# block 1

===== src/rtl/softreg_host_seq_if.sv =====
// SoftReg request/response bundle between the host sequencer (master)
// and the accelerator register file (slave). No backpressure: every cycle
// with softreg_req_valid high is a delivered request; writes get no response.
interface softreg_host_seq_if;
   logic        softreg_req_valid;
   logic        softreg_req_isWrite;
   logic [31:0] softreg_req_addr;
   logic [63:0] softreg_req_data;
   logic        softreg_resp_valid;
   logic [63:0] softreg_resp_data;

   modport master (
      output softreg_req_valid, softreg_req_isWrite, softreg_req_addr, softreg_req_data,
      input  softreg_resp_valid, softreg_resp_data
   );

   modport slave (
      input  softreg_req_valid, softreg_req_isWrite, softreg_req_addr, softreg_req_data,
      output softreg_resp_valid, softreg_resp_data
   );
endinterface


===== src/rtl/softreg_host_seq.sv =====
// SoftReg host sequencer for the PageRank accelerator.
// On start: latch cfg_*, write the eight parameter registers on consecutive
// cycles, then poll DONE_ALL until non-zero status, poll limit or timeout.
// Optional macro SOFTREG_SEQ_PERF_EN enables the perf_cycles run-length
// counter; when undefined perf_cycles is tied to 0.
// Register addresses default to a 64-bit-word map; override the ADDR_*
// parameters to match the accelerator's pr_constants.v.
module softreg_host_seq #(
   parameter int unsigned POLL_INTERVAL      = 1024,
   parameter int unsigned MAX_POLLS          = 1000,
   parameter int unsigned RESP_TIMEOUT       = 256,
   parameter logic [31:0] ADDR_N_VERT        = 32'h0000_0000,
   parameter logic [31:0] ADDR_N_INEDGES     = 32'h0000_0008,
   parameter logic [31:0] ADDR_VADDR         = 32'h0000_0010,
   parameter logic [31:0] ADDR_IEADDR        = 32'h0000_0018,
   parameter logic [31:0] ADDR_WRITE_ADDR0   = 32'h0000_0020,
   parameter logic [31:0] ADDR_WRITE_ADDR1   = 32'h0000_0028,
   parameter logic [31:0] ADDR_N_ROUNDS      = 32'h0000_0030,
   parameter logic [31:0] ADDR_DONE_READ_PARAMS = 32'h0000_0038,
   parameter logic [31:0] ADDR_DONE_ALL      = 32'h0000_0040
) (
   input  logic        clk,
   input  logic        rst,
   input  logic        start,
   input  logic [63:0] cfg_n_vert,
   input  logic [63:0] cfg_n_inedges,
   input  logic [63:0] cfg_vaddr,
   input  logic [63:0] cfg_ieaddr,
   input  logic [63:0] cfg_write_addr0,
   input  logic [63:0] cfg_write_addr1,
   input  logic [63:0] cfg_n_rounds,
   softreg_host_seq_if.master sr,
   output logic        busy,
   output logic        done,
   output logic [63:0] status,
   output logic [1:0]  error_code,
   output logic [31:0] poll_count,
   output logic [31:0] perf_cycles
);

   typedef enum logic [2:0] {
      S_IDLE, S_WRITE, S_WAIT, S_RD_REQ, S_RD_WAIT, S_DONE, S_ERROR
   } state_t;

   state_t           state_q, state_d;
   logic [2:0]       idx_q, idx_d;
   // Entry 7 stays 0: it is the DONE_READ_PARAMS write data.
   logic [7:0][63:0] cfg_q, cfg_d;
   logic [31:0]      wait_cnt_q, wait_cnt_d;
   logic [31:0]      to_cnt_q, to_cnt_d;
   logic [31:0]      poll_cnt_q, poll_cnt_d;
   logic [63:0]      status_q, status_d;
   logic [1:0]       err_q, err_d;
   logic             req_valid_q, req_valid_d;
   logic             req_wr_q, req_wr_d;
   logic [31:0]      req_addr_q, req_addr_d;
   logic [63:0]      req_data_q, req_data_d;

   function automatic logic [31:0] write_addr(input logic [2:0] i);
      case (i)
         3'd0:    write_addr = ADDR_N_VERT;
         3'd1:    write_addr = ADDR_N_INEDGES;
         3'd2:    write_addr = ADDR_VADDR;
         3'd3:    write_addr = ADDR_IEADDR;
         3'd4:    write_addr = ADDR_WRITE_ADDR0;
         3'd5:    write_addr = ADDR_WRITE_ADDR1;
         3'd6:    write_addr = ADDR_N_ROUNDS;
         default: write_addr = ADDR_DONE_READ_PARAMS;
      endcase
   endfunction

   // Next-state logic; the request is derived from the next state so it is
   // registered and appears on the bus in the same cycle as that state.
   always_comb begin
      state_d     = state_q;
      idx_d       = idx_q;
      cfg_d       = cfg_q;
      wait_cnt_d  = wait_cnt_q;
      to_cnt_d    = to_cnt_q;
      poll_cnt_d  = poll_cnt_q;
      status_d    = status_q;
      err_d       = err_q;
      req_valid_d = 1'b0;
      req_wr_d    = 1'b0;
      req_addr_d  = '0;
      req_data_d  = '0;

      case (state_q)
         S_IDLE, S_DONE, S_ERROR: begin
            if (start) begin
               cfg_d      = {64'd0, cfg_n_rounds, cfg_write_addr1, cfg_write_addr0,
                             cfg_ieaddr, cfg_vaddr, cfg_n_inedges, cfg_n_vert};
               status_d   = '0;
               err_d      = 2'd0;
               poll_cnt_d = '0;
               idx_d      = 3'd0;
               state_d    = S_WRITE;
            end
         end
         S_WRITE: begin
            if (idx_q == 3'd7) begin
               wait_cnt_d = '0;
               state_d    = S_WAIT;
            end else begin
               idx_d = idx_q + 3'd1;
            end
         end
         S_WAIT: begin
            if (wait_cnt_q + 32'd1 >= POLL_INTERVAL) begin
               poll_cnt_d = poll_cnt_q + 32'd1;
               state_d    = S_RD_REQ;
            end else begin
               wait_cnt_d = wait_cnt_q + 32'd1;
            end
         end
         S_RD_REQ: begin
            // to_cnt holds cycles elapsed since the read request.
            to_cnt_d = 32'd1;
            state_d  = S_RD_WAIT;
         end
         S_RD_WAIT: begin
            // A response in the expiry cycle is still accepted.
            if (sr.softreg_resp_valid) begin
               if (sr.softreg_resp_data != 64'd0) begin
                  status_d = sr.softreg_resp_data;
                  state_d  = S_DONE;
               end else if (poll_cnt_q >= MAX_POLLS) begin
                  err_d   = 2'd2;
                  state_d = S_ERROR;
               end else begin
                  wait_cnt_d = '0;
                  state_d    = S_WAIT;
               end
            end else if (to_cnt_q + 32'd1 >= RESP_TIMEOUT) begin
               err_d   = 2'd1;
               state_d = S_ERROR;
            end else begin
               to_cnt_d = to_cnt_q + 32'd1;
            end
         end
         default: state_d = S_IDLE;
      endcase

      if (state_d == S_WRITE) begin
         req_valid_d = 1'b1;
         req_wr_d    = 1'b1;
         req_addr_d  = write_addr(idx_d);
         req_data_d  = cfg_d[idx_d];
      end else if (state_d == S_RD_REQ) begin
         req_valid_d = 1'b1;
         req_addr_d  = ADDR_DONE_ALL;
      end
   end

   // State and output registers with synchronous active-low reset.
   always_ff @(posedge clk) begin
      if (!rst) begin
         state_q     <= S_IDLE;
         idx_q       <= '0;
         cfg_q       <= '0;
         wait_cnt_q  <= '0;
         to_cnt_q    <= '0;
         poll_cnt_q  <= '0;
         status_q    <= '0;
         err_q       <= '0;
         req_valid_q <= 1'b0;
         req_wr_q    <= 1'b0;
         req_addr_q  <= '0;
         req_data_q  <= '0;
      end else begin
         state_q     <= state_d;
         idx_q       <= idx_d;
         cfg_q       <= cfg_d;
         wait_cnt_q  <= wait_cnt_d;
         to_cnt_q    <= to_cnt_d;
         poll_cnt_q  <= poll_cnt_d;
         status_q    <= status_d;
         err_q       <= err_d;
         req_valid_q <= req_valid_d;
         req_wr_q    <= req_wr_d;
         req_addr_q  <= req_addr_d;
         req_data_q  <= req_data_d;
      end
   end

   assign sr.softreg_req_valid   = req_valid_q;
   assign sr.softreg_req_isWrite = req_wr_q;
   assign sr.softreg_req_addr    = req_addr_q;
   assign sr.softreg_req_data    = req_data_q;

   assign busy       = (state_q == S_WRITE) || (state_q == S_WAIT) ||
                       (state_q == S_RD_REQ) || (state_q == S_RD_WAIT);
   assign done       = (state_q == S_DONE) || (state_q == S_ERROR);
   assign status     = status_q;
   assign error_code = err_q;
   assign poll_count = poll_cnt_q;

`ifdef SOFTREG_SEQ_PERF_EN
   logic [31:0] perf_q, perf_d;
   logic        perf_start;

   // Run length: loaded with 1 on start so that on the first DONE/ERROR
   // cycle it equals the distance from the start cycle; saturates.
   always_comb begin
      perf_start = start && !busy;
      perf_d     = perf_q;
      if (perf_start) begin
         perf_d = 32'd1;
      end else if (busy && (perf_q != 32'hFFFF_FFFF)) begin
         perf_d = perf_q + 32'd1;
      end
   end

   // Performance counter register.
   always_ff @(posedge clk) begin
      if (!rst) begin
         perf_q <= '0;
      end else begin
         perf_q <= perf_d;
      end
   end

   assign perf_cycles = perf_q;
`else
   assign perf_cycles = '0;
`endif

endmodule


===== src/flat_wrapper.sv =====
// flat-port wrapper written by rule: the top's interface ports become plain ports
module softreg_host_seq_flat 
#(
   parameter int unsigned POLL_INTERVAL      = 1024,
   parameter int unsigned MAX_POLLS          = 1000,
   parameter int unsigned RESP_TIMEOUT       = 256,
   parameter logic [31:0] ADDR_N_VERT        = 32'h0000_0000,
   parameter logic [31:0] ADDR_N_INEDGES     = 32'h0000_0008,
   parameter logic [31:0] ADDR_VADDR         = 32'h0000_0010,
   parameter logic [31:0] ADDR_IEADDR        = 32'h0000_0018,
   parameter logic [31:0] ADDR_WRITE_ADDR0   = 32'h0000_0020,
   parameter logic [31:0] ADDR_WRITE_ADDR1   = 32'h0000_0028,
   parameter logic [31:0] ADDR_N_ROUNDS      = 32'h0000_0030,
   parameter logic [31:0] ADDR_DONE_READ_PARAMS = 32'h0000_0038,
   parameter logic [31:0] ADDR_DONE_ALL      = 32'h0000_0040
)
  (clk, rst, start, cfg_n_vert, cfg_n_inedges, cfg_vaddr, cfg_ieaddr, cfg_write_addr0, cfg_write_addr1, cfg_n_rounds, busy, done, status, error_code, poll_count, perf_cycles, sr_softreg_req_valid, sr_softreg_req_isWrite, sr_softreg_req_addr, sr_softreg_req_data, sr_softreg_resp_valid, sr_softreg_resp_data);
  softreg_host_seq_if sr_i ();
  input  logic clk;
  input  logic rst;
  input  logic start;
  input  logic [63:0] cfg_n_vert;
  input  logic [63:0] cfg_n_inedges;
  input  logic [63:0] cfg_vaddr;
  input  logic [63:0] cfg_ieaddr;
  input  logic [63:0] cfg_write_addr0;
  input  logic [63:0] cfg_write_addr1;
  input  logic [63:0] cfg_n_rounds;
  output logic busy;
  output logic done;
  output logic [63:0] status;
  output logic [1:0] error_code;
  output logic [31:0] poll_count;
  output logic [31:0] perf_cycles;
  output wire logic [$bits(sr_i.softreg_req_valid)-1:0] sr_softreg_req_valid;
  output wire logic [$bits(sr_i.softreg_req_isWrite)-1:0] sr_softreg_req_isWrite;
  output wire logic [$bits(sr_i.softreg_req_addr)-1:0] sr_softreg_req_addr;
  output wire logic [$bits(sr_i.softreg_req_data)-1:0] sr_softreg_req_data;
  input wire logic [$bits(sr_i.softreg_resp_valid)-1:0] sr_softreg_resp_valid;
  input wire logic [$bits(sr_i.softreg_resp_data)-1:0] sr_softreg_resp_data;
  assign sr_softreg_req_valid = sr_i.softreg_req_valid;
  assign sr_softreg_req_isWrite = sr_i.softreg_req_isWrite;
  assign sr_softreg_req_addr = sr_i.softreg_req_addr;
  assign sr_softreg_req_data = sr_i.softreg_req_data;
  assign sr_i.softreg_resp_valid = sr_softreg_resp_valid;
  assign sr_i.softreg_resp_data = sr_softreg_resp_data;
  softreg_host_seq #(.POLL_INTERVAL(POLL_INTERVAL), .MAX_POLLS(MAX_POLLS), .RESP_TIMEOUT(RESP_TIMEOUT), .ADDR_N_VERT(ADDR_N_VERT), .ADDR_N_INEDGES(ADDR_N_INEDGES), .ADDR_VADDR(ADDR_VADDR), .ADDR_IEADDR(ADDR_IEADDR), .ADDR_WRITE_ADDR0(ADDR_WRITE_ADDR0), .ADDR_WRITE_ADDR1(ADDR_WRITE_ADDR1), .ADDR_N_ROUNDS(ADDR_N_ROUNDS), .ADDR_DONE_READ_PARAMS(ADDR_DONE_READ_PARAMS), .ADDR_DONE_ALL(ADDR_DONE_ALL)) u_core (.clk(clk), .rst(rst), .start(start), .cfg_n_vert(cfg_n_vert), .cfg_n_inedges(cfg_n_inedges), .cfg_vaddr(cfg_vaddr), .cfg_ieaddr(cfg_ieaddr), .cfg_write_addr0(cfg_write_addr0), .cfg_write_addr1(cfg_write_addr1), .cfg_n_rounds(cfg_n_rounds), .sr(sr_i), .busy(busy), .done(done), .status(status), .error_code(error_code), .poll_count(poll_count), .perf_cycles(perf_cycles));
endmodule

===== config.mk =====
export PLATFORM = sky130hd
export DESIGN_NAME = softreg_host_seq_flat
export DESIGN_NICKNAME = d
export VERILOG_FILES = /design/src/rtl/softreg_host_seq_if.sv /design/src/rtl/softreg_host_seq.sv /design/src/flat_wrapper.sv
export SDC_FILE = /design/constraint.sdc
export NUM_CORES = 2
export LEC_CHECK = 0
export ABC_AREA = 1
export CAP_MARGIN = 20
export CELL_PAD_IN_SITES_DETAIL_PLACEMENT = 1
export CELL_PAD_IN_SITES_GLOBAL_PLACEMENT = 1
export CORE_MARGIN = 2
export CORE_UTILIZATION = 32
export CTS_CLUSTER_SIZE = 24
export DETAILED_ROUTE_END_ITERATION = 10
export PLACE_DENSITY_LB_ADDON = 0.1
export SYNTH_ARGS = -nofsm -noshare
export SYNTH_HDL_FRONTEND = slang
export SYNTH_SLANG_ARGS = --single-unit

===== constraint.sdc =====
create_clock -name clk -period 2.1 [get_ports clk]
set_input_delay 0.63 -clock clk [delete_from_list [all_inputs] [get_ports clk]]
set_output_delay 0.63 -clock clk [all_outputs]
set_load 0.005 [all_outputs]

# block 2

**src/rtl/timer_dev_pkg.sv**
```systemverilog
// Shared definitions for the memory-mapped countdown timer.
// Latency: n/a (constants, types and a combinational helper only).
// Backpressure: n/a.
package timer_dev_pkg;

    // Register offsets decoded from addr[3:2]; offset 3 is reserved.
    localparam logic [1:0] OFF_CTRL   = 2'd0;
    localparam logic [1:0] OFF_PRESET = 2'd1;
    localparam logic [1:0] OFF_COUNT  = 2'd2;

    // CTRL bit positions.
    localparam int CTRL_EN      = 0;
    localparam int CTRL_MODE_LO = 1;
    localparam int CTRL_MODE_HI = 2;
    localparam int CTRL_IM      = 3;

    // MODE codes; 10/11 behave like one-shot.
    localparam logic [1:0] MODE_ONESHOT = 2'b00;
    localparam logic [1:0] MODE_AUTO    = 2'b01;

    localparam logic [31:0] CTRL_MASK_DEFAULT = 32'h0000_000F;

    typedef enum logic [1:0] {
        ST_IDLE = 2'd0,
        ST_LOAD = 2'd1,
        ST_CNT  = 2'd2,
        ST_INT  = 2'd3
    } state_t;

    // Replace each enabled byte lane of old_val with the matching lane of new_val.
    function automatic logic [31:0] lane_merge(input logic [31:0] old_val,
                                               input logic [31:0] new_val,
                                               input logic [3:0]  be);
        logic [31:0] res;
        res = old_val;
        for (int i = 0; i < 4; i++) begin
            if (be[i]) begin
                res[8*i +: 8] = new_val[8*i +: 8];
            end
        end
        return res;
    endfunction

endpackage

```
**src/rtl/timer_dev.sv**
```systemverilog
// Countdown timer with CTRL/PRESET/COUNT registers, one-shot or auto-reload, masked irq.
// Latency: writes land on the capturing edge; reads are combinational; EN write to COUNT=PRESET is 2 edges.
// Backpressure: none, every bus access completes in one cycle.
module timer_dev
    import timer_dev_pkg::*;
#(
    parameter logic [31:0] CTRL_MASK = CTRL_MASK_DEFAULT
) (
    input  logic        clk,
    input  logic        reset,
    input  logic        sel,
    input  logic        we,
    input  logic [31:0] addr,
    input  logic [3:0]  byteen,
    input  logic [31:0] wdata,
    output logic [31:0] rdata,
    output logic        irq
);

    logic [31:0] ctrl;
    logic [31:0] preset;
    logic [31:0] count;
    logic        irq_flag;
    state_t      state;
    state_t      state_nxt;

    logic [1:0]  reg_off;
    logic        wr_ctrl;
    logic        wr_preset;
    logic        en;
    logic        auto_mode;
    logic        count_zero;

    // FSM-derived strobes driving the datapath
    logic        load_cnt;
    logic        dec_cnt;
    logic        int_fire;
    logic        clr_en;

    // Only addr[3:2] selects a register; the rest of the address is the bridge's business.
    logic        unused_addr;
    assign unused_addr = ^{addr[31:4], addr[1:0]};

    assign reg_off    = addr[3:2];
    assign wr_ctrl    = sel && we && (reg_off == OFF_CTRL);
    assign wr_preset  = sel && we && (reg_off == OFF_PRESET);
    assign en         = ctrl[CTRL_EN];
    assign auto_mode  = (ctrl[CTRL_MODE_HI:CTRL_MODE_LO] == MODE_AUTO);
    assign count_zero = (count == 32'd0);

    // State register
    always_ff @(posedge clk or negedge reset) begin
        if (!reset) begin
            state <= ST_IDLE;
        end else begin
            state <= state_nxt;
        end
    end

    // Next-state logic
    always_comb begin
        state_nxt = state;
        case (state)
            ST_IDLE: if (en) state_nxt = ST_LOAD;
            ST_LOAD: state_nxt = ST_CNT;
            ST_CNT: begin
                if (!en) begin
                    state_nxt = ST_IDLE;
                end else if (count_zero) begin
                    state_nxt = ST_INT;
                end
            end
            ST_INT:  state_nxt = auto_mode ? ST_LOAD : ST_IDLE;
            default: state_nxt = ST_IDLE;
        endcase
    end

    // Output decode: per-state datapath strobes
    always_comb begin
        load_cnt = (state == ST_LOAD);
        dec_cnt  = (state == ST_CNT) && en && !count_zero;
        int_fire = (state == ST_INT);
        clr_en   = (state == ST_INT) && !auto_mode;
    end

    // CTRL: a CPU write takes priority over the one-shot EN clear
    always_ff @(posedge clk or negedge reset) begin
        if (!reset) begin
            ctrl <= 32'd0;
        end else if (wr_ctrl) begin
            ctrl <= lane_merge(ctrl, wdata, byteen) & CTRL_MASK;
        end else if (clr_en) begin
            ctrl[CTRL_EN] <= 1'b0;
        end
    end

    // PRESET: plain byte-lane writable register, only sampled on LOAD
    always_ff @(posedge clk or negedge reset) begin
        if (!reset) begin
            preset <= 32'd0;
        end else if (wr_preset) begin
            preset <= lane_merge(preset, wdata, byteen);
        end
    end

    // COUNT: reload on LOAD, decrement while counting, never below zero
    always_ff @(posedge clk or negedge reset) begin
        if (!reset) begin
            count <= 32'd0;
        end else if (load_cnt) begin
            count <= preset;
        end else if (dec_cnt) begin
            count <= count - 32'd1;
        end
    end

    // irq_flag: register writes clear it and win over INT; in auto-reload the
    // following LOAD drops it again, giving a one-cycle pulse. A sticky one-shot
    // flag can never meet LOAD without a CTRL write re-enabling first.
    always_ff @(posedge clk or negedge reset) begin
        if (!reset) begin
            irq_flag <= 1'b0;
        end else if (wr_ctrl || wr_preset) begin
            irq_flag <= 1'b0;
        end else if (int_fire) begin
            irq_flag <= 1'b1;
        end else if (load_cnt) begin
            irq_flag <= 1'b0;
        end
    end

    // Combinational read mux; idle bus and the reserved offset read as 0
    always_comb begin
        rdata = 32'd0;
        if (sel) begin
            case (reg_off)
                OFF_CTRL:   rdata = ctrl;
                OFF_PRESET: rdata = preset;
                OFF_COUNT:  rdata = count;
                default:    rdata = 32'd0;
            endcase
        end
    end

    assign irq = irq_flag && ctrl[CTRL_IM];

endmodule
```
**config.mk**
```make
export PLATFORM = sky130hd
export DESIGN_NAME = timer_dev
export DESIGN_NICKNAME = d
export VERILOG_FILES = /design/src/rtl/timer_dev_pkg.sv /design/src/rtl/timer_dev.sv
export SDC_FILE = /design/constraint.sdc
export NUM_CORES = 1
export LEC_CHECK = 0
export CORE_ASPECT_RATIO = 1.1
export CORE_MARGIN = 2
export CORE_UTILIZATION = 44
export DETAILED_ROUTE_END_ITERATION = 8
export GPL_ROUTABILITY_DRIVEN = 0
export MAX_ROUTING_LAYER = met4
export PLACE_DENSITY_LB_ADDON = 0.1
export SYNTH_ARGS = -nofsm -noshare
export SYNTH_HDL_FRONTEND = slang
export SYNTH_SLANG_ARGS = --single-unit
```
**constraint.sdc**
```tcl
create_clock -name clk -period 2.5 [get_ports clk]
set_clock_uncertainty 0.05 [all_clocks]
set_input_delay 0.25 -clock clk [delete_from_list [all_inputs] [get_ports clk]]
set_output_delay 0.25 -clock clk [all_outputs]
set_load 0.05 [all_outputs]
```

==> screenshots <==
Placed cells, one color a class.
picture 1
Scale bar: 20 microns.
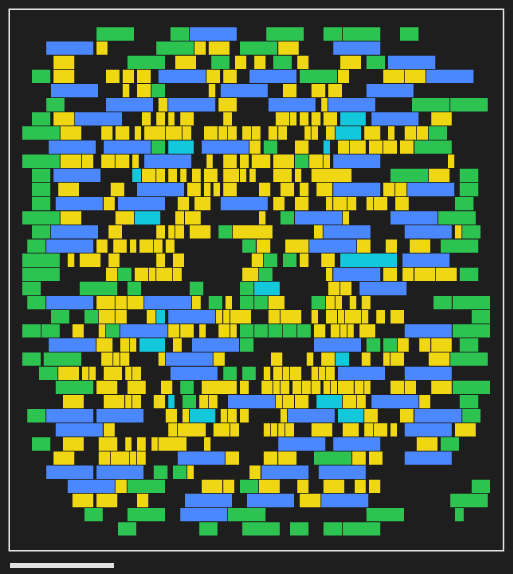
picture 2
Scale bar: 100 microns.
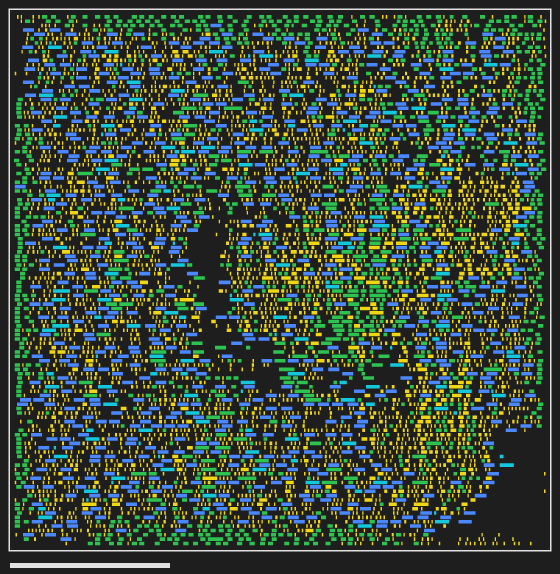
The one with the most cells is picture 2.
The one with the most sequential cells is picture 2.
picture 1: block 2
picture 2: block 1

Key to picture 2:
[blue] registers | cells: 750 | share of their area: 28%
[yellow] remaining logic cells | cells: 4503 | share of their area: 40%
[cyan] clock drivers and dummy loads | cells: 163 | share of their area: 5.6%
[green] remaining buffers and delay cells | cells: 1348 | share of their area: 27%

**Block 1: clock wiring as the flow saved it**

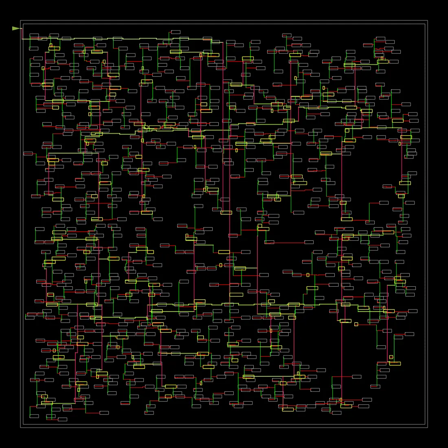
clk pwr: 16.0 mW
Sink Count: 750
worst skew pair latency: 0.68 ns
clock buf count: 133

**Block 1: signal wires on met1**

Supply wires on this layer in gray.
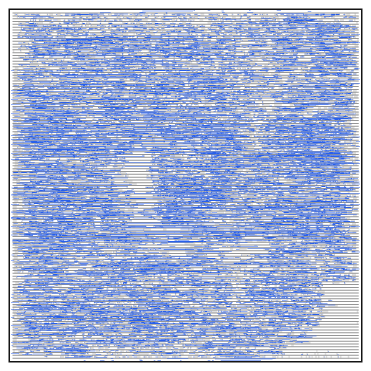
main direction: horizontal
longest straight run: 119 microns
wire length on this layer: 71.0 mm

==> Changelog: implementation, block 1 <==
## Implementation

- RSZ-0062 raised after global routing: true
- Crit Reg-Reg Endpoint: u_core.sr.softreg_req_data[44]
- HP Class: register to register
- Max-slew violations: 0
- Finish-stage setup viols: 514
- Seq pwr share: 37.3%
- Max power group: the clock network
- Setup TNS: -96.79 ns
- Failing checks: setup timing
- Grt total ovfl: 0
- Core area: 111000 sq um
- Count leader, synth: nand2_1
- Max incr delay on CP: 0.44 ns
- Clock transition at path regs: 0.06 ns
- First-pass GRT wire length: 233000 microns
- # rows: 122
- Fa+ha+maj area frac: less than 1%
- Comb/total area: roughly a third
- Pre-CTS setup slack: -1.07 ns
- Startpoint types: input port
- Leading area contributor after synthesis: dfxtp_1
- GR Util All Layers: 26.5%
- Status: finished with violations
- Final WS setup: -0.468 ns
- Synth Area in XOR/XNOR: less than 1%
- HPWL after detailed placement: 111000 microns
- Chip height: 338 microns
- Logic area: 17800 sq um
- Tool Warnings: 32
- Worst vdd ir: ~0.49 mV
- Worst Setup EP: u_core.wait_cnt_q[2]
block 1: flip-flops by register name (all words and copies together) (netlist names):
signal	flops
u_core.cfg_q	512
u_core.sr.softreg_req_data	64
u_core.status	64
u_core.poll_count	32
u_core.to_cnt_q	32
u_core.wait_cnt_q	32
u_core.sr.softreg_req_addr	4
u_core.idx_q	3
u_core.state_q	3
u_core.error_code	2
u_core.sr.softreg_req_isWrite	1
u_core.sr.softreg_req_valid	1
block 1: through the flow:
stage               power (mW)  cells  hold slack, ns
finish                    41.0   8271           0.426
CTS                       40.2   8169           0.427
floorplan                 19.0   5619           0.409
global route              42.7   8267           0.443
detailed placement        22.8   7938           0.418
global placement          22.7   7938           0.416
block 1: layer usage:
metal / vias up / wire [microns] / global-route usage, %
met5: - / 115 / 0
met4: 18 / 6960 / 10.7
met3: 322 / 7830 / 4.45
met2: 887 / 79000 / 44.9
met1: 19100 / 71000 / 33.5
li1: 19100 / - / -
block 1: critical path: cells and delay by family:
| family | cells | cell delay [ns] |
|---|---|---|
| buf+inv | 4 | 0.90 |
| simple gates | 9 | 1.59 |
**Block 2: drive-strength map**

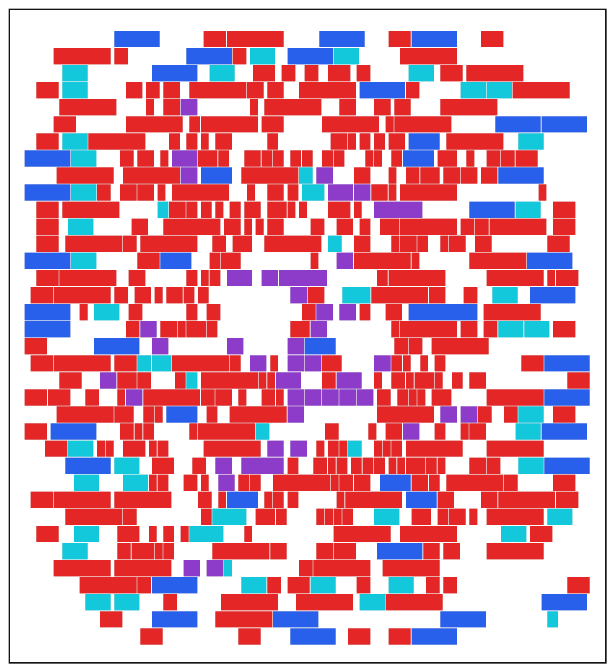
[purple] x3 and x4 | cells: 43 | most used: buf_4
[cyan] x2 | cells: 51 | most used: mux2_2
[blue] x6 and larger | cells: 43 | most used: buf_12
[red] x1 and smaller | cells: 378 | most used: dfrtp_1

==> Changelog: implementation, block 2 <==
## Implementation

- Fmax: 418 MHz
- TritonRoute pass-1 iters: 5
- Seq pwr share: 40.4%
- Root Buffer: clkbuf_8
- Main flop type: dfrtp_1
- GR Util All Layers: 23.4%
- Clock transition at path regs: 0.08 ns
- Comb/total area: 38.4%
- Tap cells: around 110
- Met3 wire len: 569 microns
- Logic gate share of total power: between 40% and 50%
- Fill cells: 730
- Ports: roughly 110
- Status: completed
- Yosys warns: 0
- Clk network pwr share: 17.8%
- Flop Count: between 70 and 80
- Crit path depth: 7
- Worst Setup EP: count[30]
- P_int: around 3.0 mW
- Asr flop ratio synth: 100%
- Switching part of the total: 39.2%
- CTS Buf Count: 9
- Critical path startpoint: count[27]
- Most common library cells after synthesis: dfrtp_1, nand2_1, mux2_2
- Post-CTS setup buffers: 0
- Count leader, synth: dfrtp_1
- Worst skew pair latency: about 0.35 ns
- Reg area: 1780 sq um
- Layout cells sized above 1: around a quarter
- Largest registers: count: 32 flops, preset: 32 flops, ctrl: 4 flops
- Top cells excl fill/tap: dfrtp_1, nand2_1, clkdlybuf4s50_1
- Worst-case clock buffer depth: 2
- Data buffer area share: 23.9%
- Clock buf count: 11
- Worst vdd ir: 0.403 mV
- CP Class: register to register
- CP Capture Type: register
- Tcrit/Tclk final: between 90% and 100%
- Flop-to-flop setup slack: 0.11 ns
- Cell leakage power: 2.25 nW
[block 2: kinds of logic (layout without fill, tap and decap cells)]
kind of cell | Yosys count | after routing | synth area share, %
compound gates | 104 | 104 | 19.0
fa+ha+maj | 1 | 1 | 0.313
buf+inv | 25 | 129 | 2.79
flops | 71 | 71 | 44.5
mux | 40 | 40 | 11.2
simple gates | 170 | 170 | 22.3
[block 2: through the flow]
| step | area, sq um | util, % | setup WS (ns) |
|---|---|---|---|
| after detailed placement | 5380 | 60.9 | 0.0713 |
| after floorplan | 3990 | - | 0.0259 |
| after CTS | 5560 | 63.0 | 0.0333 |
| final | 5610 | 63.5 | 0.109 |
| after global placement | 5380 | 60.9 | 0.0978 |
| after global routing | 5610 | 63.5 | 0.0107 |
[block 2: power by group through the flow]
| stage | Clock [mW] | Sequential, mW | Combinational, mW |
|---|---|---|---|
| after floorplan | 0 | 1.86 | 1.27 |
| after global placement | 0 | 1.96 | 1.96 |
| after detailed placement | 0 | 1.97 | 2.01 |
| after CTS | 0.888 | 1.95 | 2.02 |
| after global routing | 0.957 | 2.05 | 2.23 |
| final | 0.873 | 1.98 | 2.05 |
[block 2: worst min-delay path, delay by kind of cell]
family | cells | cell delay [ns]
buffers and inverters | 3 | 0.97

# block 3

**src/rtl/perf_counter_dump_pkg.sv**
```systemverilog
// perf_counter_dump_pkg
// Shared constants, state encoding and the byte-select helper for the
// performance-counter dump block.
// Frame layout: HDR_BYTE, NUM_CNT, then NUM_CNT counters LSB first, then an
// XOR checksum of every preceding byte.
package perf_counter_dump_pkg;

    localparam int NUM_CNT = 5;
    localparam int CNT_W = 32;
    localparam logic [7:0] HDR_BYTE = 8'hA5;

    localparam int DATA_BYTES = NUM_CNT * CNT_W / 8;
    localparam int SNAP_W = NUM_CNT * CNT_W;
    localparam int IDX_W = 5;
    localparam logic [IDX_W-1:0] LAST_IDX = IDX_W'(DATA_BYTES - 1);
    localparam logic [7:0] COUNT_BYTE = 8'(NUM_CNT);

    typedef enum logic [2:0] {
        IDLE = 3'd0,
        HDR  = 3'd1,
        CNT  = 3'd2,
        DATA = 3'd3,
        CHK  = 3'd4,
        DONE = 3'd5
    } state_t;

    // Byte idx of the flattened snapshot; byte 0 is the LSB of the first counter.
    function automatic logic [7:0] selectByte(input logic [SNAP_W-1:0] snap,
                                              input logic [IDX_W-1:0] idx);
        logic [7:0] result;
        result = '0;
        for (int i = 0; i < DATA_BYTES; i++) begin
            if (idx == IDX_W'(i)) begin
                result = snap[i*8 +: 8];
            end
        end
        return result;
    endfunction

endpackage

```
**src/rtl/perf_counter_dump.sv**
```systemverilog
// perf_counter_dump
// Takes an atomic snapshot of the five performance counters on dump_req and
// streams it out as a framed byte sequence over a valid/ready interface.
// Ports:
//   clk, reset         - clock and synchronous active-high reset
//   dump_req           - start a snapshot/frame (only honoured in IDLE)
//   cycle_count .. branch_mispredicts - live 32-bit counter values
//   tx_data, tx_valid  - current frame byte and its valid flag
//   tx_ready           - sink accepts the byte when tx_valid && tx_ready
//   busy               - high in every state except IDLE
//   dump_done          - one-cycle pulse after the checksum byte is accepted
module perf_counter_dump
    import perf_counter_dump_pkg::*;
(
    input  logic        clk,
    input  logic        reset,
    input  logic        dump_req,
    input  logic [31:0] cycle_count,
    input  logic [31:0] instruction_count,
    input  logic [31:0] stall_count,
    input  logic [31:0] branch_count,
    input  logic [31:0] branch_mispredicts,
    output logic [7:0]  tx_data,
    output logic        tx_valid,
    input  logic        tx_ready,
    output logic        busy,
    output logic        dump_done
);

    state_t             state_q;
    logic [IDX_W-1:0]   byteIdx_q;
    logic [7:0]         checksum_q;
    logic [SNAP_W-1:0]  snap_q;
    logic [7:0]         txData_q;
    logic               txValid_q;
    logic               busy_q;
    logic               dumpDone_q;

    logic               accept;
    logic [7:0]         checksum_d;
    logic [IDX_W-1:0]   byteIdx_d;
    logic [7:0]         nextData_d;

    assign accept     = txValid_q && tx_ready;
    assign checksum_d = checksum_q ^ txData_q;
    assign byteIdx_d  = byteIdx_q + 1'b1;
    assign nextData_d = selectByte(snap_q, byteIdx_d);

    // Frame sequencer. All outputs are registered, so each transition loads
    // the byte that the next state will present.
    always_ff @(posedge clk) begin
        if (reset) begin
            state_q    <= IDLE;
            byteIdx_q  <= '0;
            checksum_q <= '0;
            snap_q     <= '0;
            txData_q   <= '0;
            txValid_q  <= 1'b0;
            busy_q     <= 1'b0;
            dumpDone_q <= 1'b0;
        end else begin
            case (state_q)
                IDLE: begin
                    dumpDone_q <= 1'b0;
                    if (dump_req) begin
                        // First counter sits in the low bits so byte 0 is its LSB.
                        snap_q     <= {branch_mispredicts, branch_count, stall_count,
                                       instruction_count, cycle_count};
                        checksum_q <= '0;
                        byteIdx_q  <= '0;
                        txData_q   <= HDR_BYTE;
                        txValid_q  <= 1'b1;
                        busy_q     <= 1'b1;
                        state_q    <= HDR;
                    end
                end
                HDR: begin
                    if (accept) begin
                        checksum_q <= checksum_d;
                        txData_q   <= COUNT_BYTE;
                        state_q    <= CNT;
                    end
                end
                CNT: begin
                    if (accept) begin
                        checksum_q <= checksum_d;
                        byteIdx_q  <= '0;
                        txData_q   <= selectByte(snap_q, '0);
                        state_q    <= DATA;
                    end
                end
                DATA: begin
                    if (accept) begin
                        checksum_q <= checksum_d;
                        if (byteIdx_q == LAST_IDX) begin
                            // Checksum byte already includes the data byte being accepted now.
                            txData_q <= checksum_d;
                            state_q  <= CHK;
                        end else begin
                            byteIdx_q <= byteIdx_d;
                            txData_q  <= nextData_d;
                        end
                    end
                end
                CHK: begin
                    if (accept) begin
                        checksum_q <= checksum_d;
                        txData_q   <= '0;
                        txValid_q  <= 1'b0;
                        dumpDone_q <= 1'b1;
                        state_q    <= DONE;
                    end
                end
                DONE: begin
                    dumpDone_q <= 1'b0;
                    busy_q     <= 1'b0;
                    state_q    <= IDLE;
                end
                default: begin
                    txData_q   <= '0;
                    txValid_q  <= 1'b0;
                    busy_q     <= 1'b0;
                    dumpDone_q <= 1'b0;
                    state_q    <= IDLE;
                end
            endcase
        end
    end

    assign tx_data   = txData_q;
    assign tx_valid  = txValid_q;
    assign busy      = busy_q;
    assign dump_done = dumpDone_q;

endmodule

```
**config.mk**
```make
export PLATFORM = sky130hd
export DESIGN_NAME = perf_counter_dump
export DESIGN_NICKNAME = d
export VERILOG_FILES = /design/src/rtl/perf_counter_dump_pkg.sv /design/src/rtl/perf_counter_dump.sv
export SDC_FILE = /design/constraint.sdc
export NUM_CORES = 1
export LEC_CHECK = 0
export CORE_MARGIN = 2
export CORE_UTILIZATION = 30
export CTS_CLUSTER_SIZE = 20
export DETAILED_ROUTE_END_ITERATION = 7
export PLACE_DENSITY = 0.56
export SLEW_MARGIN = 20
export SYNTH_ARGS = -nofsm -noshare
export SYNTH_HDL_FRONTEND = slang
export SYNTH_SLANG_ARGS = --single-unit
export TNS_END_PERCENT = 1
```
**constraint.sdc**
```tcl
create_clock -name clk -period 4.6 [get_ports clk]
set_input_delay 0.92 -clock clk [delete_from_list [all_inputs] [get_ports clk]]
set_output_delay 0.92 -clock clk [all_outputs]
set_load 0.03 [all_outputs]
```
# block 4

File: config.mk
export PLATFORM = sky130hd
export DESIGN_NAME = irq_arbiter
export DESIGN_NICKNAME = d
export VERILOG_FILES = /design/src/rtl/irq_arbiter.sv
export SDC_FILE = /design/constraint.sdc
export NUM_CORES = 1
export LEC_CHECK = 0
export CELL_PAD_IN_SITES_DETAIL_PLACEMENT = 0
export CELL_PAD_IN_SITES_GLOBAL_PLACEMENT = 1
export CORE_UTILIZATION = 28
export CTS_CLUSTER_DIAMETER = 200
export DETAILED_ROUTE_END_ITERATION = 8
export PLACE_DENSITY_LB_ADDON = 0.15
export SYNTH_ARGS = -nofsm -noshare
export SYNTH_HDL_FRONTEND = slang
export SYNTH_SLANG_ARGS = --single-unit
File: constraint.sdc
create_clock -name clk -period 1.75 [get_ports clk]
set_input_delay 0.2625 -clock clk [delete_from_list [all_inputs] [get_ports clk]]
set_output_delay 0.2625 -clock clk [all_outputs]
set_load 0.05 [all_outputs]
File: src/rtl/irq_arbiter.sv
// irq_arbiter: edge-latched, maskable interrupt arbiter with a
// request/acknowledge/EOI handshake and a 4-word bus register file.
//
// Ports:
//   clk      system clock, rising edge
//   rst      asynchronous active-low reset
//   irq_src  level IRQ lines from devices (synchronous to clk)
//   we       bus write enable
//   addr     register select: 0 ENABLE, 1 PENDING, 2 STATUS, 3 RAW
//   din      bus write data
//   dout     bus read data, combinational from addr
//   int_req  registered interrupt request to the CPU
//   int_id   id of the requested / in-service source
//   int_ack  CPU acknowledge, single-cycle pulse
module irq_arbiter #(
    parameter int N_SRC = 6
) (
    input  logic             clk,
    input  logic             rst,
    input  logic [N_SRC-1:0] irq_src,
    input  logic             we,
    input  logic [1:0]       addr,
    input  logic [31:0]      din,
    output logic [31:0]      dout,
    output logic             int_req,
    output logic [2:0]       int_id,
    input  logic             int_ack
);

    localparam logic [1:0] A_ENABLE  = 2'd0;
    localparam logic [1:0] A_PENDING = 2'd1;
    localparam logic [1:0] A_STATUS  = 2'd2;
    localparam logic [1:0] A_RAW     = 2'd3;

    typedef enum logic [1:0] {
        IDLE    = 2'd0,
        REQ     = 2'd1,
        SERVICE = 2'd2
    } state_t;

    state_t state_q, state_d;

    logic [N_SRC-1:0] enable_q;
    logic [N_SRC-1:0] pending_q;
    logic [N_SRC-1:0] pending_d;
    logic [N_SRC-1:0] prev_q;
    logic [N_SRC-1:0] edge_set;
    logic [N_SRC-1:0] w1c_clr;
    logic [N_SRC-1:0] eoi_clr;
    logic [N_SRC-1:0] active;

    logic [2:0] id_q, id_d;
    logic [2:0] low_id;
    logic       low_vld;
    logic       cur_active;
    logic       req_q;

    logic wr_enable;
    logic wr_pending;
    logic wr_eoi;
    logic eoi_fire;

    logic unused_din;
    assign unused_din = ^din[31:N_SRC];

    // Bus write decode
    assign wr_enable  = we && (addr == A_ENABLE);
    assign wr_pending = we && (addr == A_PENDING);
    assign wr_eoi     = we && (addr == A_STATUS);
    assign eoi_fire   = wr_eoi && (state_q == SERVICE);

    // Rising-edge detect and masking
    assign edge_set = irq_src & ~prev_q;
    assign active   = pending_q & enable_q;
    assign w1c_clr  = wr_pending ? din[N_SRC-1:0] : '0;

    // Lowest-index active source; descending scan so the
    // last assignment wins with the smallest index.
    always_comb begin
        low_id  = '0;
        low_vld = 1'b0;
        for (int i = N_SRC - 1; i >= 0; i--) begin
            if (active[i]) begin
                low_id  = 3'(i);
                low_vld = 1'b1;
            end
        end
    end

    // Select by id without indexing past N_SRC
    always_comb begin
        cur_active = 1'b0;
        eoi_clr    = '0;
        for (int i = 0; i < N_SRC; i++) begin
            if (id_q == 3'(i)) begin
                cur_active = active[i];
                eoi_clr[i] = eoi_fire;
            end
        end
    end

    // An edge in the same cycle as a clear keeps the bit set
    assign pending_d = (pending_q & ~(w1c_clr | eoi_clr)) | edge_set;

    // Bus-visible registers
    always_ff @(posedge clk or negedge rst) begin
        if (!rst) begin
            enable_q  <= '0;
            pending_q <= '0;
            prev_q    <= '0;
        end else begin
            prev_q    <= irq_src;
            pending_q <= pending_d;
            if (wr_enable) begin
                enable_q <= din[N_SRC-1:0];
            end
        end
    end

    // FSM: state register
    always_ff @(posedge clk or negedge rst) begin
        if (!rst) begin
            state_q <= IDLE;
            id_q    <= '0;
            req_q   <= 1'b0;
        end else begin
            state_q <= state_d;
            id_q    <= id_d;
            req_q   <= (state_d == REQ);
        end
    end

    // FSM: next state. id is frozen from REQ entry until
    // the return to IDLE, where it is cleared.
    always_comb begin
        state_d = state_q;
        id_d    = id_q;
        unique case (state_q)
            IDLE: begin
                if (low_vld) begin
                    state_d = REQ;
                    id_d    = low_id;
                end
            end
            REQ: begin
                if (int_ack) begin
                    state_d = SERVICE;
                end else if (!cur_active) begin
                    state_d = IDLE;
                    id_d    = '0;
                end
            end
            SERVICE: begin
                if (wr_eoi) begin
                    state_d = IDLE;
                    id_d    = '0;
                end
            end
            default: begin
                state_d = IDLE;
                id_d    = '0;
            end
        endcase
    end

    // FSM: outputs and read mux
    always_comb begin
        int_req = req_q;
        int_id  = id_q;
        dout    = '0;
        unique case (addr)
            A_ENABLE:  dout[N_SRC-1:0] = enable_q;
            A_PENDING: dout[N_SRC-1:0] = pending_q;
            A_STATUS: begin
                dout[31]  = (state_q == SERVICE);
                dout[30]  = req_q;
                dout[2:0] = id_q;
            end
            A_RAW:     dout[N_SRC-1:0] = irq_src;
            default:   dout = '0;
        endcase
    end

endmodule

# block 5

==> src/rtl/spi_master_param_driver.sv <==
// Parametrised SPI master: DATA_W-bit words, CLK_DIV clocks per SCLK half-period, all four modes, CS_N selects.
// Define SPI_MASTER_LSB_FIRST_EN for LSB-first TX/RX order; the default build is MSB first.
//
// state | meaning
// IDLE  | CS high, SCLK follows cpol_i, waits for start_i
// SETUP | CS low, first MOSI bit driven, CLK_DIV cycles before the first SCLK edge
// XFER  | 2*DATA_W SCLK edges, one every CLK_DIV cycles
// HOLD  | SCLK parked at CPOL, CS still low for CLK_DIV cycles, then done
module spi_master_param_driver #(
    parameter int DATA_W  = 8,
    parameter int CLK_DIV = 2,
    parameter int CS_N    = 1
) (
    input  logic                                     clk_i,
    input  logic                                     rst_i,
    input  logic                                     start_i,
    input  logic                                     cpol_i,
    input  logic                                     cpha_i,
    input  logic [((CS_N > 1) ? $clog2(CS_N) : 1)-1:0] cs_sel_i,
    input  logic [DATA_W-1:0]                        data_in_bi,
    output logic                                     busy_o,
    output logic                                     done_o,
    output logic [DATA_W-1:0]                        data_out_bo,
    input  logic                                     spi_miso_i,
    output logic                                     spi_mosi_o,
    output logic                                     spi_sclk_o,
    output logic [CS_N-1:0]                          spi_cs_bo
);

    localparam int DIV_W = (CLK_DIV > 1) ? $clog2(CLK_DIV) : 1;
    localparam int BC_W  = $clog2(DATA_W) + 1;
    localparam logic [DIV_W-1:0] DIV_LOAD = DIV_W'(CLK_DIV - 1);
    localparam logic [BC_W-1:0]  LAST_BIT = BC_W'(DATA_W - 1);
`ifdef SPI_MASTER_LSB_FIRST_EN
    localparam bit LSB_FIRST = 1'b1;
`else
    localparam bit LSB_FIRST = 1'b0;
`endif

    typedef enum logic [1:0] {IDLE, SETUP, XFER, HOLD} state_t;
    state_t state, state_nxt;

    logic [DIV_W-1:0]  div_cnt;
    logic [BC_W-1:0]   bit_cnt;
    logic [DATA_W-1:0] tx_sr, rx_sr;
    logic              cpol_q, cpha_q;
    logic [CS_N-1:0]   cs_dec;
    logic              tick, launch, finish, leading, sample_en, shift_en;

    always_ff @(posedge clk_i) begin
        if (rst_i) state <= IDLE;
        else       state <= state_nxt;
    end

    // Leading edge = SCLK currently at its idle level and about to leave it.
    always_comb begin
        state_nxt = state;
        tick      = (div_cnt == '0);
        leading   = (spi_sclk_o == cpol_q);
        launch    = 1'b0;
        finish    = 1'b0;
        sample_en = 1'b0;
        shift_en  = 1'b0;
        case (state)
            IDLE: begin
                if (start_i) begin
                    launch    = 1'b1;
                    state_nxt = SETUP;
                end
            end
            SETUP: begin
                if (tick) state_nxt = XFER;
            end
            XFER: begin
                if (tick) begin
                    sample_en = cpha_q ? !leading : leading;
                    shift_en  = cpha_q ? (leading && bit_cnt != '0)
                                       : (!leading && bit_cnt != LAST_BIT);
                    if (!leading && bit_cnt == LAST_BIT) state_nxt = HOLD;
                end
            end
            HOLD: begin
                if (tick) begin
                    finish    = 1'b1;
                    state_nxt = IDLE;
                end
            end
            default: state_nxt = IDLE;
        endcase
    end

    // Out-of-range selects leave every line high.
    always_comb begin
        cs_dec = '1;
        for (int i = 0; i < CS_N; i++) begin
            if (int'(cs_sel_i) == i) cs_dec[i] = 1'b0;
        end
    end

    always_ff @(posedge clk_i) begin
        if (rst_i) begin
            busy_o      <= 1'b0;
            done_o      <= 1'b0;
            data_out_bo <= '0;
            spi_mosi_o  <= 1'b0;
            spi_sclk_o  <= 1'b0;
            spi_cs_bo   <= '1;
            div_cnt     <= '0;
            bit_cnt     <= '0;
            tx_sr       <= '0;
            rx_sr       <= '0;
            cpol_q      <= 1'b0;
            cpha_q      <= 1'b0;
        end else begin
            done_o <= 1'b0;
            if (state == IDLE) begin
                spi_sclk_o <= cpol_i;
                if (launch) begin
                    cpol_q     <= cpol_i;
                    cpha_q     <= cpha_i;
                    tx_sr      <= data_in_bi;
                    spi_mosi_o <= LSB_FIRST ? data_in_bi[0] : data_in_bi[DATA_W-1];
                    busy_o     <= 1'b1;
                    spi_cs_bo  <= cs_dec;
                    div_cnt    <= DIV_LOAD;
                    bit_cnt    <= '0;
                end
            end else begin
                div_cnt <= tick ? DIV_LOAD : div_cnt - DIV_W'(1);
                if (state == XFER && tick) begin
                    spi_sclk_o <= ~spi_sclk_o;
                    if (!leading) bit_cnt <= bit_cnt + BC_W'(1);
                end
                if (sample_en) begin
                    rx_sr <= LSB_FIRST ? {spi_miso_i, rx_sr[DATA_W-1:1]}
                                       : {rx_sr[DATA_W-2:0], spi_miso_i};
                end
                if (shift_en) begin
                    tx_sr      <= LSB_FIRST ? (tx_sr >> 1) : (tx_sr << 1);
                    spi_mosi_o <= LSB_FIRST ? tx_sr[1] : tx_sr[DATA_W-2];
                end
                if (finish) begin
                    busy_o      <= 1'b0;
                    done_o      <= 1'b1;
                    data_out_bo <= rx_sr;
                    spi_cs_bo   <= '1;
                end
            end
        end
    end

endmodule
==> config.mk <==
export PLATFORM = sky130hd
export DESIGN_NAME = spi_master_param_driver
export DESIGN_NICKNAME = d
export VERILOG_FILES = /design/src/rtl/spi_master_param_driver.sv
export SDC_FILE = /design/constraint.sdc
export NUM_CORES = 1
export LEC_CHECK = 0
export CORE_MARGIN = 3
export CORE_UTILIZATION = 55
export DETAILED_ROUTE_END_ITERATION = 7
export HOLD_SLACK_MARGIN = 0.05
export MAX_ROUTING_LAYER = met4
export PLACE_DENSITY = 0.86
export SLEW_MARGIN = 20
export SYNTH_ARGS = -nofsm -noshare
export SYNTH_HDL_FRONTEND = slang
export SYNTH_SLANG_ARGS = --single-unit
export TNS_END_PERCENT = 20
==> constraint.sdc <==
create_clock -name clk_i -period 3.75 [get_ports clk_i]
set_input_delay 0.375 -clock clk_i [delete_from_list [all_inputs] [get_ports clk_i]]
set_output_delay 0.375 -clock clk_i [all_outputs]
set_load 0.005 [all_outputs]
# block 6

File: src/rtl/gpio_ctrl.sv
// GPIO peripheral: output/direction registers, atomic set/clear/toggle, synchronised inputs,
// and per-bit rising-edge interrupt status with a single level interrupt.
module gpio_ctrl #(
    parameter int unsigned WIDTH       = 32,
    parameter int unsigned SYNC_STAGES = 2
) (
    input  logic             clk,
    input  logic             resetn,
    input  logic [2:0]       addr,
    input  logic             write_en,
    input  logic             read_en,
    input  logic [WIDTH-1:0] wdata,
    output logic [WIDTH-1:0] rdata,
    input  logic [WIDTH-1:0] gpio_in,
    output logic [WIDTH-1:0] gpio_out,
    output logic [WIDTH-1:0] gpio_oe,
    output logic             irq
);

    localparam logic [2:0] AddrOut = 3'd0;
    localparam logic [2:0] AddrDir = 3'd1;
    localparam logic [2:0] AddrIn  = 3'd2;
    localparam logic [2:0] AddrSet = 3'd3;
    localparam logic [2:0] AddrClr = 3'd4;
    localparam logic [2:0] AddrTog = 3'd5;
    localparam logic [2:0] AddrIe  = 3'd6;
    localparam logic [2:0] AddrIs  = 3'd7;

    logic [WIDTH-1:0] out_q, out_d;
    logic [WIDTH-1:0] dir_q, dir_d;
    logic [WIDTH-1:0] ie_q, ie_d;
    logic [WIDTH-1:0] is_q, is_d;
    logic [WIDTH-1:0] prev_q, prev_d;
    logic [WIDTH-1:0] rdata_q, rdata_d;
    logic [WIDTH-1:0] sync_q [SYNC_STAGES];
    logic [WIDTH-1:0] sync_d [SYNC_STAGES];
    logic [WIDTH-1:0] in_val;
    logic [WIDTH-1:0] rise;

    assign in_val = sync_q[SYNC_STAGES-1];
    // Output-mode bits never raise status.
    assign rise   = in_val & ~prev_q & ~dir_q;

    always_comb begin
        sync_d[0] = gpio_in;
        for (int unsigned i = 1; i < SYNC_STAGES; i++) begin
            sync_d[i] = sync_q[i-1];
        end
    end

    always_comb begin
        out_d  = out_q;
        dir_d  = dir_q;
        ie_d   = ie_q;
        is_d   = is_q;
        prev_d = in_val;
        if (write_en) begin
            unique case (addr)
                AddrOut: out_d = wdata;
                AddrDir: dir_d = wdata;
                AddrSet: out_d = out_q | wdata;
                AddrClr: out_d = out_q & ~wdata;
                AddrTog: out_d = out_q ^ wdata;
                AddrIe:  ie_d  = wdata;
                AddrIs:  is_d  = is_q & ~wdata;
                default: ;
            endcase
        end
        // Applied after the clear so a same-cycle edge keeps the bit set.
        is_d = is_d | rise;
    end

    always_comb begin
        rdata_d = rdata_q;
        if (read_en) begin
            unique case (addr)
                AddrOut: rdata_d = out_q;
                AddrDir: rdata_d = dir_q;
                AddrIn:  rdata_d = in_val;
                AddrIe:  rdata_d = ie_q;
                AddrIs:  rdata_d = is_q;
                default: rdata_d = '0;
            endcase
        end
    end

    always_ff @(posedge clk or negedge resetn) begin
        if (!resetn) begin
            out_q   <= '0;
            dir_q   <= '0;
            ie_q    <= '0;
            is_q    <= '0;
            prev_q  <= '0;
            rdata_q <= '0;
            for (int unsigned i = 0; i < SYNC_STAGES; i++) begin
                sync_q[i] <= '0;
            end
        end else begin
            out_q   <= out_d;
            dir_q   <= dir_d;
            ie_q    <= ie_d;
            is_q    <= is_d;
            prev_q  <= prev_d;
            rdata_q <= rdata_d;
            for (int unsigned i = 0; i < SYNC_STAGES; i++) begin
                sync_q[i] <= sync_d[i];
            end
        end
    end

    assign rdata    = rdata_q;
    assign gpio_out = out_q;
    assign gpio_oe  = dir_q;
    assign irq      = |(is_q & ie_q);

endmodule

File: config.mk
export PLATFORM = sky130hd
export DESIGN_NAME = gpio_ctrl
export DESIGN_NICKNAME = d
export VERILOG_FILES = /design/src/rtl/gpio_ctrl.sv
export SDC_FILE = /design/constraint.sdc
export NUM_CORES = 1
export LEC_CHECK = 0
export CAP_MARGIN = 15
export CORE_MARGIN = 2
export CORE_UTILIZATION = 39
export DETAILED_ROUTE_END_ITERATION = 12
export GPL_ROUTABILITY_DRIVEN = 1
export PLACE_DENSITY = 0.61
export RECOVER_POWER = 50
export SLEW_MARGIN = 20
export SYNTH_ARGS = -nofsm -noshare
export SYNTH_HDL_FRONTEND = slang
export SYNTH_SLANG_ARGS = --single-unit
File: constraint.sdc
create_clock -name clk -period 2.05 [get_ports clk]
set_clock_uncertainty 0.15 [all_clocks]
set_input_delay 0.3075 -clock clk [delete_from_list [all_inputs] [get_ports clk]]
set_output_delay 0.3075 -clock clk [all_outputs]
set_load 0.05 [all_outputs]
**Block 6: routed clock nets over the placement**

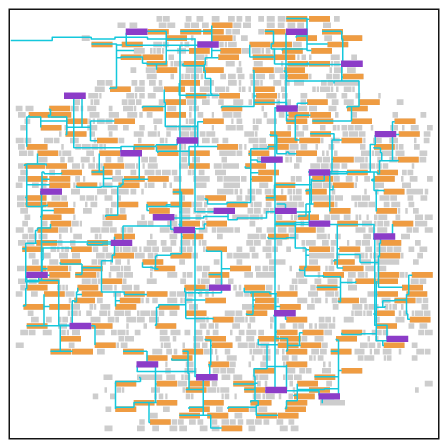
[cyan] clock wires | length: 3450 microns
[orange] flip-flops | count: 256
[purple] clock-net drivers | count: 28
flops lie: spread over the die
routed clock nets: 29

==> Changelog: implementation, block 6 <==
## Implementation

- CTS Buf Count: 28
- Final WS setup: -0.583 ns
- Most common library cells after synthesis: dfrtp_1, nand2_1, mux2_2
- Post-route ant nets: 0
- Core area: 31400 sq um
- Max power group: sequential cells
- Failing checks: setup timing
- Port buffer count: around 170
- Worst-path cell chain: a22oi_2 -> buf_4 -> nand4_1 -> or4_4 -> buf_8
- Tool Warnings: 60
- Yosys warns: 0
- H-tree levels: 1
- Max-slew violations: 0
- Count leader, synth: dfrtp_1
- GR Util All Layers: 21.6%
- Top cells excl fill/tap: dfrtp_1, buf_4, nand2_1
- Ports: about 170
- Top-area cell share: 51.9%
- HP Class: input port to register
- TritonRoute pass-1 iters: 4
- Design Area, Final: approximately 16000 sq um
- P_seq: 6.35 mW
- Status: finished with violations
- Reg area: 6410 sq um
- Finish-stage setup viols: 1
- Die width: 182 microns
- Clk pwr: approximately 5.6 mW
- Max incr delay on CP: 0.59 ns
- Distinct lib cells: 35
- # rows: 65
block 6: sequential cells by signal, indices dropped and copies added (netlist names):
name      cells
gpio_oe      32
gpio_out     32
ie_q         32
in_val       32
is_q         32
prev_q       32
rdata        32
sync_d       32
block 6: logic make-up (layout without fill, tap and decap cells):
logic type / count (synthesis) / after routing / share of synthesized area (%)
adders and majority gates: 64 / 64 / 6.48
AOI/OAI and AO/OA: 273 / 273 / 18.1
DFF: 256 / 256 / 51.9
and+or+nand+nor: 206 / 206 / 7.13
buffers and inverters: 143 / 407 / 5.11
other: 0 / 1 / 0
muxes: 128 / 128 / 11.3
block 6: path summary, 6_finish.rpt:
kind / slack, ns / start / to / cells past startpoint
worst max-delay path: -0.58 / ie_q[15] / irq / 5
worst min-delay path: 0.14 / read_en / rdata[5] / 3
worst max register to register: 0.43 / gpio_out[2] / gpio_out[2] / 5
worst min register to register: 0.20 / sync_d[20] / in_val[20] / 0
max in group asynchronous: 0.26 / resetn / sync_d[15] / 3
min in group asynchronous: 0.24 / resetn / gpio_out[5] / 2
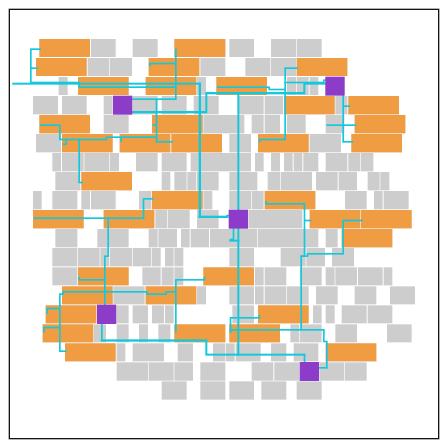
**Above:** block 5 (routed clock nets over the placement).
[purple] clock-net drivers | count: 5
[orange] flip-flops | count: 37
[cyan] clock wires | length: 444 microns
routed clock nets: 6
flops lie: spread over the die

**Block 5: drive-strength map**

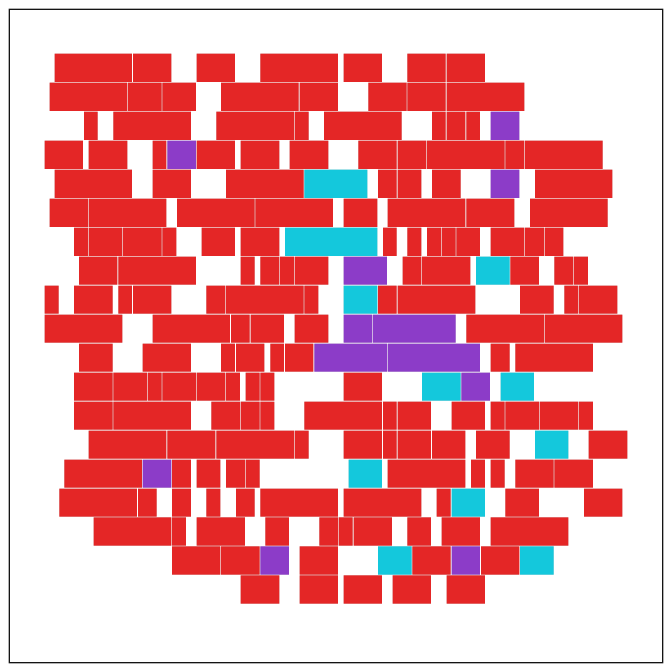
[purple] x3 and x4 | cells: 12 | most used: clkbuf_4
[cyan] x2 | cells: 11 | most used: a21oi_2
[red] x1 and smaller | cells: 173 | most used: dfxtp_1

==> Changelog: implementation, block 5 <==
## Implementation

- # rows: 19
- Bufs and invs on worst path: 1
- Final min period: roughly 2.3 ns
- Seq pwr share: 43.5%
- Clk network pwr share: 18.6%
- NetSw: around 0.43 mW
- Via count: around 1300
- Finish-stage setup viols: 0
- Pre-Place Util: about three fifths
- P_int: 0.714 mW
- Post-route ant nets: 0
- TritonRoute pass-1 iters: 4
- Ys cells: around 170
- Chip height: 61.2 microns
- Core area: 2830 sq um
- Comb power: 0.431 mW
- CP Capture Type: register
- Count leader, synth: dfxtp_1
- Met2 wire len: 1810 microns
- Worst endpoint required time: 4.01 ns
- GR peak layer: met2
- Setup TNS: 0 ns
- Worst-path cell chain: inv_1 -> ha_1 -> nor3b_4 -> nand4_4 -> nand3_2 -> a21oi_2
- Drt total wl: 3530 microns
- Tcrit/Tclk final: between 60% and 70%
- Synthesis area per yosys: 1680 sq um
- Distinct lib cells: 36
- Worst skew pair latency: 0.36 ns
- Grt met2 use: 37.2%
- Mux share of post-synthesis cell area: under 10%
- Top-area cell share: between 40 and 50%
- Number of synthesized flops with an enable pin: 0
- Asr flop ratio synth: 0%
- Cell leakage power: 0.840 nW
- Status: completed
- HP Class: register to register
- Port buffer count: 27
[block 5: worst paths after layout]
kind	cells past startpoint	slack, ns	from	endpoint
setup / recovery	6	1.49	state[0]	tx_sr[2]
hold / removal	2	0.48	spi_cs_bo	spi_cs_bo
setup reg to reg	6	1.49	state[0]	tx_sr[2]
hold reg to reg	2	0.48	spi_cs_bo	spi_cs_bo
[block 5: per-stage QoR]
stage	std cells	setup WS, ns	util, %	power (mW)	hold WS [ns]
2_1_floorplan	166	2.01	-	0.823	0.442
5_1_grt	227	1.32	71.5	1.20	0.509
4_1_cts	227	1.49	71.5	1.14	0.481
3_5_place_dp	219	1.53	69.5	0.931	0.463
3_3_place_gp	219	1.67	69.5	0.907	0.450
6_report	227	1.49	71.5	1.14	0.476
[block 5: worst min-delay path, stage by stage, from the launching register on]
cell and delay [ns]:
dfxtp_1 0.33, nand2_1 0.05, nand3_1 0.06
[block 5: final cells by class]
cell class	count	area [sq um]
Tap cell	31	38.8
Clock buffer	6	41.3
Clock inverter	2	15.0
Fill cell	214	806
Inverter	5	18.8
Sequential cell	37	741
Timing Repair Buffer	28	278
Multi-Input combinational cell	118	891
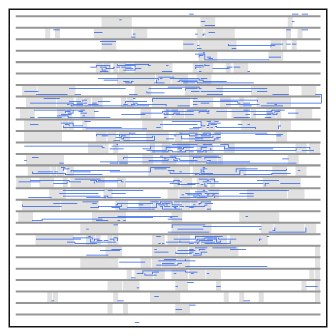
**Above:** block 4 (signal wires on met1).
Supply wires on this layer in gray.
wire length on this layer: 1710 microns
share of all routed wire: 46%
main direction: horizontal
longest straight run: 26.7 microns
nets with wire on the layer: 180

==> Changelog: implementation, block 4 <==
## Implementation

- Status: completed
- Distinct lib cells: 44
- Crit Reg-Reg Endpoint: pending_q[3]
- Cell area leaders: dfrtp_1, buf_4, mux2_2
- HP Class: input port to async pin
- Port buffer count: 29
- Total chip power: between 2 and 2.5 mW
- Number of synthesized flops with an enable pin: 0
- Setup TNS: 0 ns
- Top cells excl fill/tap: conb_1, buf_4, dfrtp_1
- Hold WS: between 0.3 and 0.4 ns
- Startpoint types: register
- Sequential share of cell area: 29.4%
- Final min period: 1.73 ns
- RSZ-0062 raised after global routing: true
block 4: cells by family (layout without fill, tap and decap cells):
logic type	Yosys count	after routing	synth area share, %
AND/OR/NAND/NOR	44	44	17.9
buffers and inverters	39	66	16.2
AND-OR/OR-AND	26	26	14.2
flip-flops	24	24	40.3
multiplexers	12	12	11.1
other	1	24	0.252
block 4: routing by layer:
layer,track usage [%],share of wire [%],vias up
li1,-,-,583
met1,20.1,46,596
met2,23.7,50,34
met3,3.21,3.9,4
met4,3.35,0.88,0
met5,0,0,-
block 4: where the power goes:
part / internal, mW / switching (mW) / total, mW
Sequential: 0.671 / 0.116 / 0.787
Clock: 0.163 / 0.180 / 0.342
Combinational: 0.577 / 0.778 / 1.35
Total: 1.41 / 1.07 / 2.48
block 4: flip-flops by register name, indices dropped and copies added (netlist names):
| name | cells |
|---|---|
| pending_q | 6 |
| enable_q | 6 |
| prev_q | 6 |
| state_q | 2 |
| int_req | 1 |
| int_id | 3 |
block 4: what timing repair did:
item,in CTS,in global routing
resized,8,5
buffers inserted,2,5
endpoints found under the setup margin,7,6
**Block 3: placed cells, one color a class**

Scale bar: 50 microns.
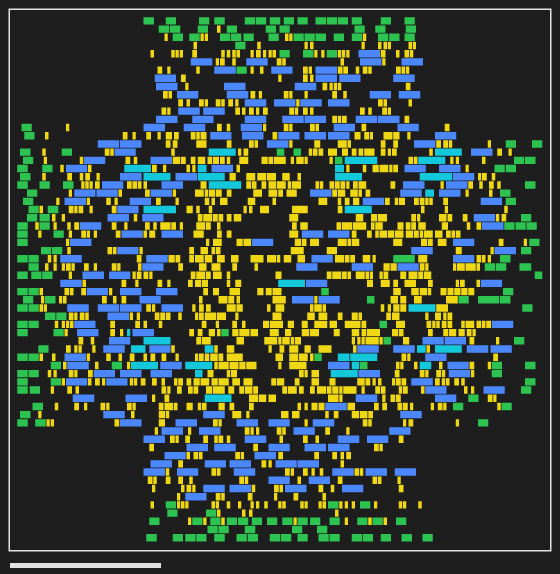
[cyan] clock drivers and dummy loads | cells: 32 | share of their area: 5.7%
[blue] registers | cells: 187 | share of their area: 33%
[yellow] remaining logic cells | cells: 982 | share of their area: 45%
[green] remaining buffers and delay cells | cells: 187 | share of their area: 16%

==> Changelog: implementation, block 3 <==
## Implementation

- Largest net degree at the start of global routing: 164
- Reg2reg start: byteIdx_q[1]
- Worst vdd ir: 0.254 mV
- Clock transition at path regs: around 0.07 ns
- Number of synthesized flops with an enable pin: 0
- Critical path startpoint: byteIdx_q[1]
- Avg WL per Cell: 18.1 microns
- Root Buffer: clkbuf_16
- Max_slew headroom: 35.2%
- Met3 wire len: 2350 microns
- Max-slew violations: 0
- Core area: 30300 sq um
- CP arrival: 3.49 ns
- CP Class: register to register
- Mapped Cells: 1265
- Pre-Place Util: 30.3%
- Area delta synth->final: 28.6%
- # rows: approximately 64
- Design Area, Final: 11800 sq um
- Drt drc: 0
- DR iter-0 viols: roughly 850
- Asr flop ratio synth: 0%
- Main flop type: dfxtp_1
- Hold Path Sink: busy
- Grt total ovfl: 0
- Synth Area in XOR/XNOR: less than 1%
- Met3 Use GR: 4.30%
- Bufs and invs on worst path: 0
- Synthesis area per yosys: 9190 sq um
- Sink Count: 187
- Setup TNS: 0 ns
- Top cell excl fill/tap: nand2_1
- Cell area leaders: dfxtp_1, nand2_1, a21oi_1
- Register area share after synthesis: 40.7%
- Status: completed
- Cell Count, Final, Fillers Out: between 1500 and 2000
- Worst Setup EP: tx_data[6]
- Hold WS: 0.458 ns
- Most common library cells after synthesis: nand2_1, a21oi_1, dfxtp_1
- Worst path top cell family by delay: AND-OR/OR-AND gates
- RSZ-0062 raised after global routing: false
- DR vias/cell: 5.26
- Final min period: 3.17 ns
-- block 3: final cells by class --
| cell class | instances | area share [%] |
|---|---|---|
| Clock buffer | 19 | 3.75 |
| Clock inverter | 13 | 1.70 |
| Timing Repair Buffer | 187 | 15.8 |
| Multi-Input combinational cell | 968 | 42.5 |
| Sequential cell | 187 | 31.7 |
| Inverter | 14 | 0.445 |
| Tap cell | 396 | 4.19 |
-- block 3: report_power, final --
part	internal, mW	switching, mW	leakage [nW]
registers	1.72	0.0862	1.53
logic	0.245	0.276	2.31
clock network	0.942	0.688	0.309
-- block 3: flip-flops by register name (all words and copies together), names as in the netlist --
signal	cells
snap_q	160
busy	1
checksum_q	8
state_q	3
tx_data	8
tx_valid	1
byteIdx_q	5
dump_done	1
-- block 3: worst reg2reg max path, stage by stage (launching register included) --
cell       delay, ns
dfxtp_1         0.50
ha_1            0.33
and3_1          0.26
xor2_2          0.77
a211oi_1        0.26
a2111oi_0       0.40
o2111ai_1       0.20
a211o_1         0.34
-- block 3: per-stage QoR --
step / setup slack (ns) / total power [mW]
finish: 1.43 / 3.96
CTS: 1.49 / 3.99
global route: 1.30 / 4.13
global placement: 1.36 / 2.36
floorplan: 2.02 / 2.10
detailed placement: 1.35 / 2.37

==> layout pictures side by side <==
Clock wiring as the flow saved it.
Plate I
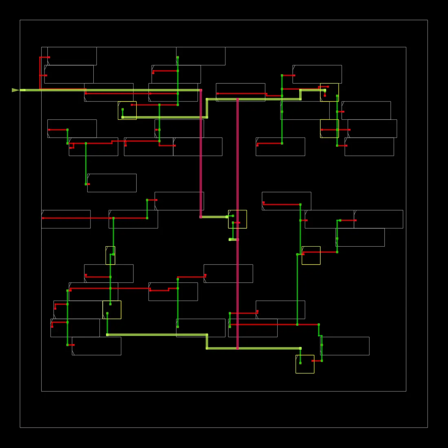
Plate II
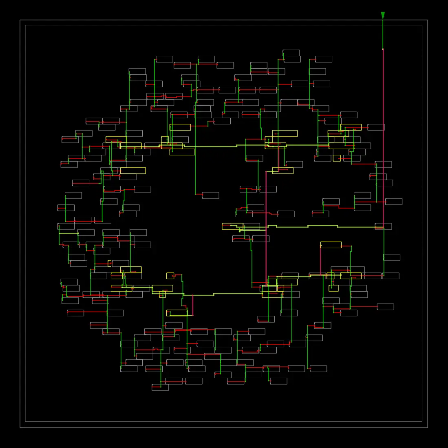
Plate III
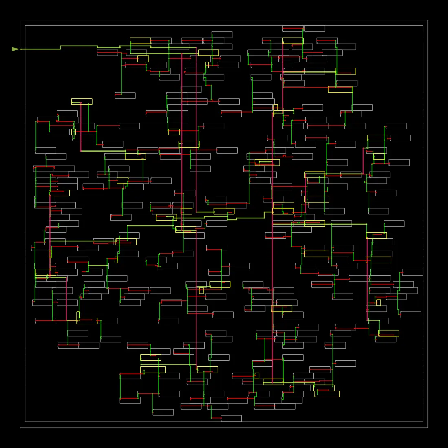
Plate IV
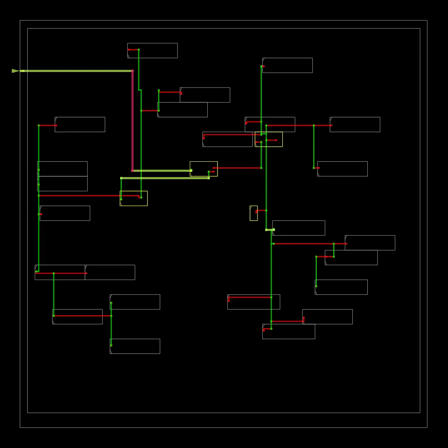
Plate IV -> block 4
Plate I -> block 5
Plate III -> block 6
Plate II -> block 3
The one with the most clock buffers is Plate III.
The one with the most sequential cells is Plate III.


# block 7

**Block 7: clock wiring as the flow saved it**

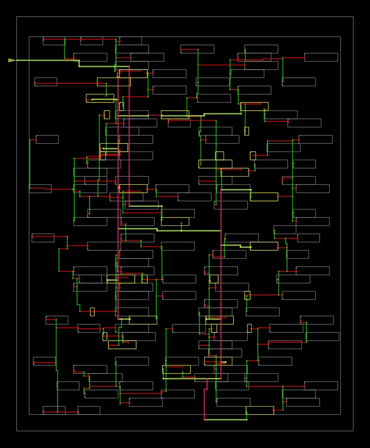

[src/rtl/fifo_regfile.sv]
// fifo_regfile: DEPTH x WIDTH storage array for param_peek_fifo.
// One synchronous write port and one combinational read port; the array
// itself is never reset, only the pointers that qualify its contents.
module fifo_regfile #(
  parameter int WIDTH      = 6,
  parameter int DEPTH_BITS = 4
) (
  input  logic                  clk,
  input  logic                  we,
  input  logic [DEPTH_BITS-1:0] waddr,
  input  logic [WIDTH-1:0]      wdata,
  input  logic [DEPTH_BITS-1:0] raddr,
  output logic [WIDTH-1:0]      rdata
);

  localparam int DEPTH = 2 ** DEPTH_BITS;

  logic [WIDTH-1:0] mem [DEPTH];

  // Write the addressed entry when the top accepts a push.
  always_ff @(posedge clk) begin
    if (we) mem[waddr] <= wdata;
  end

  assign rdata = mem[raddr];

endmodule

[src/rtl/param_peek_fifo.sv]
// param_peek_fifo: parametrised synchronous FIFO with random-access peek,
// occupancy count, almost-full threshold and sticky overflow/underflow flags.
// Push and pop are independent; a push into a full FIFO is accepted when a
// pop drains an entry in the same cycle.
module param_peek_fifo #(
  parameter int WIDTH      = 6,
  parameter int DEPTH_BITS = 4,
  parameter int AF_LEVEL   = 14
) (
  input  logic                  clk,
  input  logic                  reset_n,
  input  logic                  push,
  input  logic [WIDTH-1:0]      push_data,
  input  logic                  pop,
  input  logic                  flush,
  input  logic [DEPTH_BITS-1:0] peek_idx,
  input  logic                  clear_err,
  output logic [WIDTH-1:0]      rd_data,
  output logic                  empty_n,
  output logic                  full,
  output logic                  almost_full,
  output logic [DEPTH_BITS:0]   count,
  output logic                  overflow,
  output logic                  underflow
);

  localparam int DEPTH   = 2 ** DEPTH_BITS;
  localparam int COUNT_W = DEPTH_BITS + 1;

  logic [DEPTH_BITS-1:0] wr_ptr;
  logic [DEPTH_BITS-1:0] rd_ptr;
  logic [COUNT_W-1:0]    count_q;
  logic [DEPTH_BITS-1:0] peek_addr;
  logic [WIDTH-1:0]      peek_word;
  logic                  peek_hit;
  logic                  push_ok;
  logic                  pop_ok;

  // Status is decoded from the registered count only.
  assign count       = count_q;
  assign empty_n     = (count_q != '0);
  assign full        = (count_q == COUNT_W'(DEPTH));
  assign almost_full = (count_q >= COUNT_W'(AF_LEVEL));

  // A pop needs something to take; a push needs room, or a same-cycle pop
  // (a full FIFO is never empty, so any pop there is accepted).
  assign pop_ok  = pop && empty_n;
  assign push_ok = push && (!full || pop);

  // Peek address wraps with the pointers; slots beyond the occupancy read 0.
  assign peek_addr = rd_ptr + peek_idx;
  assign peek_hit  = ({1'b0, peek_idx} < count_q);

  fifo_regfile #(
    .WIDTH      (WIDTH),
    .DEPTH_BITS (DEPTH_BITS)
  ) u_regfile (
    .clk   (clk),
    .we    (push_ok && reset_n && !flush),
    .waddr (wr_ptr),
    .wdata (push_data),
    .raddr (peek_addr),
    .rdata (peek_word)
  );

  // Pointer and occupancy update; flush discards contents but keeps flags.
  always_ff @(posedge clk) begin
    if (!reset_n || flush) begin
      wr_ptr  <= '0;
      rd_ptr  <= '0;
      count_q <= '0;
    end else begin
      if (push_ok) wr_ptr <= wr_ptr + 1'b1;
      if (pop_ok)  rd_ptr <= rd_ptr + 1'b1;
      case ({push_ok, pop_ok})
        2'b10:   count_q <= count_q + 1'b1;
        2'b01:   count_q <= count_q - 1'b1;
        default: count_q <= count_q;
      endcase
    end
  end

  // Registered peek using pre-edge pointer, count and storage.
  always_ff @(posedge clk) begin
    if (!reset_n || flush) rd_data <= '0;
    else                   rd_data <= peek_hit ? peek_word : '0;
  end

  // Sticky error flags; a fresh error outranks clear_err in the same cycle.
  always_ff @(posedge clk) begin
    if (!reset_n) begin
      overflow  <= 1'b0;
      underflow <= 1'b0;
    end else if (!flush) begin
      overflow  <= (overflow  && !clear_err) || (push && !push_ok);
      underflow <= (underflow && !clear_err) || (pop  && !pop_ok);
    end
  end

endmodule

[config.mk]
export PLATFORM = sky130hd
export DESIGN_NAME = param_peek_fifo
export DESIGN_NICKNAME = d
export VERILOG_FILES = /design/src/rtl/fifo_regfile.sv /design/src/rtl/param_peek_fifo.sv
export SDC_FILE = /design/constraint.sdc
export NUM_CORES = 1
export LEC_CHECK = 0
export ABC_AREA = 1
export CAP_MARGIN = 20
export CELL_PAD_IN_SITES_DETAIL_PLACEMENT = 2
export CELL_PAD_IN_SITES_GLOBAL_PLACEMENT = 2
export CORE_ASPECT_RATIO = 1.25
export CORE_MARGIN = 4
export CORE_UTILIZATION = 41
export DETAILED_ROUTE_END_ITERATION = 10
export HOLD_SLACK_MARGIN = 0.1
export PLACE_DENSITY_LB_ADDON = 0.1
export SETUP_SLACK_MARGIN = 0.4
export SLEW_MARGIN = 20
export SYNTH_ARGS = -nofsm -noshare
export SYNTH_HDL_FRONTEND = slang
export SYNTH_HIERARCHICAL = 1
export SYNTH_SLANG_ARGS = --single-unit
[constraint.sdc]
create_clock -name clk -period 4.65 [get_ports clk]
set_input_delay 0.93 -clock clk [delete_from_list [all_inputs] [get_ports clk]]
set_output_delay 0.93 -clock clk [all_outputs]
set_load 0.1 [all_outputs]
# block 8

[config.mk]
export PLATFORM = sky130hd
export DESIGN_NAME = clock_core_gen2
export DESIGN_NICKNAME = d
export VERILOG_FILES = /design/src/rtl/clock_pkg.sv /design/src/rtl/wrap_counter.sv /design/src/rtl/clock_core_gen2.sv
export SDC_FILE = /design/constraint.sdc
export NUM_CORES = 1
export LEC_CHECK = 0
export ABC_AREA = 1
export ABC_CLOCK_PERIOD_IN_PS = 4100
export CORE_AREA = 2 2 118 86
export CTS_BUF_LIST = sky130_fd_sc_hd__clkbuf_8 sky130_fd_sc_hd__clkbuf_16
export CTS_CLUSTER_DIAMETER = 40
export DETAILED_ROUTE_END_ITERATION = 10
export DIE_AREA = 0 0 120 88
export MAX_ROUTING_LAYER = met4
export SLEW_MARGIN = 20
export SYNTH_ARGS = -nofsm -noshare
export SYNTH_HDL_FRONTEND = slang
export SYNTH_HIERARCHICAL = 1
export SYNTH_SLANG_ARGS = --single-unit
[constraint.sdc]
create_clock -name i_clk -period 4.1 [get_ports i_clk]
set_clock_uncertainty 0.2 [all_clocks]
set_input_delay 0.615 -clock i_clk [delete_from_list [all_inputs] [get_ports i_clk]]
set_output_delay 0.615 -clock i_clk [all_outputs]
set_load 0.05 [all_outputs]
[src/rtl/clock_pkg.sv]
// Shared limits, field widths and display FSM encoding
// for the clock_core_gen2 timekeeping slice.
package clock_pkg;

  localparam int SEC_W    = 6;
  localparam int MIN_W    = 6;
  localparam int HR_W     = 5;

  localparam int SEC_MAX  = 59;
  localparam int MIN_MAX  = 59;
  localparam int HR24_MAX = 23;
  localparam int HR12_MIN = 1;
  localparam int HR12_MAX = 12;

  typedef enum logic [1:0] {
    CONFIG,
    IDLE,
    REQ
  } disp_state_t;

  function automatic logic [HR_W-1:0] hr_next(
    input logic [HR_W-1:0] h,
    input logic            twelve
  );
    if (twelve)
      return (h == HR_W'(HR12_MAX)) ? HR_W'(HR12_MIN) : h + 1'b1;
    else
      return (h == HR_W'(HR24_MAX)) ? '0 : h + 1'b1;
  endfunction

endpackage

[src/rtl/wrap_counter.sv]
// MIN..MAX counter with increment, force-to-MIN and wrap carry.
// Exposes its next value so the parent can compare ahead of the edge.
module wrap_counter #(
  parameter int W   = 6,
  parameter int MIN = 0,
  parameter int MAX = 59,
  parameter int RST = MIN
) (
  input  logic         clk,
  input  logic         rst,
  input  logic         inc,
  input  logic         clr,
  output logic [W-1:0] q,
  output logic [W-1:0] nxt,
  output logic         wrap
);

  assign wrap = inc && (q == W'(MAX));

  always_comb begin
    nxt = q;
    if (clr)
      nxt = W'(MIN);
    else if (inc)
      nxt = wrap ? W'(MIN) : q + 1'b1;
  end

  always_ff @(posedge clk or posedge rst) begin
    if (rst) q <= W'(RST);
    else     q <= nxt;
  end

endmodule

[src/rtl/clock_core_gen2.sv]
// Time/alarm registers with 12/24h mode, alarm timeout and a
// level-held display request handshake with update coalescing.
module clock_core_gen2
  import clock_pkg::*;
#(
  parameter bit TWELVE_HOUR     = 1'b0,
  parameter int ALARM_TIMEOUT_S = 60
) (
  input  logic             i_clk,
  input  logic             i_reset,
  input  logic             i_1hz_stb,
  input  logic             i_set_stb,
  input  logic             i_set_hours,
  input  logic             i_set_minutes,
  input  logic             i_set_alarm,
  input  logic             i_alarm_en,
  input  logic             i_alarm_clear,
  input  logic             i_display_ack,
  output logic [HR_W-1:0]  o_hours,
  output logic [MIN_W-1:0] o_minutes,
  output logic [SEC_W-1:0] o_seconds,
  output logic             o_pm,
  output logic [HR_W-1:0]  o_alarm_hours,
  output logic [MIN_W-1:0] o_alarm_minutes,
  output logic             o_alarm_active,
  output logic             o_display_stb,
  output logic             o_write_config
);

  localparam logic [HR_W-1:0] HR_RST =
    TWELVE_HOUR ? HR_W'(HR12_MAX) : '0;
  localparam int AH_MIN = TWELVE_HOUR ? HR12_MIN : 0;
  localparam int AH_MAX = TWELVE_HOUR ? HR12_MAX : HR24_MAX;
  localparam int AH_RST = TWELVE_HOUR ? HR12_MAX : 0;

  logic set_any, time_set, tick, set_t, set_a;
  logic sec_wrap, min_wrap, am_wrap, ah_wrap;
  logic min_inc, hr_inc, am_inc, ah_inc;
  logic [SEC_W-1:0] sec, sec_nxt;
  logic [MIN_W-1:0] mins, min_nxt, a_min, am_nxt;
  logic [HR_W-1:0]  hours, hr_nxt, a_hr, ah_nxt;
  logic pm, pm_nxt, a_pm, apm_nxt;
  logic act, act_nxt, trig, evt, pend;
  logic [7:0] cnt, cnt_nxt;
  logic stb, cfg;
  disp_state_t state;
  logic unused;

  assign set_any  = i_set_hours | i_set_minutes;
  assign time_set = set_any & ~i_set_alarm;
  assign tick     = i_1hz_stb & ~time_set;
  assign set_t    = i_set_stb & time_set;
  assign set_a    = i_set_stb & i_set_alarm & set_any;

  assign min_inc = (tick & sec_wrap) | (set_t & i_set_minutes);
  assign hr_inc  = (tick & sec_wrap & min_wrap) | (set_t & i_set_hours);
  assign am_inc  = set_a & i_set_minutes;
  assign ah_inc  = set_a & i_set_hours;

  wrap_counter #(.W(SEC_W), .MIN(0), .MAX(SEC_MAX)) u_sec (
    .clk(i_clk), .rst(i_reset), .inc(tick), .clr(set_t),
    .q(sec), .nxt(sec_nxt), .wrap(sec_wrap)
  );

  wrap_counter #(.W(MIN_W), .MIN(0), .MAX(MIN_MAX)) u_min (
    .clk(i_clk), .rst(i_reset), .inc(min_inc), .clr(1'b0),
    .q(mins), .nxt(min_nxt), .wrap(min_wrap)
  );

  wrap_counter #(.W(MIN_W), .MIN(0), .MAX(MIN_MAX)) u_amin (
    .clk(i_clk), .rst(i_reset), .inc(am_inc), .clr(1'b0),
    .q(a_min), .nxt(am_nxt), .wrap(am_wrap)
  );

  wrap_counter #(
    .W(HR_W), .MIN(AH_MIN), .MAX(AH_MAX), .RST(AH_RST)
  ) u_ahr (
    .clk(i_clk), .rst(i_reset), .inc(ah_inc), .clr(1'b0),
    .q(a_hr), .nxt(ah_nxt), .wrap(ah_wrap)
  );

  assign unused = am_wrap ^ ah_wrap;

  // PM flips on the 11 -> 12 step, both for time and alarm
  assign hr_nxt  = hr_inc ? hr_next(hours, TWELVE_HOUR) : hours;
  assign pm_nxt  = pm ^ (TWELVE_HOUR && hr_inc &&
                         hours == HR_W'(11));
  assign apm_nxt = a_pm ^ (TWELVE_HOUR && ah_inc &&
                           a_hr == HR_W'(11));

  assign trig = tick & sec_wrap & i_alarm_en &
                (hr_nxt == a_hr) & (min_nxt == a_min) &
                (pm_nxt == a_pm);

  always_comb begin
    act_nxt = act;
    cnt_nxt = cnt;
    if (i_alarm_clear || !i_alarm_en) begin
      act_nxt = 1'b0;
      cnt_nxt = '0;
    end else if (trig) begin
      act_nxt = 1'b1;
      cnt_nxt = 8'(ALARM_TIMEOUT_S);
    end else if (act && i_1hz_stb) begin
      cnt_nxt = cnt - 8'd1;
      if (cnt == 8'd1) act_nxt = 1'b0;
    end
  end

  assign evt = (sec_nxt != sec) | (min_nxt != mins) |
               (hr_nxt != hours) | (pm_nxt != pm) |
               (am_nxt != a_min) | (ah_nxt != a_hr) |
               (apm_nxt != a_pm) | (act_nxt != act);

  always_ff @(posedge i_clk or posedge i_reset) begin
    if (i_reset) begin
      hours <= HR_RST;
      pm    <= 1'b0;
      a_pm  <= 1'b0;
      act   <= 1'b0;
      cnt   <= '0;
      state <= CONFIG;
      pend  <= 1'b0;
      stb   <= 1'b1;
      cfg   <= 1'b1;
    end else begin
      hours <= hr_nxt;
      pm    <= pm_nxt;
      a_pm  <= apm_nxt;
      act   <= act_nxt;
      cnt   <= cnt_nxt;
      unique case (state)
        CONFIG: begin
          pend <= pend | evt;
          if (i_display_ack) begin
            state <= IDLE;
            stb   <= 1'b0;
            cfg   <= 1'b0;
          end
        end
        IDLE: begin
          if (evt || pend) begin
            state <= REQ;
            stb   <= 1'b1;
            cfg   <= 1'b0;
            pend  <= 1'b0;
          end
        end
        REQ: begin
          if (i_display_ack && (pend || evt)) begin
            pend <= 1'b0;
          end else if (i_display_ack) begin
            state <= IDLE;
            stb   <= 1'b0;
          end else begin
            pend <= pend | evt;
          end
        end
        default: begin
          state <= CONFIG;
          stb   <= 1'b1;
          cfg   <= 1'b1;
        end
      endcase
    end
  end

  assign o_hours         = hours;
  assign o_minutes       = mins;
  assign o_seconds       = sec;
  assign o_pm            = pm;
  assign o_alarm_hours   = a_hr;
  assign o_alarm_minutes = a_min;
  assign o_alarm_active  = act;
  assign o_display_stb   = stb;
  assign o_write_config  = cfg;

endmodule

# block 9

==> src/rtl/serial_adder.sv <==
`timescale 1ns/1ps
`default_nettype none
// ============================================================================
//  Module      : serial_adder
//  Description : Bit-serial WIDTH-bit add/subtract unit. One result bit per
//                clock, LSB first; carry regenerated locally as a majority
//                function because the 1-bit sum cell has no carry output.
//  Revision    : 1.0 - initial release
// ============================================================================
module serial_adder #(
    parameter int WIDTH = 16,
    parameter int CW    = 5
) (
    input  logic             clk,
    input  logic             rstn,
    input  logic             i_start,
    input  logic             i_sub,
    input  logic [WIDTH-1:0] i_opA,
    input  logic [WIDTH-1:0] i_opB,
    output logic             o_busy,
    output logic             o_done,
    output logic [WIDTH-1:0] o_result,
    output logic             o_carry,
    output logic             o_ovf
);

    localparam logic [1:0]    c_idle = 2'd0;
    localparam logic [1:0]    c_run  = 2'd1;
    localparam logic [1:0]    c_done = 2'd2;
    localparam logic [CW-1:0] c_last = CW'(WIDTH - 1);

    logic [1:0]       r_state;
    logic [1:0]       w_next;
    logic [CW-1:0]    r_cnt;
    logic             r_carry;
    logic [WIDTH-1:0] r_a;
    logic [WIDTH-1:0] r_b;
    logic [WIDTH-1:0] r_result;
    logic             r_carry_out;
    logic             r_ovf;

    logic             w_accept;
    logic             w_last;
    logic             w_sum;
    logic             w_cout;

    // A start is only honoured when no operation is in flight
    assign w_accept = i_start && ((r_state == c_idle) || (r_state == c_done));
    assign w_last   = (r_cnt == c_last);

    // One-bit sum cell and the majority carry that accompanies it
    assign w_sum  = r_a[0] ^ r_b[0] ^ r_carry;
    assign w_cout = (r_a[0] & r_b[0]) | (r_a[0] & r_carry) | (r_b[0] & r_carry);

    // State register
    always_ff @(posedge clk or negedge rstn) begin
        if (!rstn) begin
            r_state <= c_idle;
        end else begin
            r_state <= w_next;
        end
    end

    // Next-state logic
    always_comb begin
        w_next = r_state;
        case (r_state)
            c_idle:  w_next = i_start ? c_run : c_idle;
            c_run:   w_next = w_last ? c_done : c_run;
            c_done:  w_next = i_start ? c_run : c_idle;
            default: w_next = c_idle;
        endcase
    end

    // Status outputs decoded directly from the state
    always_comb begin
        o_busy = 1'b0;
        o_done = 1'b0;
        case (r_state)
            c_run:   o_busy = 1'b1;
            c_done:  o_done = 1'b1;
            default: ;
        endcase
    end

    // Serial datapath: operand load on start, one bit per RUN cycle
    always_ff @(posedge clk or negedge rstn) begin
        if (!rstn) begin
            r_cnt       <= '0;
            r_carry     <= 1'b0;
            r_a         <= '0;
            r_b         <= '0;
            r_result    <= '0;
            r_carry_out <= 1'b0;
            r_ovf       <= 1'b0;
        end else if (w_accept) begin
            // Subtraction is A + ~B + 1: invert B and seed the carry with 1
            r_a         <= i_opA;
            r_b         <= i_sub ? ~i_opB : i_opB;
            r_carry     <= i_sub;
            r_cnt       <= '0;
            r_result    <= '0;
            r_carry_out <= 1'b0;
            r_ovf       <= 1'b0;
        end else if (r_state == c_run) begin
            r_result <= {w_sum, r_result[WIDTH-1:1]};
            r_carry  <= w_cout;
            r_a      <= {1'b0, r_a[WIDTH-1:1]};
            r_b      <= {1'b0, r_b[WIDTH-1:1]};
            if (w_last) begin
                // r_carry here is the carry into the MSB
                r_carry_out <= w_cout;
                r_ovf       <= r_carry ^ w_cout;
            end else begin
                r_cnt <= r_cnt + CW'(1);
            end
        end
    end

    assign o_result = r_result;
    assign o_carry  = r_carry_out;
    assign o_ovf    = r_ovf;

endmodule
`default_nettype wire

==> config.mk <==
export PLATFORM = sky130hd
export DESIGN_NAME = serial_adder
export DESIGN_NICKNAME = d
export VERILOG_FILES = /design/src/rtl/serial_adder.sv
export SDC_FILE = /design/constraint.sdc
export NUM_CORES = 1
export LEC_CHECK = 0
export ABC_AREA = 1
export CAP_MARGIN = 30
export CORE_ASPECT_RATIO = 1.75
export CORE_MARGIN = 1
export CORE_UTILIZATION = 25
export CTS_CLUSTER_DIAMETER = 30
export DETAILED_ROUTE_END_ITERATION = 8
export GPL_ROUTABILITY_DRIVEN = 0
export HOLD_SLACK_MARGIN = 0.08
export SLEW_MARGIN = 10
export SYNTH_ARGS = -nofsm -noshare
export SYNTH_HDL_FRONTEND = slang
export SYNTH_SLANG_ARGS = --single-unit
==> constraint.sdc <==
create_clock -name clk -period 2.4 [get_ports clk]
set_input_delay 0.24 -clock clk [delete_from_list [all_inputs] [get_ports clk]]
set_output_delay 0.24 -clock clk [all_outputs]
set_load 0.05 [all_outputs]
**Block 8: signal wires on met1**

Supply wires on this layer in gray.
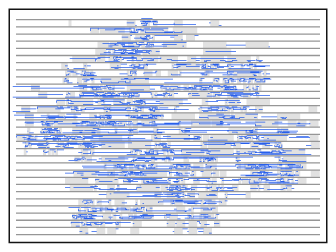
wire length on this layer: 3990 microns
main direction: horizontal

**Block 8: clock wiring as the flow saved it**

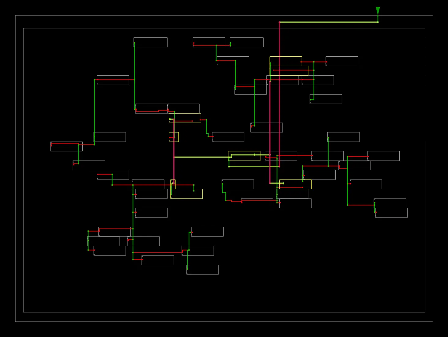
clock buf count: 5
clk pwr: 0.447 mW
CTS Buf Count: 5

==> Changelog: implementation, block 8 <==
## Implementation

- Sink Count: 42
- FF-to-FF path depth: 25
- # rows: 30
- Final min period: 3.77 ns
- Tool Warnings: 31
- HPWL after detailed placement: 6260 microns
- HP Start: o_write_config
- Layout cells sized above 1: 18.4%
- CP Class: input port to register
- CTS resizes: 0
- RSZ-0062 raised after global routing: false
- Max_slew headroom: 49.1%
- Top cell excl fill/tap: nand2_1
- Status: completed
- Chip height: 88 microns
- Vias in the first global route: around 2800
- GR Util All Layers: 16.1%
- First-pass GRT wire length: 13200 microns
- Bufs and invs on worst path: 7
- Worst-case clock buffer depth: 2
- HP Class: register to register
- Drt drc: 0
- Post-route ant nets: 0
- Routability congestion estimate: 0.857
- Clock transition at path regs: 0.06 ns
- Die area: approximately 11000 sq um
- Cell Count, Final, Fillers Out: approximately 630
- TritonRoute pass-1 iters: 4
- Worst path top cell family by delay: simple AND/OR/NAND/NOR gates
- Grt total ovfl: 0
- Mapped Area: 3230 sq um
- Design Area, Final: 4130 sq um
- Final WS setup: between 0.3 and 0.4 ns
- Yosys warns: 6
- Worst endpoint required time: 4.08 ns
- Total chip power: 1.66 mW
- Fill cells: around 950
==> block 8: flip-flops by register name, indices dropped and copies added (netlist names) <==
name	count
pend	1
u_min/q	6
o_hours	5
cnt	8
o_display_stb	1
u_ahr/q	5
state	2
u_sec/q	6
o_write_config	1
u_amin/q	6
o_alarm_active	1
==> block 8: final cells by class <==
cell class                      count  area (sq um)  area share, %
Timing Repair Buffer               60           551           13.3
Tap cell                          128           160           3.88
Clock buffer                        5           125           3.03
Sequential cell                    42          1050           25.5
Inverter                           78           295           7.16
Clock inverter                      3          41.3           1.00
Multi-Input combinational cell    318          1900           46.0
==> block 8: report_power, final <==
part	total, mW	internal [mW]	switching (mW)	leakage (nW)
combinational	0.650	0.235	0.415	1.40
clock	0.447	0.285	0.162	0.0812
sequential	0.563	0.478	0.0853	0.558
==> block 8: tightest hold or removal path, cell delays in order, from the launching register on <==
cell and delay, ns:
dfstp_2 0.37, nand2_1 0.05, nand2_1 0.05
==> block 8: metal layers <==
metal | wire [microns] | up-vias | global-route usage, %
li1 | - | 1531 | -
met5 | 0 | - | -
met4 | 89 | 0 | 4.17
met3 | 289 | 8 | 2.54
met2 | 3420 | 61 | 24.4
met1 | 3990 | 1352 | 22.5
**Block 7: drive-strength map**

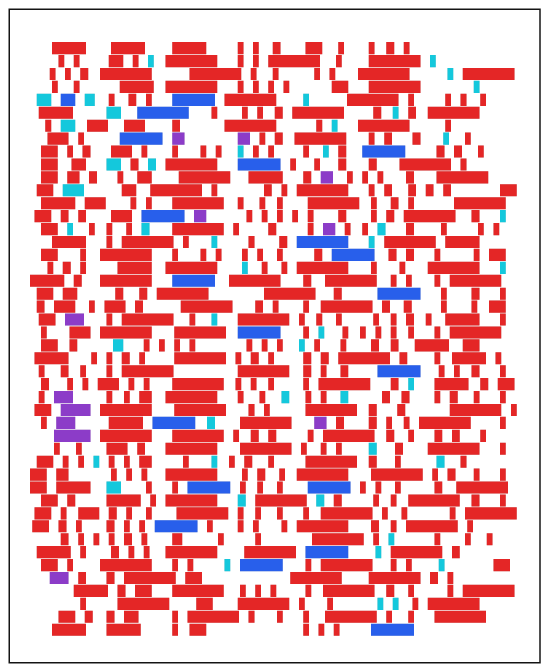
[blue] x6 and larger | cells: 20 | most used: clkbuf_16
[cyan] x2 | cells: 46 | most used: inv_2
[purple] x3 and x4 | cells: 12 | most used: buf_4
[red] x1 and smaller | cells: 548 | most used: nand2_1

**Block 7: routed clock nets over the placement**

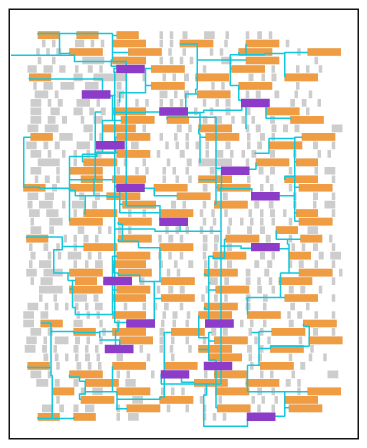
[purple] clock-net drivers | count: 17
[cyan] clock wires | length: 1660 microns
[orange] flip-flops | count: 117
flops lie: spread over the die
routed clock nets: 18

Notes on 'clock wiring as the flow saved it' of block 7 above:
Flop Count: 117
worst skew pair latency: 0.42 ns

==> Changelog: implementation, block 7 <==
## Implementation

- Sink Count: 117
- Vias in the first global route: 4720
- Fmax: just under 300 MHz
- Status: completed
- Met2 wire len: ~9600 microns
- TritonRoute pass-1 iters: 4
- Worst path top cell family by delay: buffers and inverters
- GR peak layer: met2
- Max incr delay on CP: ~1.2 ns
- Worst Setup EP: almost_full
- Final core utilization: 50.3%
- Chip height: approximately 140 microns
- Post-route ant nets: 0
- Avg WL per Cell: 22.3 microns
- Number of synthesized flops with an enable pin: approximately 96
- Ys cells: between 500 and 600
- Fill cells: approximately 1400
- Layout cells sized above 1: 12.5%
- NetSw: 0.777 mW
- Synthesis area per yosys: 5480 sq um
- Max_slew headroom: 34.3%
- Top cell excl fill/tap: nand2_1
- Reg area: 3300 sq um
- Port buffer count: 31
- N_diodes: 0
- Comb power: 0.411 mW
- CP arrival: 2.52 ns
- Startpoint types: register
- Inverters: 106
- Post-CTS setup buffers: 0
- Slowest CP cell: clkdlybuf4s50_1
==> block 7: kinds of logic after synthesis <==
group                      share of synthesized area [%]
buffers and inverters                               9.21
xor gates and xnor gates                           0.959
adders and majority gates                           3.47
AOI/OAI and AO/OA                                   2.86
DFF                                                 60.3
and+or+nand+nor                                     23.2
==> block 7: state kept, by name (all words and copies together), names as in the netlist <==
signal,cells
wr_ptr,4
overflow,1
u_regfile/mem,96
rd_ptr,4
count,5
rd_data,6
underflow,1
==> block 7: synthesized netlist by cell type (2+ instances only) <==
library cell / number
xor2_1: 2
buf_4: 4
xnor2_1: 4
nor2_1: 34
o31ai_1: 2
nand3b_1: 2
ha_1: 12
o21ai_0: 6
o21ai_2: 2
nor2_4: 2
inv_2: 28
clkinv_2: 4
buf_2: 11
nand2_4: 2
nand2_1: 160
a21oi_2: 3
edfxtp_1: 96
fa_1: 2
clkbuf_1: 2
dfxtp_1: 21
a21oi_1: 12
nand3_1: 85
inv_1: 72
==> block 7: stage by stage <==
stage	total power, mW	worst slack, ns
2_1_floorplan	1.45	0.979
3_3_place_gp	1.56	1.20
3_5_place_dp	1.58	1.12
4_1_cts	2.84	1.17
5_1_grt	2.91	1.08
6_report	2.81	1.20
**Block 9: placed cells, one color a class**

Scale bar: 20 microns.
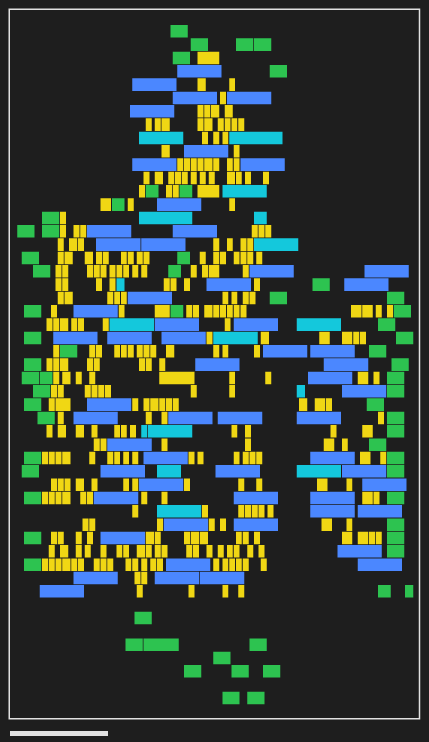
[blue] registers | cells: 58 | share of their area: 39%
[green] remaining buffers and delay cells | cells: 63 | share of their area: 17%
[yellow] remaining logic cells | cells: 322 | share of their area: 36%
[cyan] clock drivers and dummy loads | cells: 16 | share of their area: 8.6%

==> Changelog: implementation, block 9 <==
## Implementation

- Sequential share of cell area: roughly 37%
- CTS Buf Count: 9
- Tool Warnings: 26
- Yosys warns: 0
- Leading area contributor after synthesis: dfrtp_1
- Count leader, synth: nand2_1
- Startpoint types: register
- Flop-to-flop setup slack: roughly 0.80 ns
- Fin. Hold Viols: 0
- Worst slew pin tran: 0.730 ns
- Logic area: 1160 sq um
- Status: completed
- NetSw: slightly below 2 mW
- Clock buf/inv share: 8.24%
- Fill cells: 1199
- Register area share after synthesis: 50.1%
- Met1 usage: between 10% and 20%
- Worst Setup EP: o_done
- # hold bufs at CTS: 0
- Layout cells sized above 1: 6.32%
- Main flop type: dfrtp_1
- CTS tree: yes
- H-tree levels: 3
- Reg2reg start: r_cnt[0]
- Cell leakage power: 2.05 nW
- Vias in the first global route: 2426
- Comb/total area: 30.0%
- Top cell excl fill/tap: nand2_1
- Fa+ha+maj area frac: 1.55%
- Critical path startpoint: r_state[0]
- Met2 wire len: 3390 microns
- Mapped Area: just under 3000 sq um
- Largest net degree at the start of global routing: around 59
- Worst vdd ir: 0.666 mV
- PD cells: 1290 nW/um^2
- Finish-stage setup viols: 0
- Worst skew pair latency: 0.33 ns
- Grt total ovfl: 0
- Number of synthesized flops with an enable pin: 0
[block 9: registers in the layout (all words and copies together), names as in the netlist]
signal and count:
r_b 16, r_carry 1, o_ovf 1, r_cnt 5, r_a 16, o_carry 1
o_result 16, r_state 2
[block 9: critical path, delay by kind of cell (launching register included)]
family                 cells  cell delay (ns)
and+or+nand+nor            1             0.16
buffers and inverters      1             0.82
DFF                        1             0.43
[block 9: per-stage QoR]
stage	power, mW	instances	instance area [sq um]
after floorplan	3.08	400	2900
after global placement	3.64	575	3560
final	5.03	591	3880
after detailed placement	3.70	575	3560
after CTS	5.09	591	3880
after global routing	5.40	591	3880
[block 9: how the worst min path moves through the flow]
stage          startpoint     endpoint  cells after the start
2_1_floorplan        rstn      o_carry                      0
3_3_place_gp         rstn  o_result[9]                      2
3_5_place_dp         rstn  o_result[9]                      2
4_1_cts              rstn  o_result[9]                      2
5_1_grt              rstn  o_result[9]                      2
6_report             rstn  o_result[9]                      2
[block 9: power by group through the flow]
stage                     Clock, mW  Sequential [mW]  Combinational (mW)
after floorplan                   0             2.01                1.07
after global placement            0             1.62                2.02
after detailed placement          0             1.63                2.07
after CTS                      1.40             1.62                2.07
after global routing           1.45             1.68                2.28
final                          1.37             1.62                2.04


==> layout pictures side by side <==
Routed clock nets over the placement.
(a)
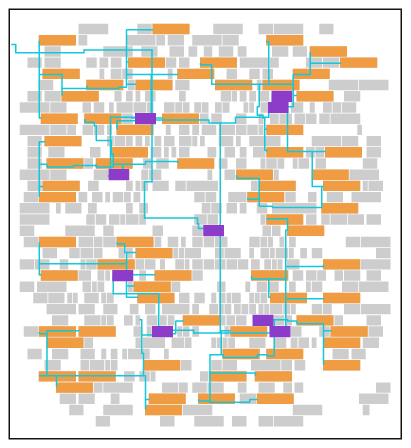
(b)
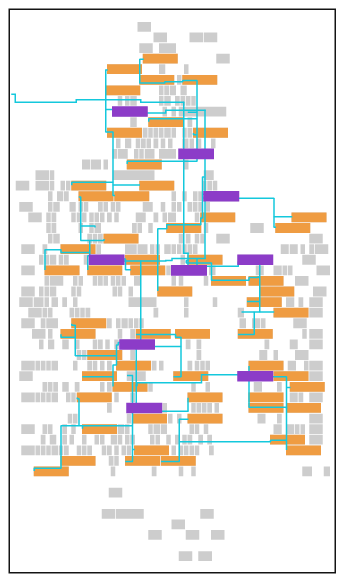
(c)
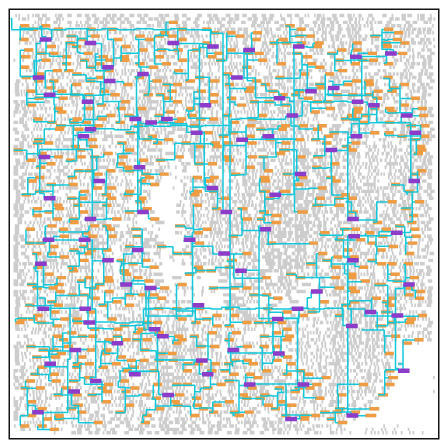
(d)
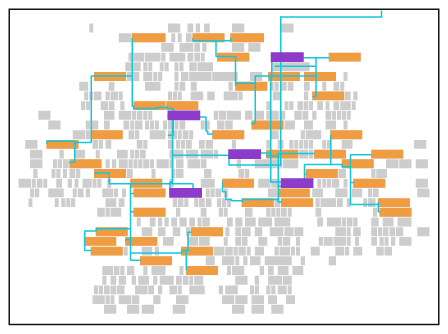
(e)
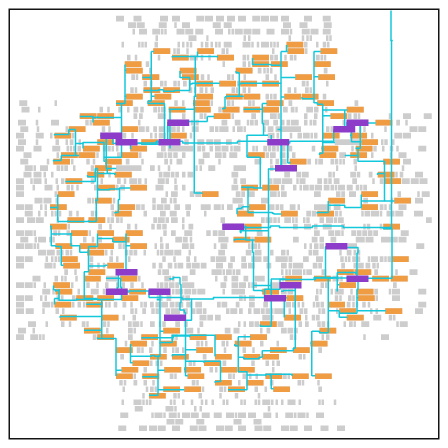
(f)
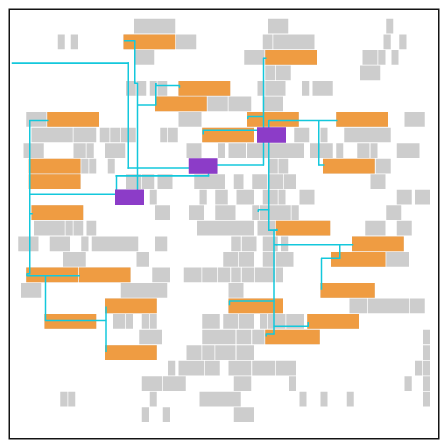
Of these, most sequential cells: (c)
Of these, fewest sequential cells: (f)
For block 4, see (f).
For block 3, see (e).
For block 2, see (a).
For block 9, see (b).
For block 8, see (d).
For block 1, see (c).


==> screenshots <==
Drive-strength map.
image #1
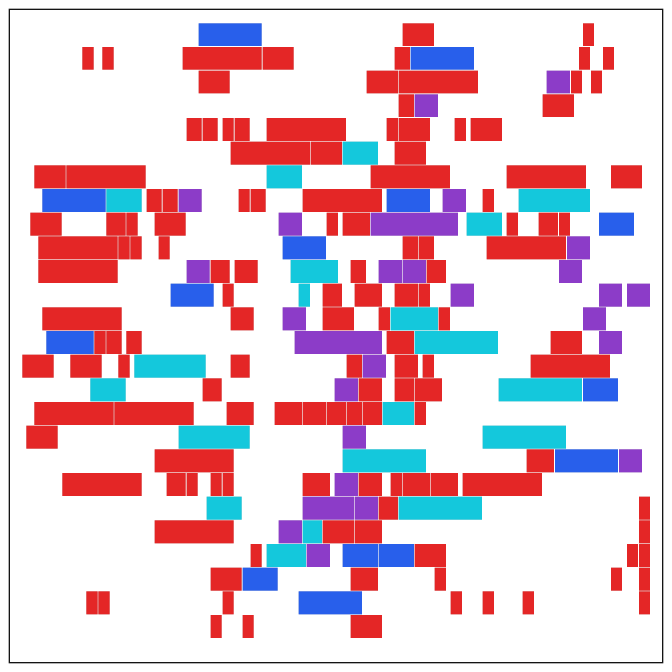
image #2
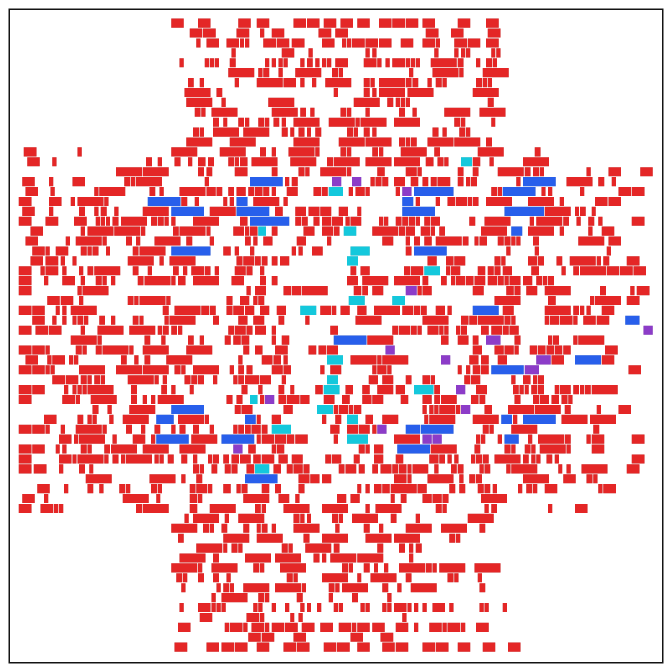
image #3
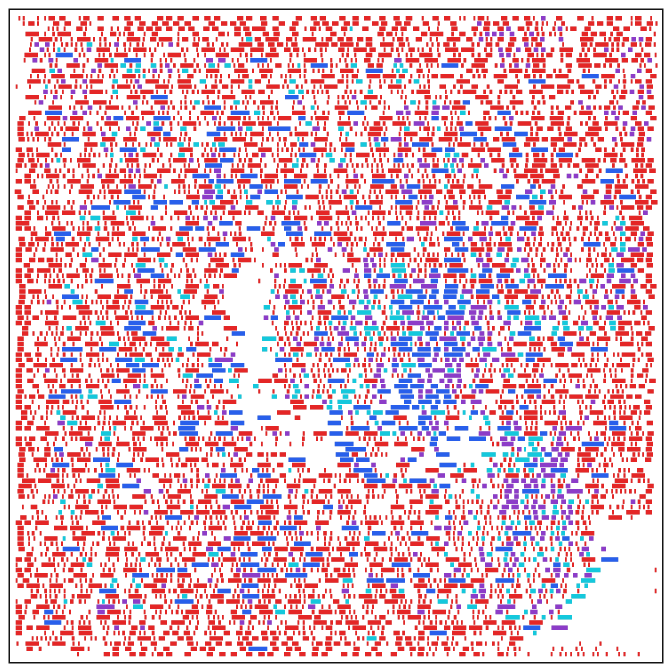
image #4
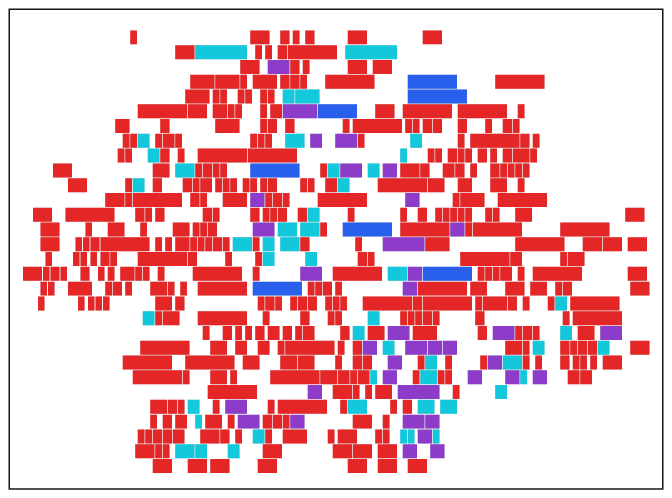
image #5
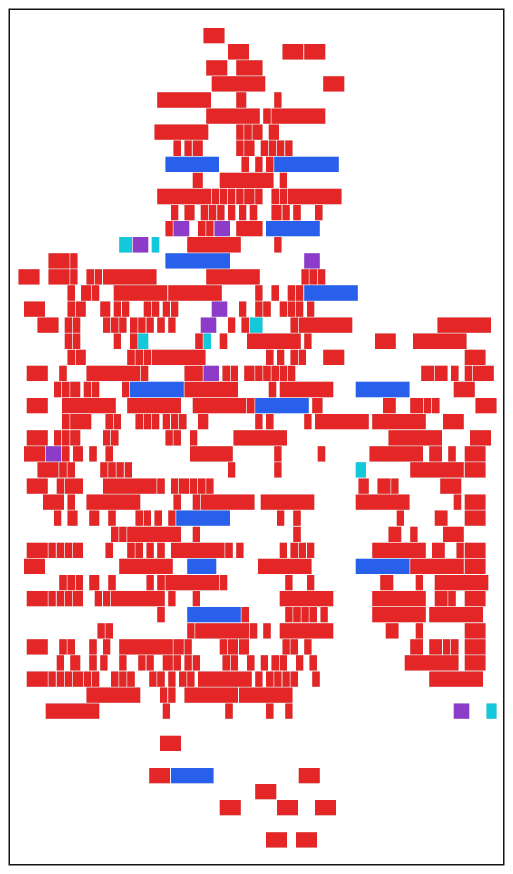
image #6
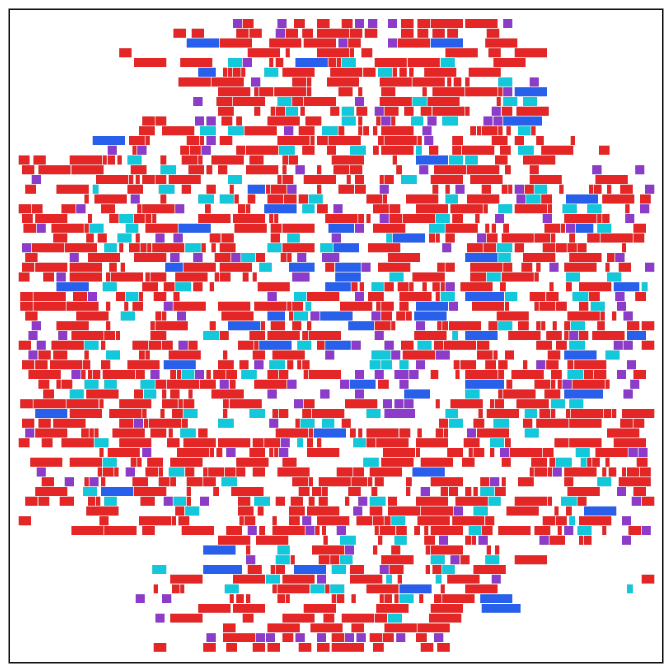
- fewest cells: image #1
- most cells: image #3
Image #3 comes from block 1.
Image #2 comes from block 3.
Image #6 comes from block 6.
Image #1 comes from block 4.
Image #4 comes from block 8.
Image #5 comes from block 9.

Key to image #4:
[purple] x3 and x4 | cells: 37 | most used: buf_4
[cyan] x2 | cells: 49 | most used: nand2_2
[blue] x6 and larger | cells: 7 | most used: clkbuf_16
[red] x1 and smaller | cells: 413 | most used: nand2_1

Power is estimated from default activity; no workload was simulated.
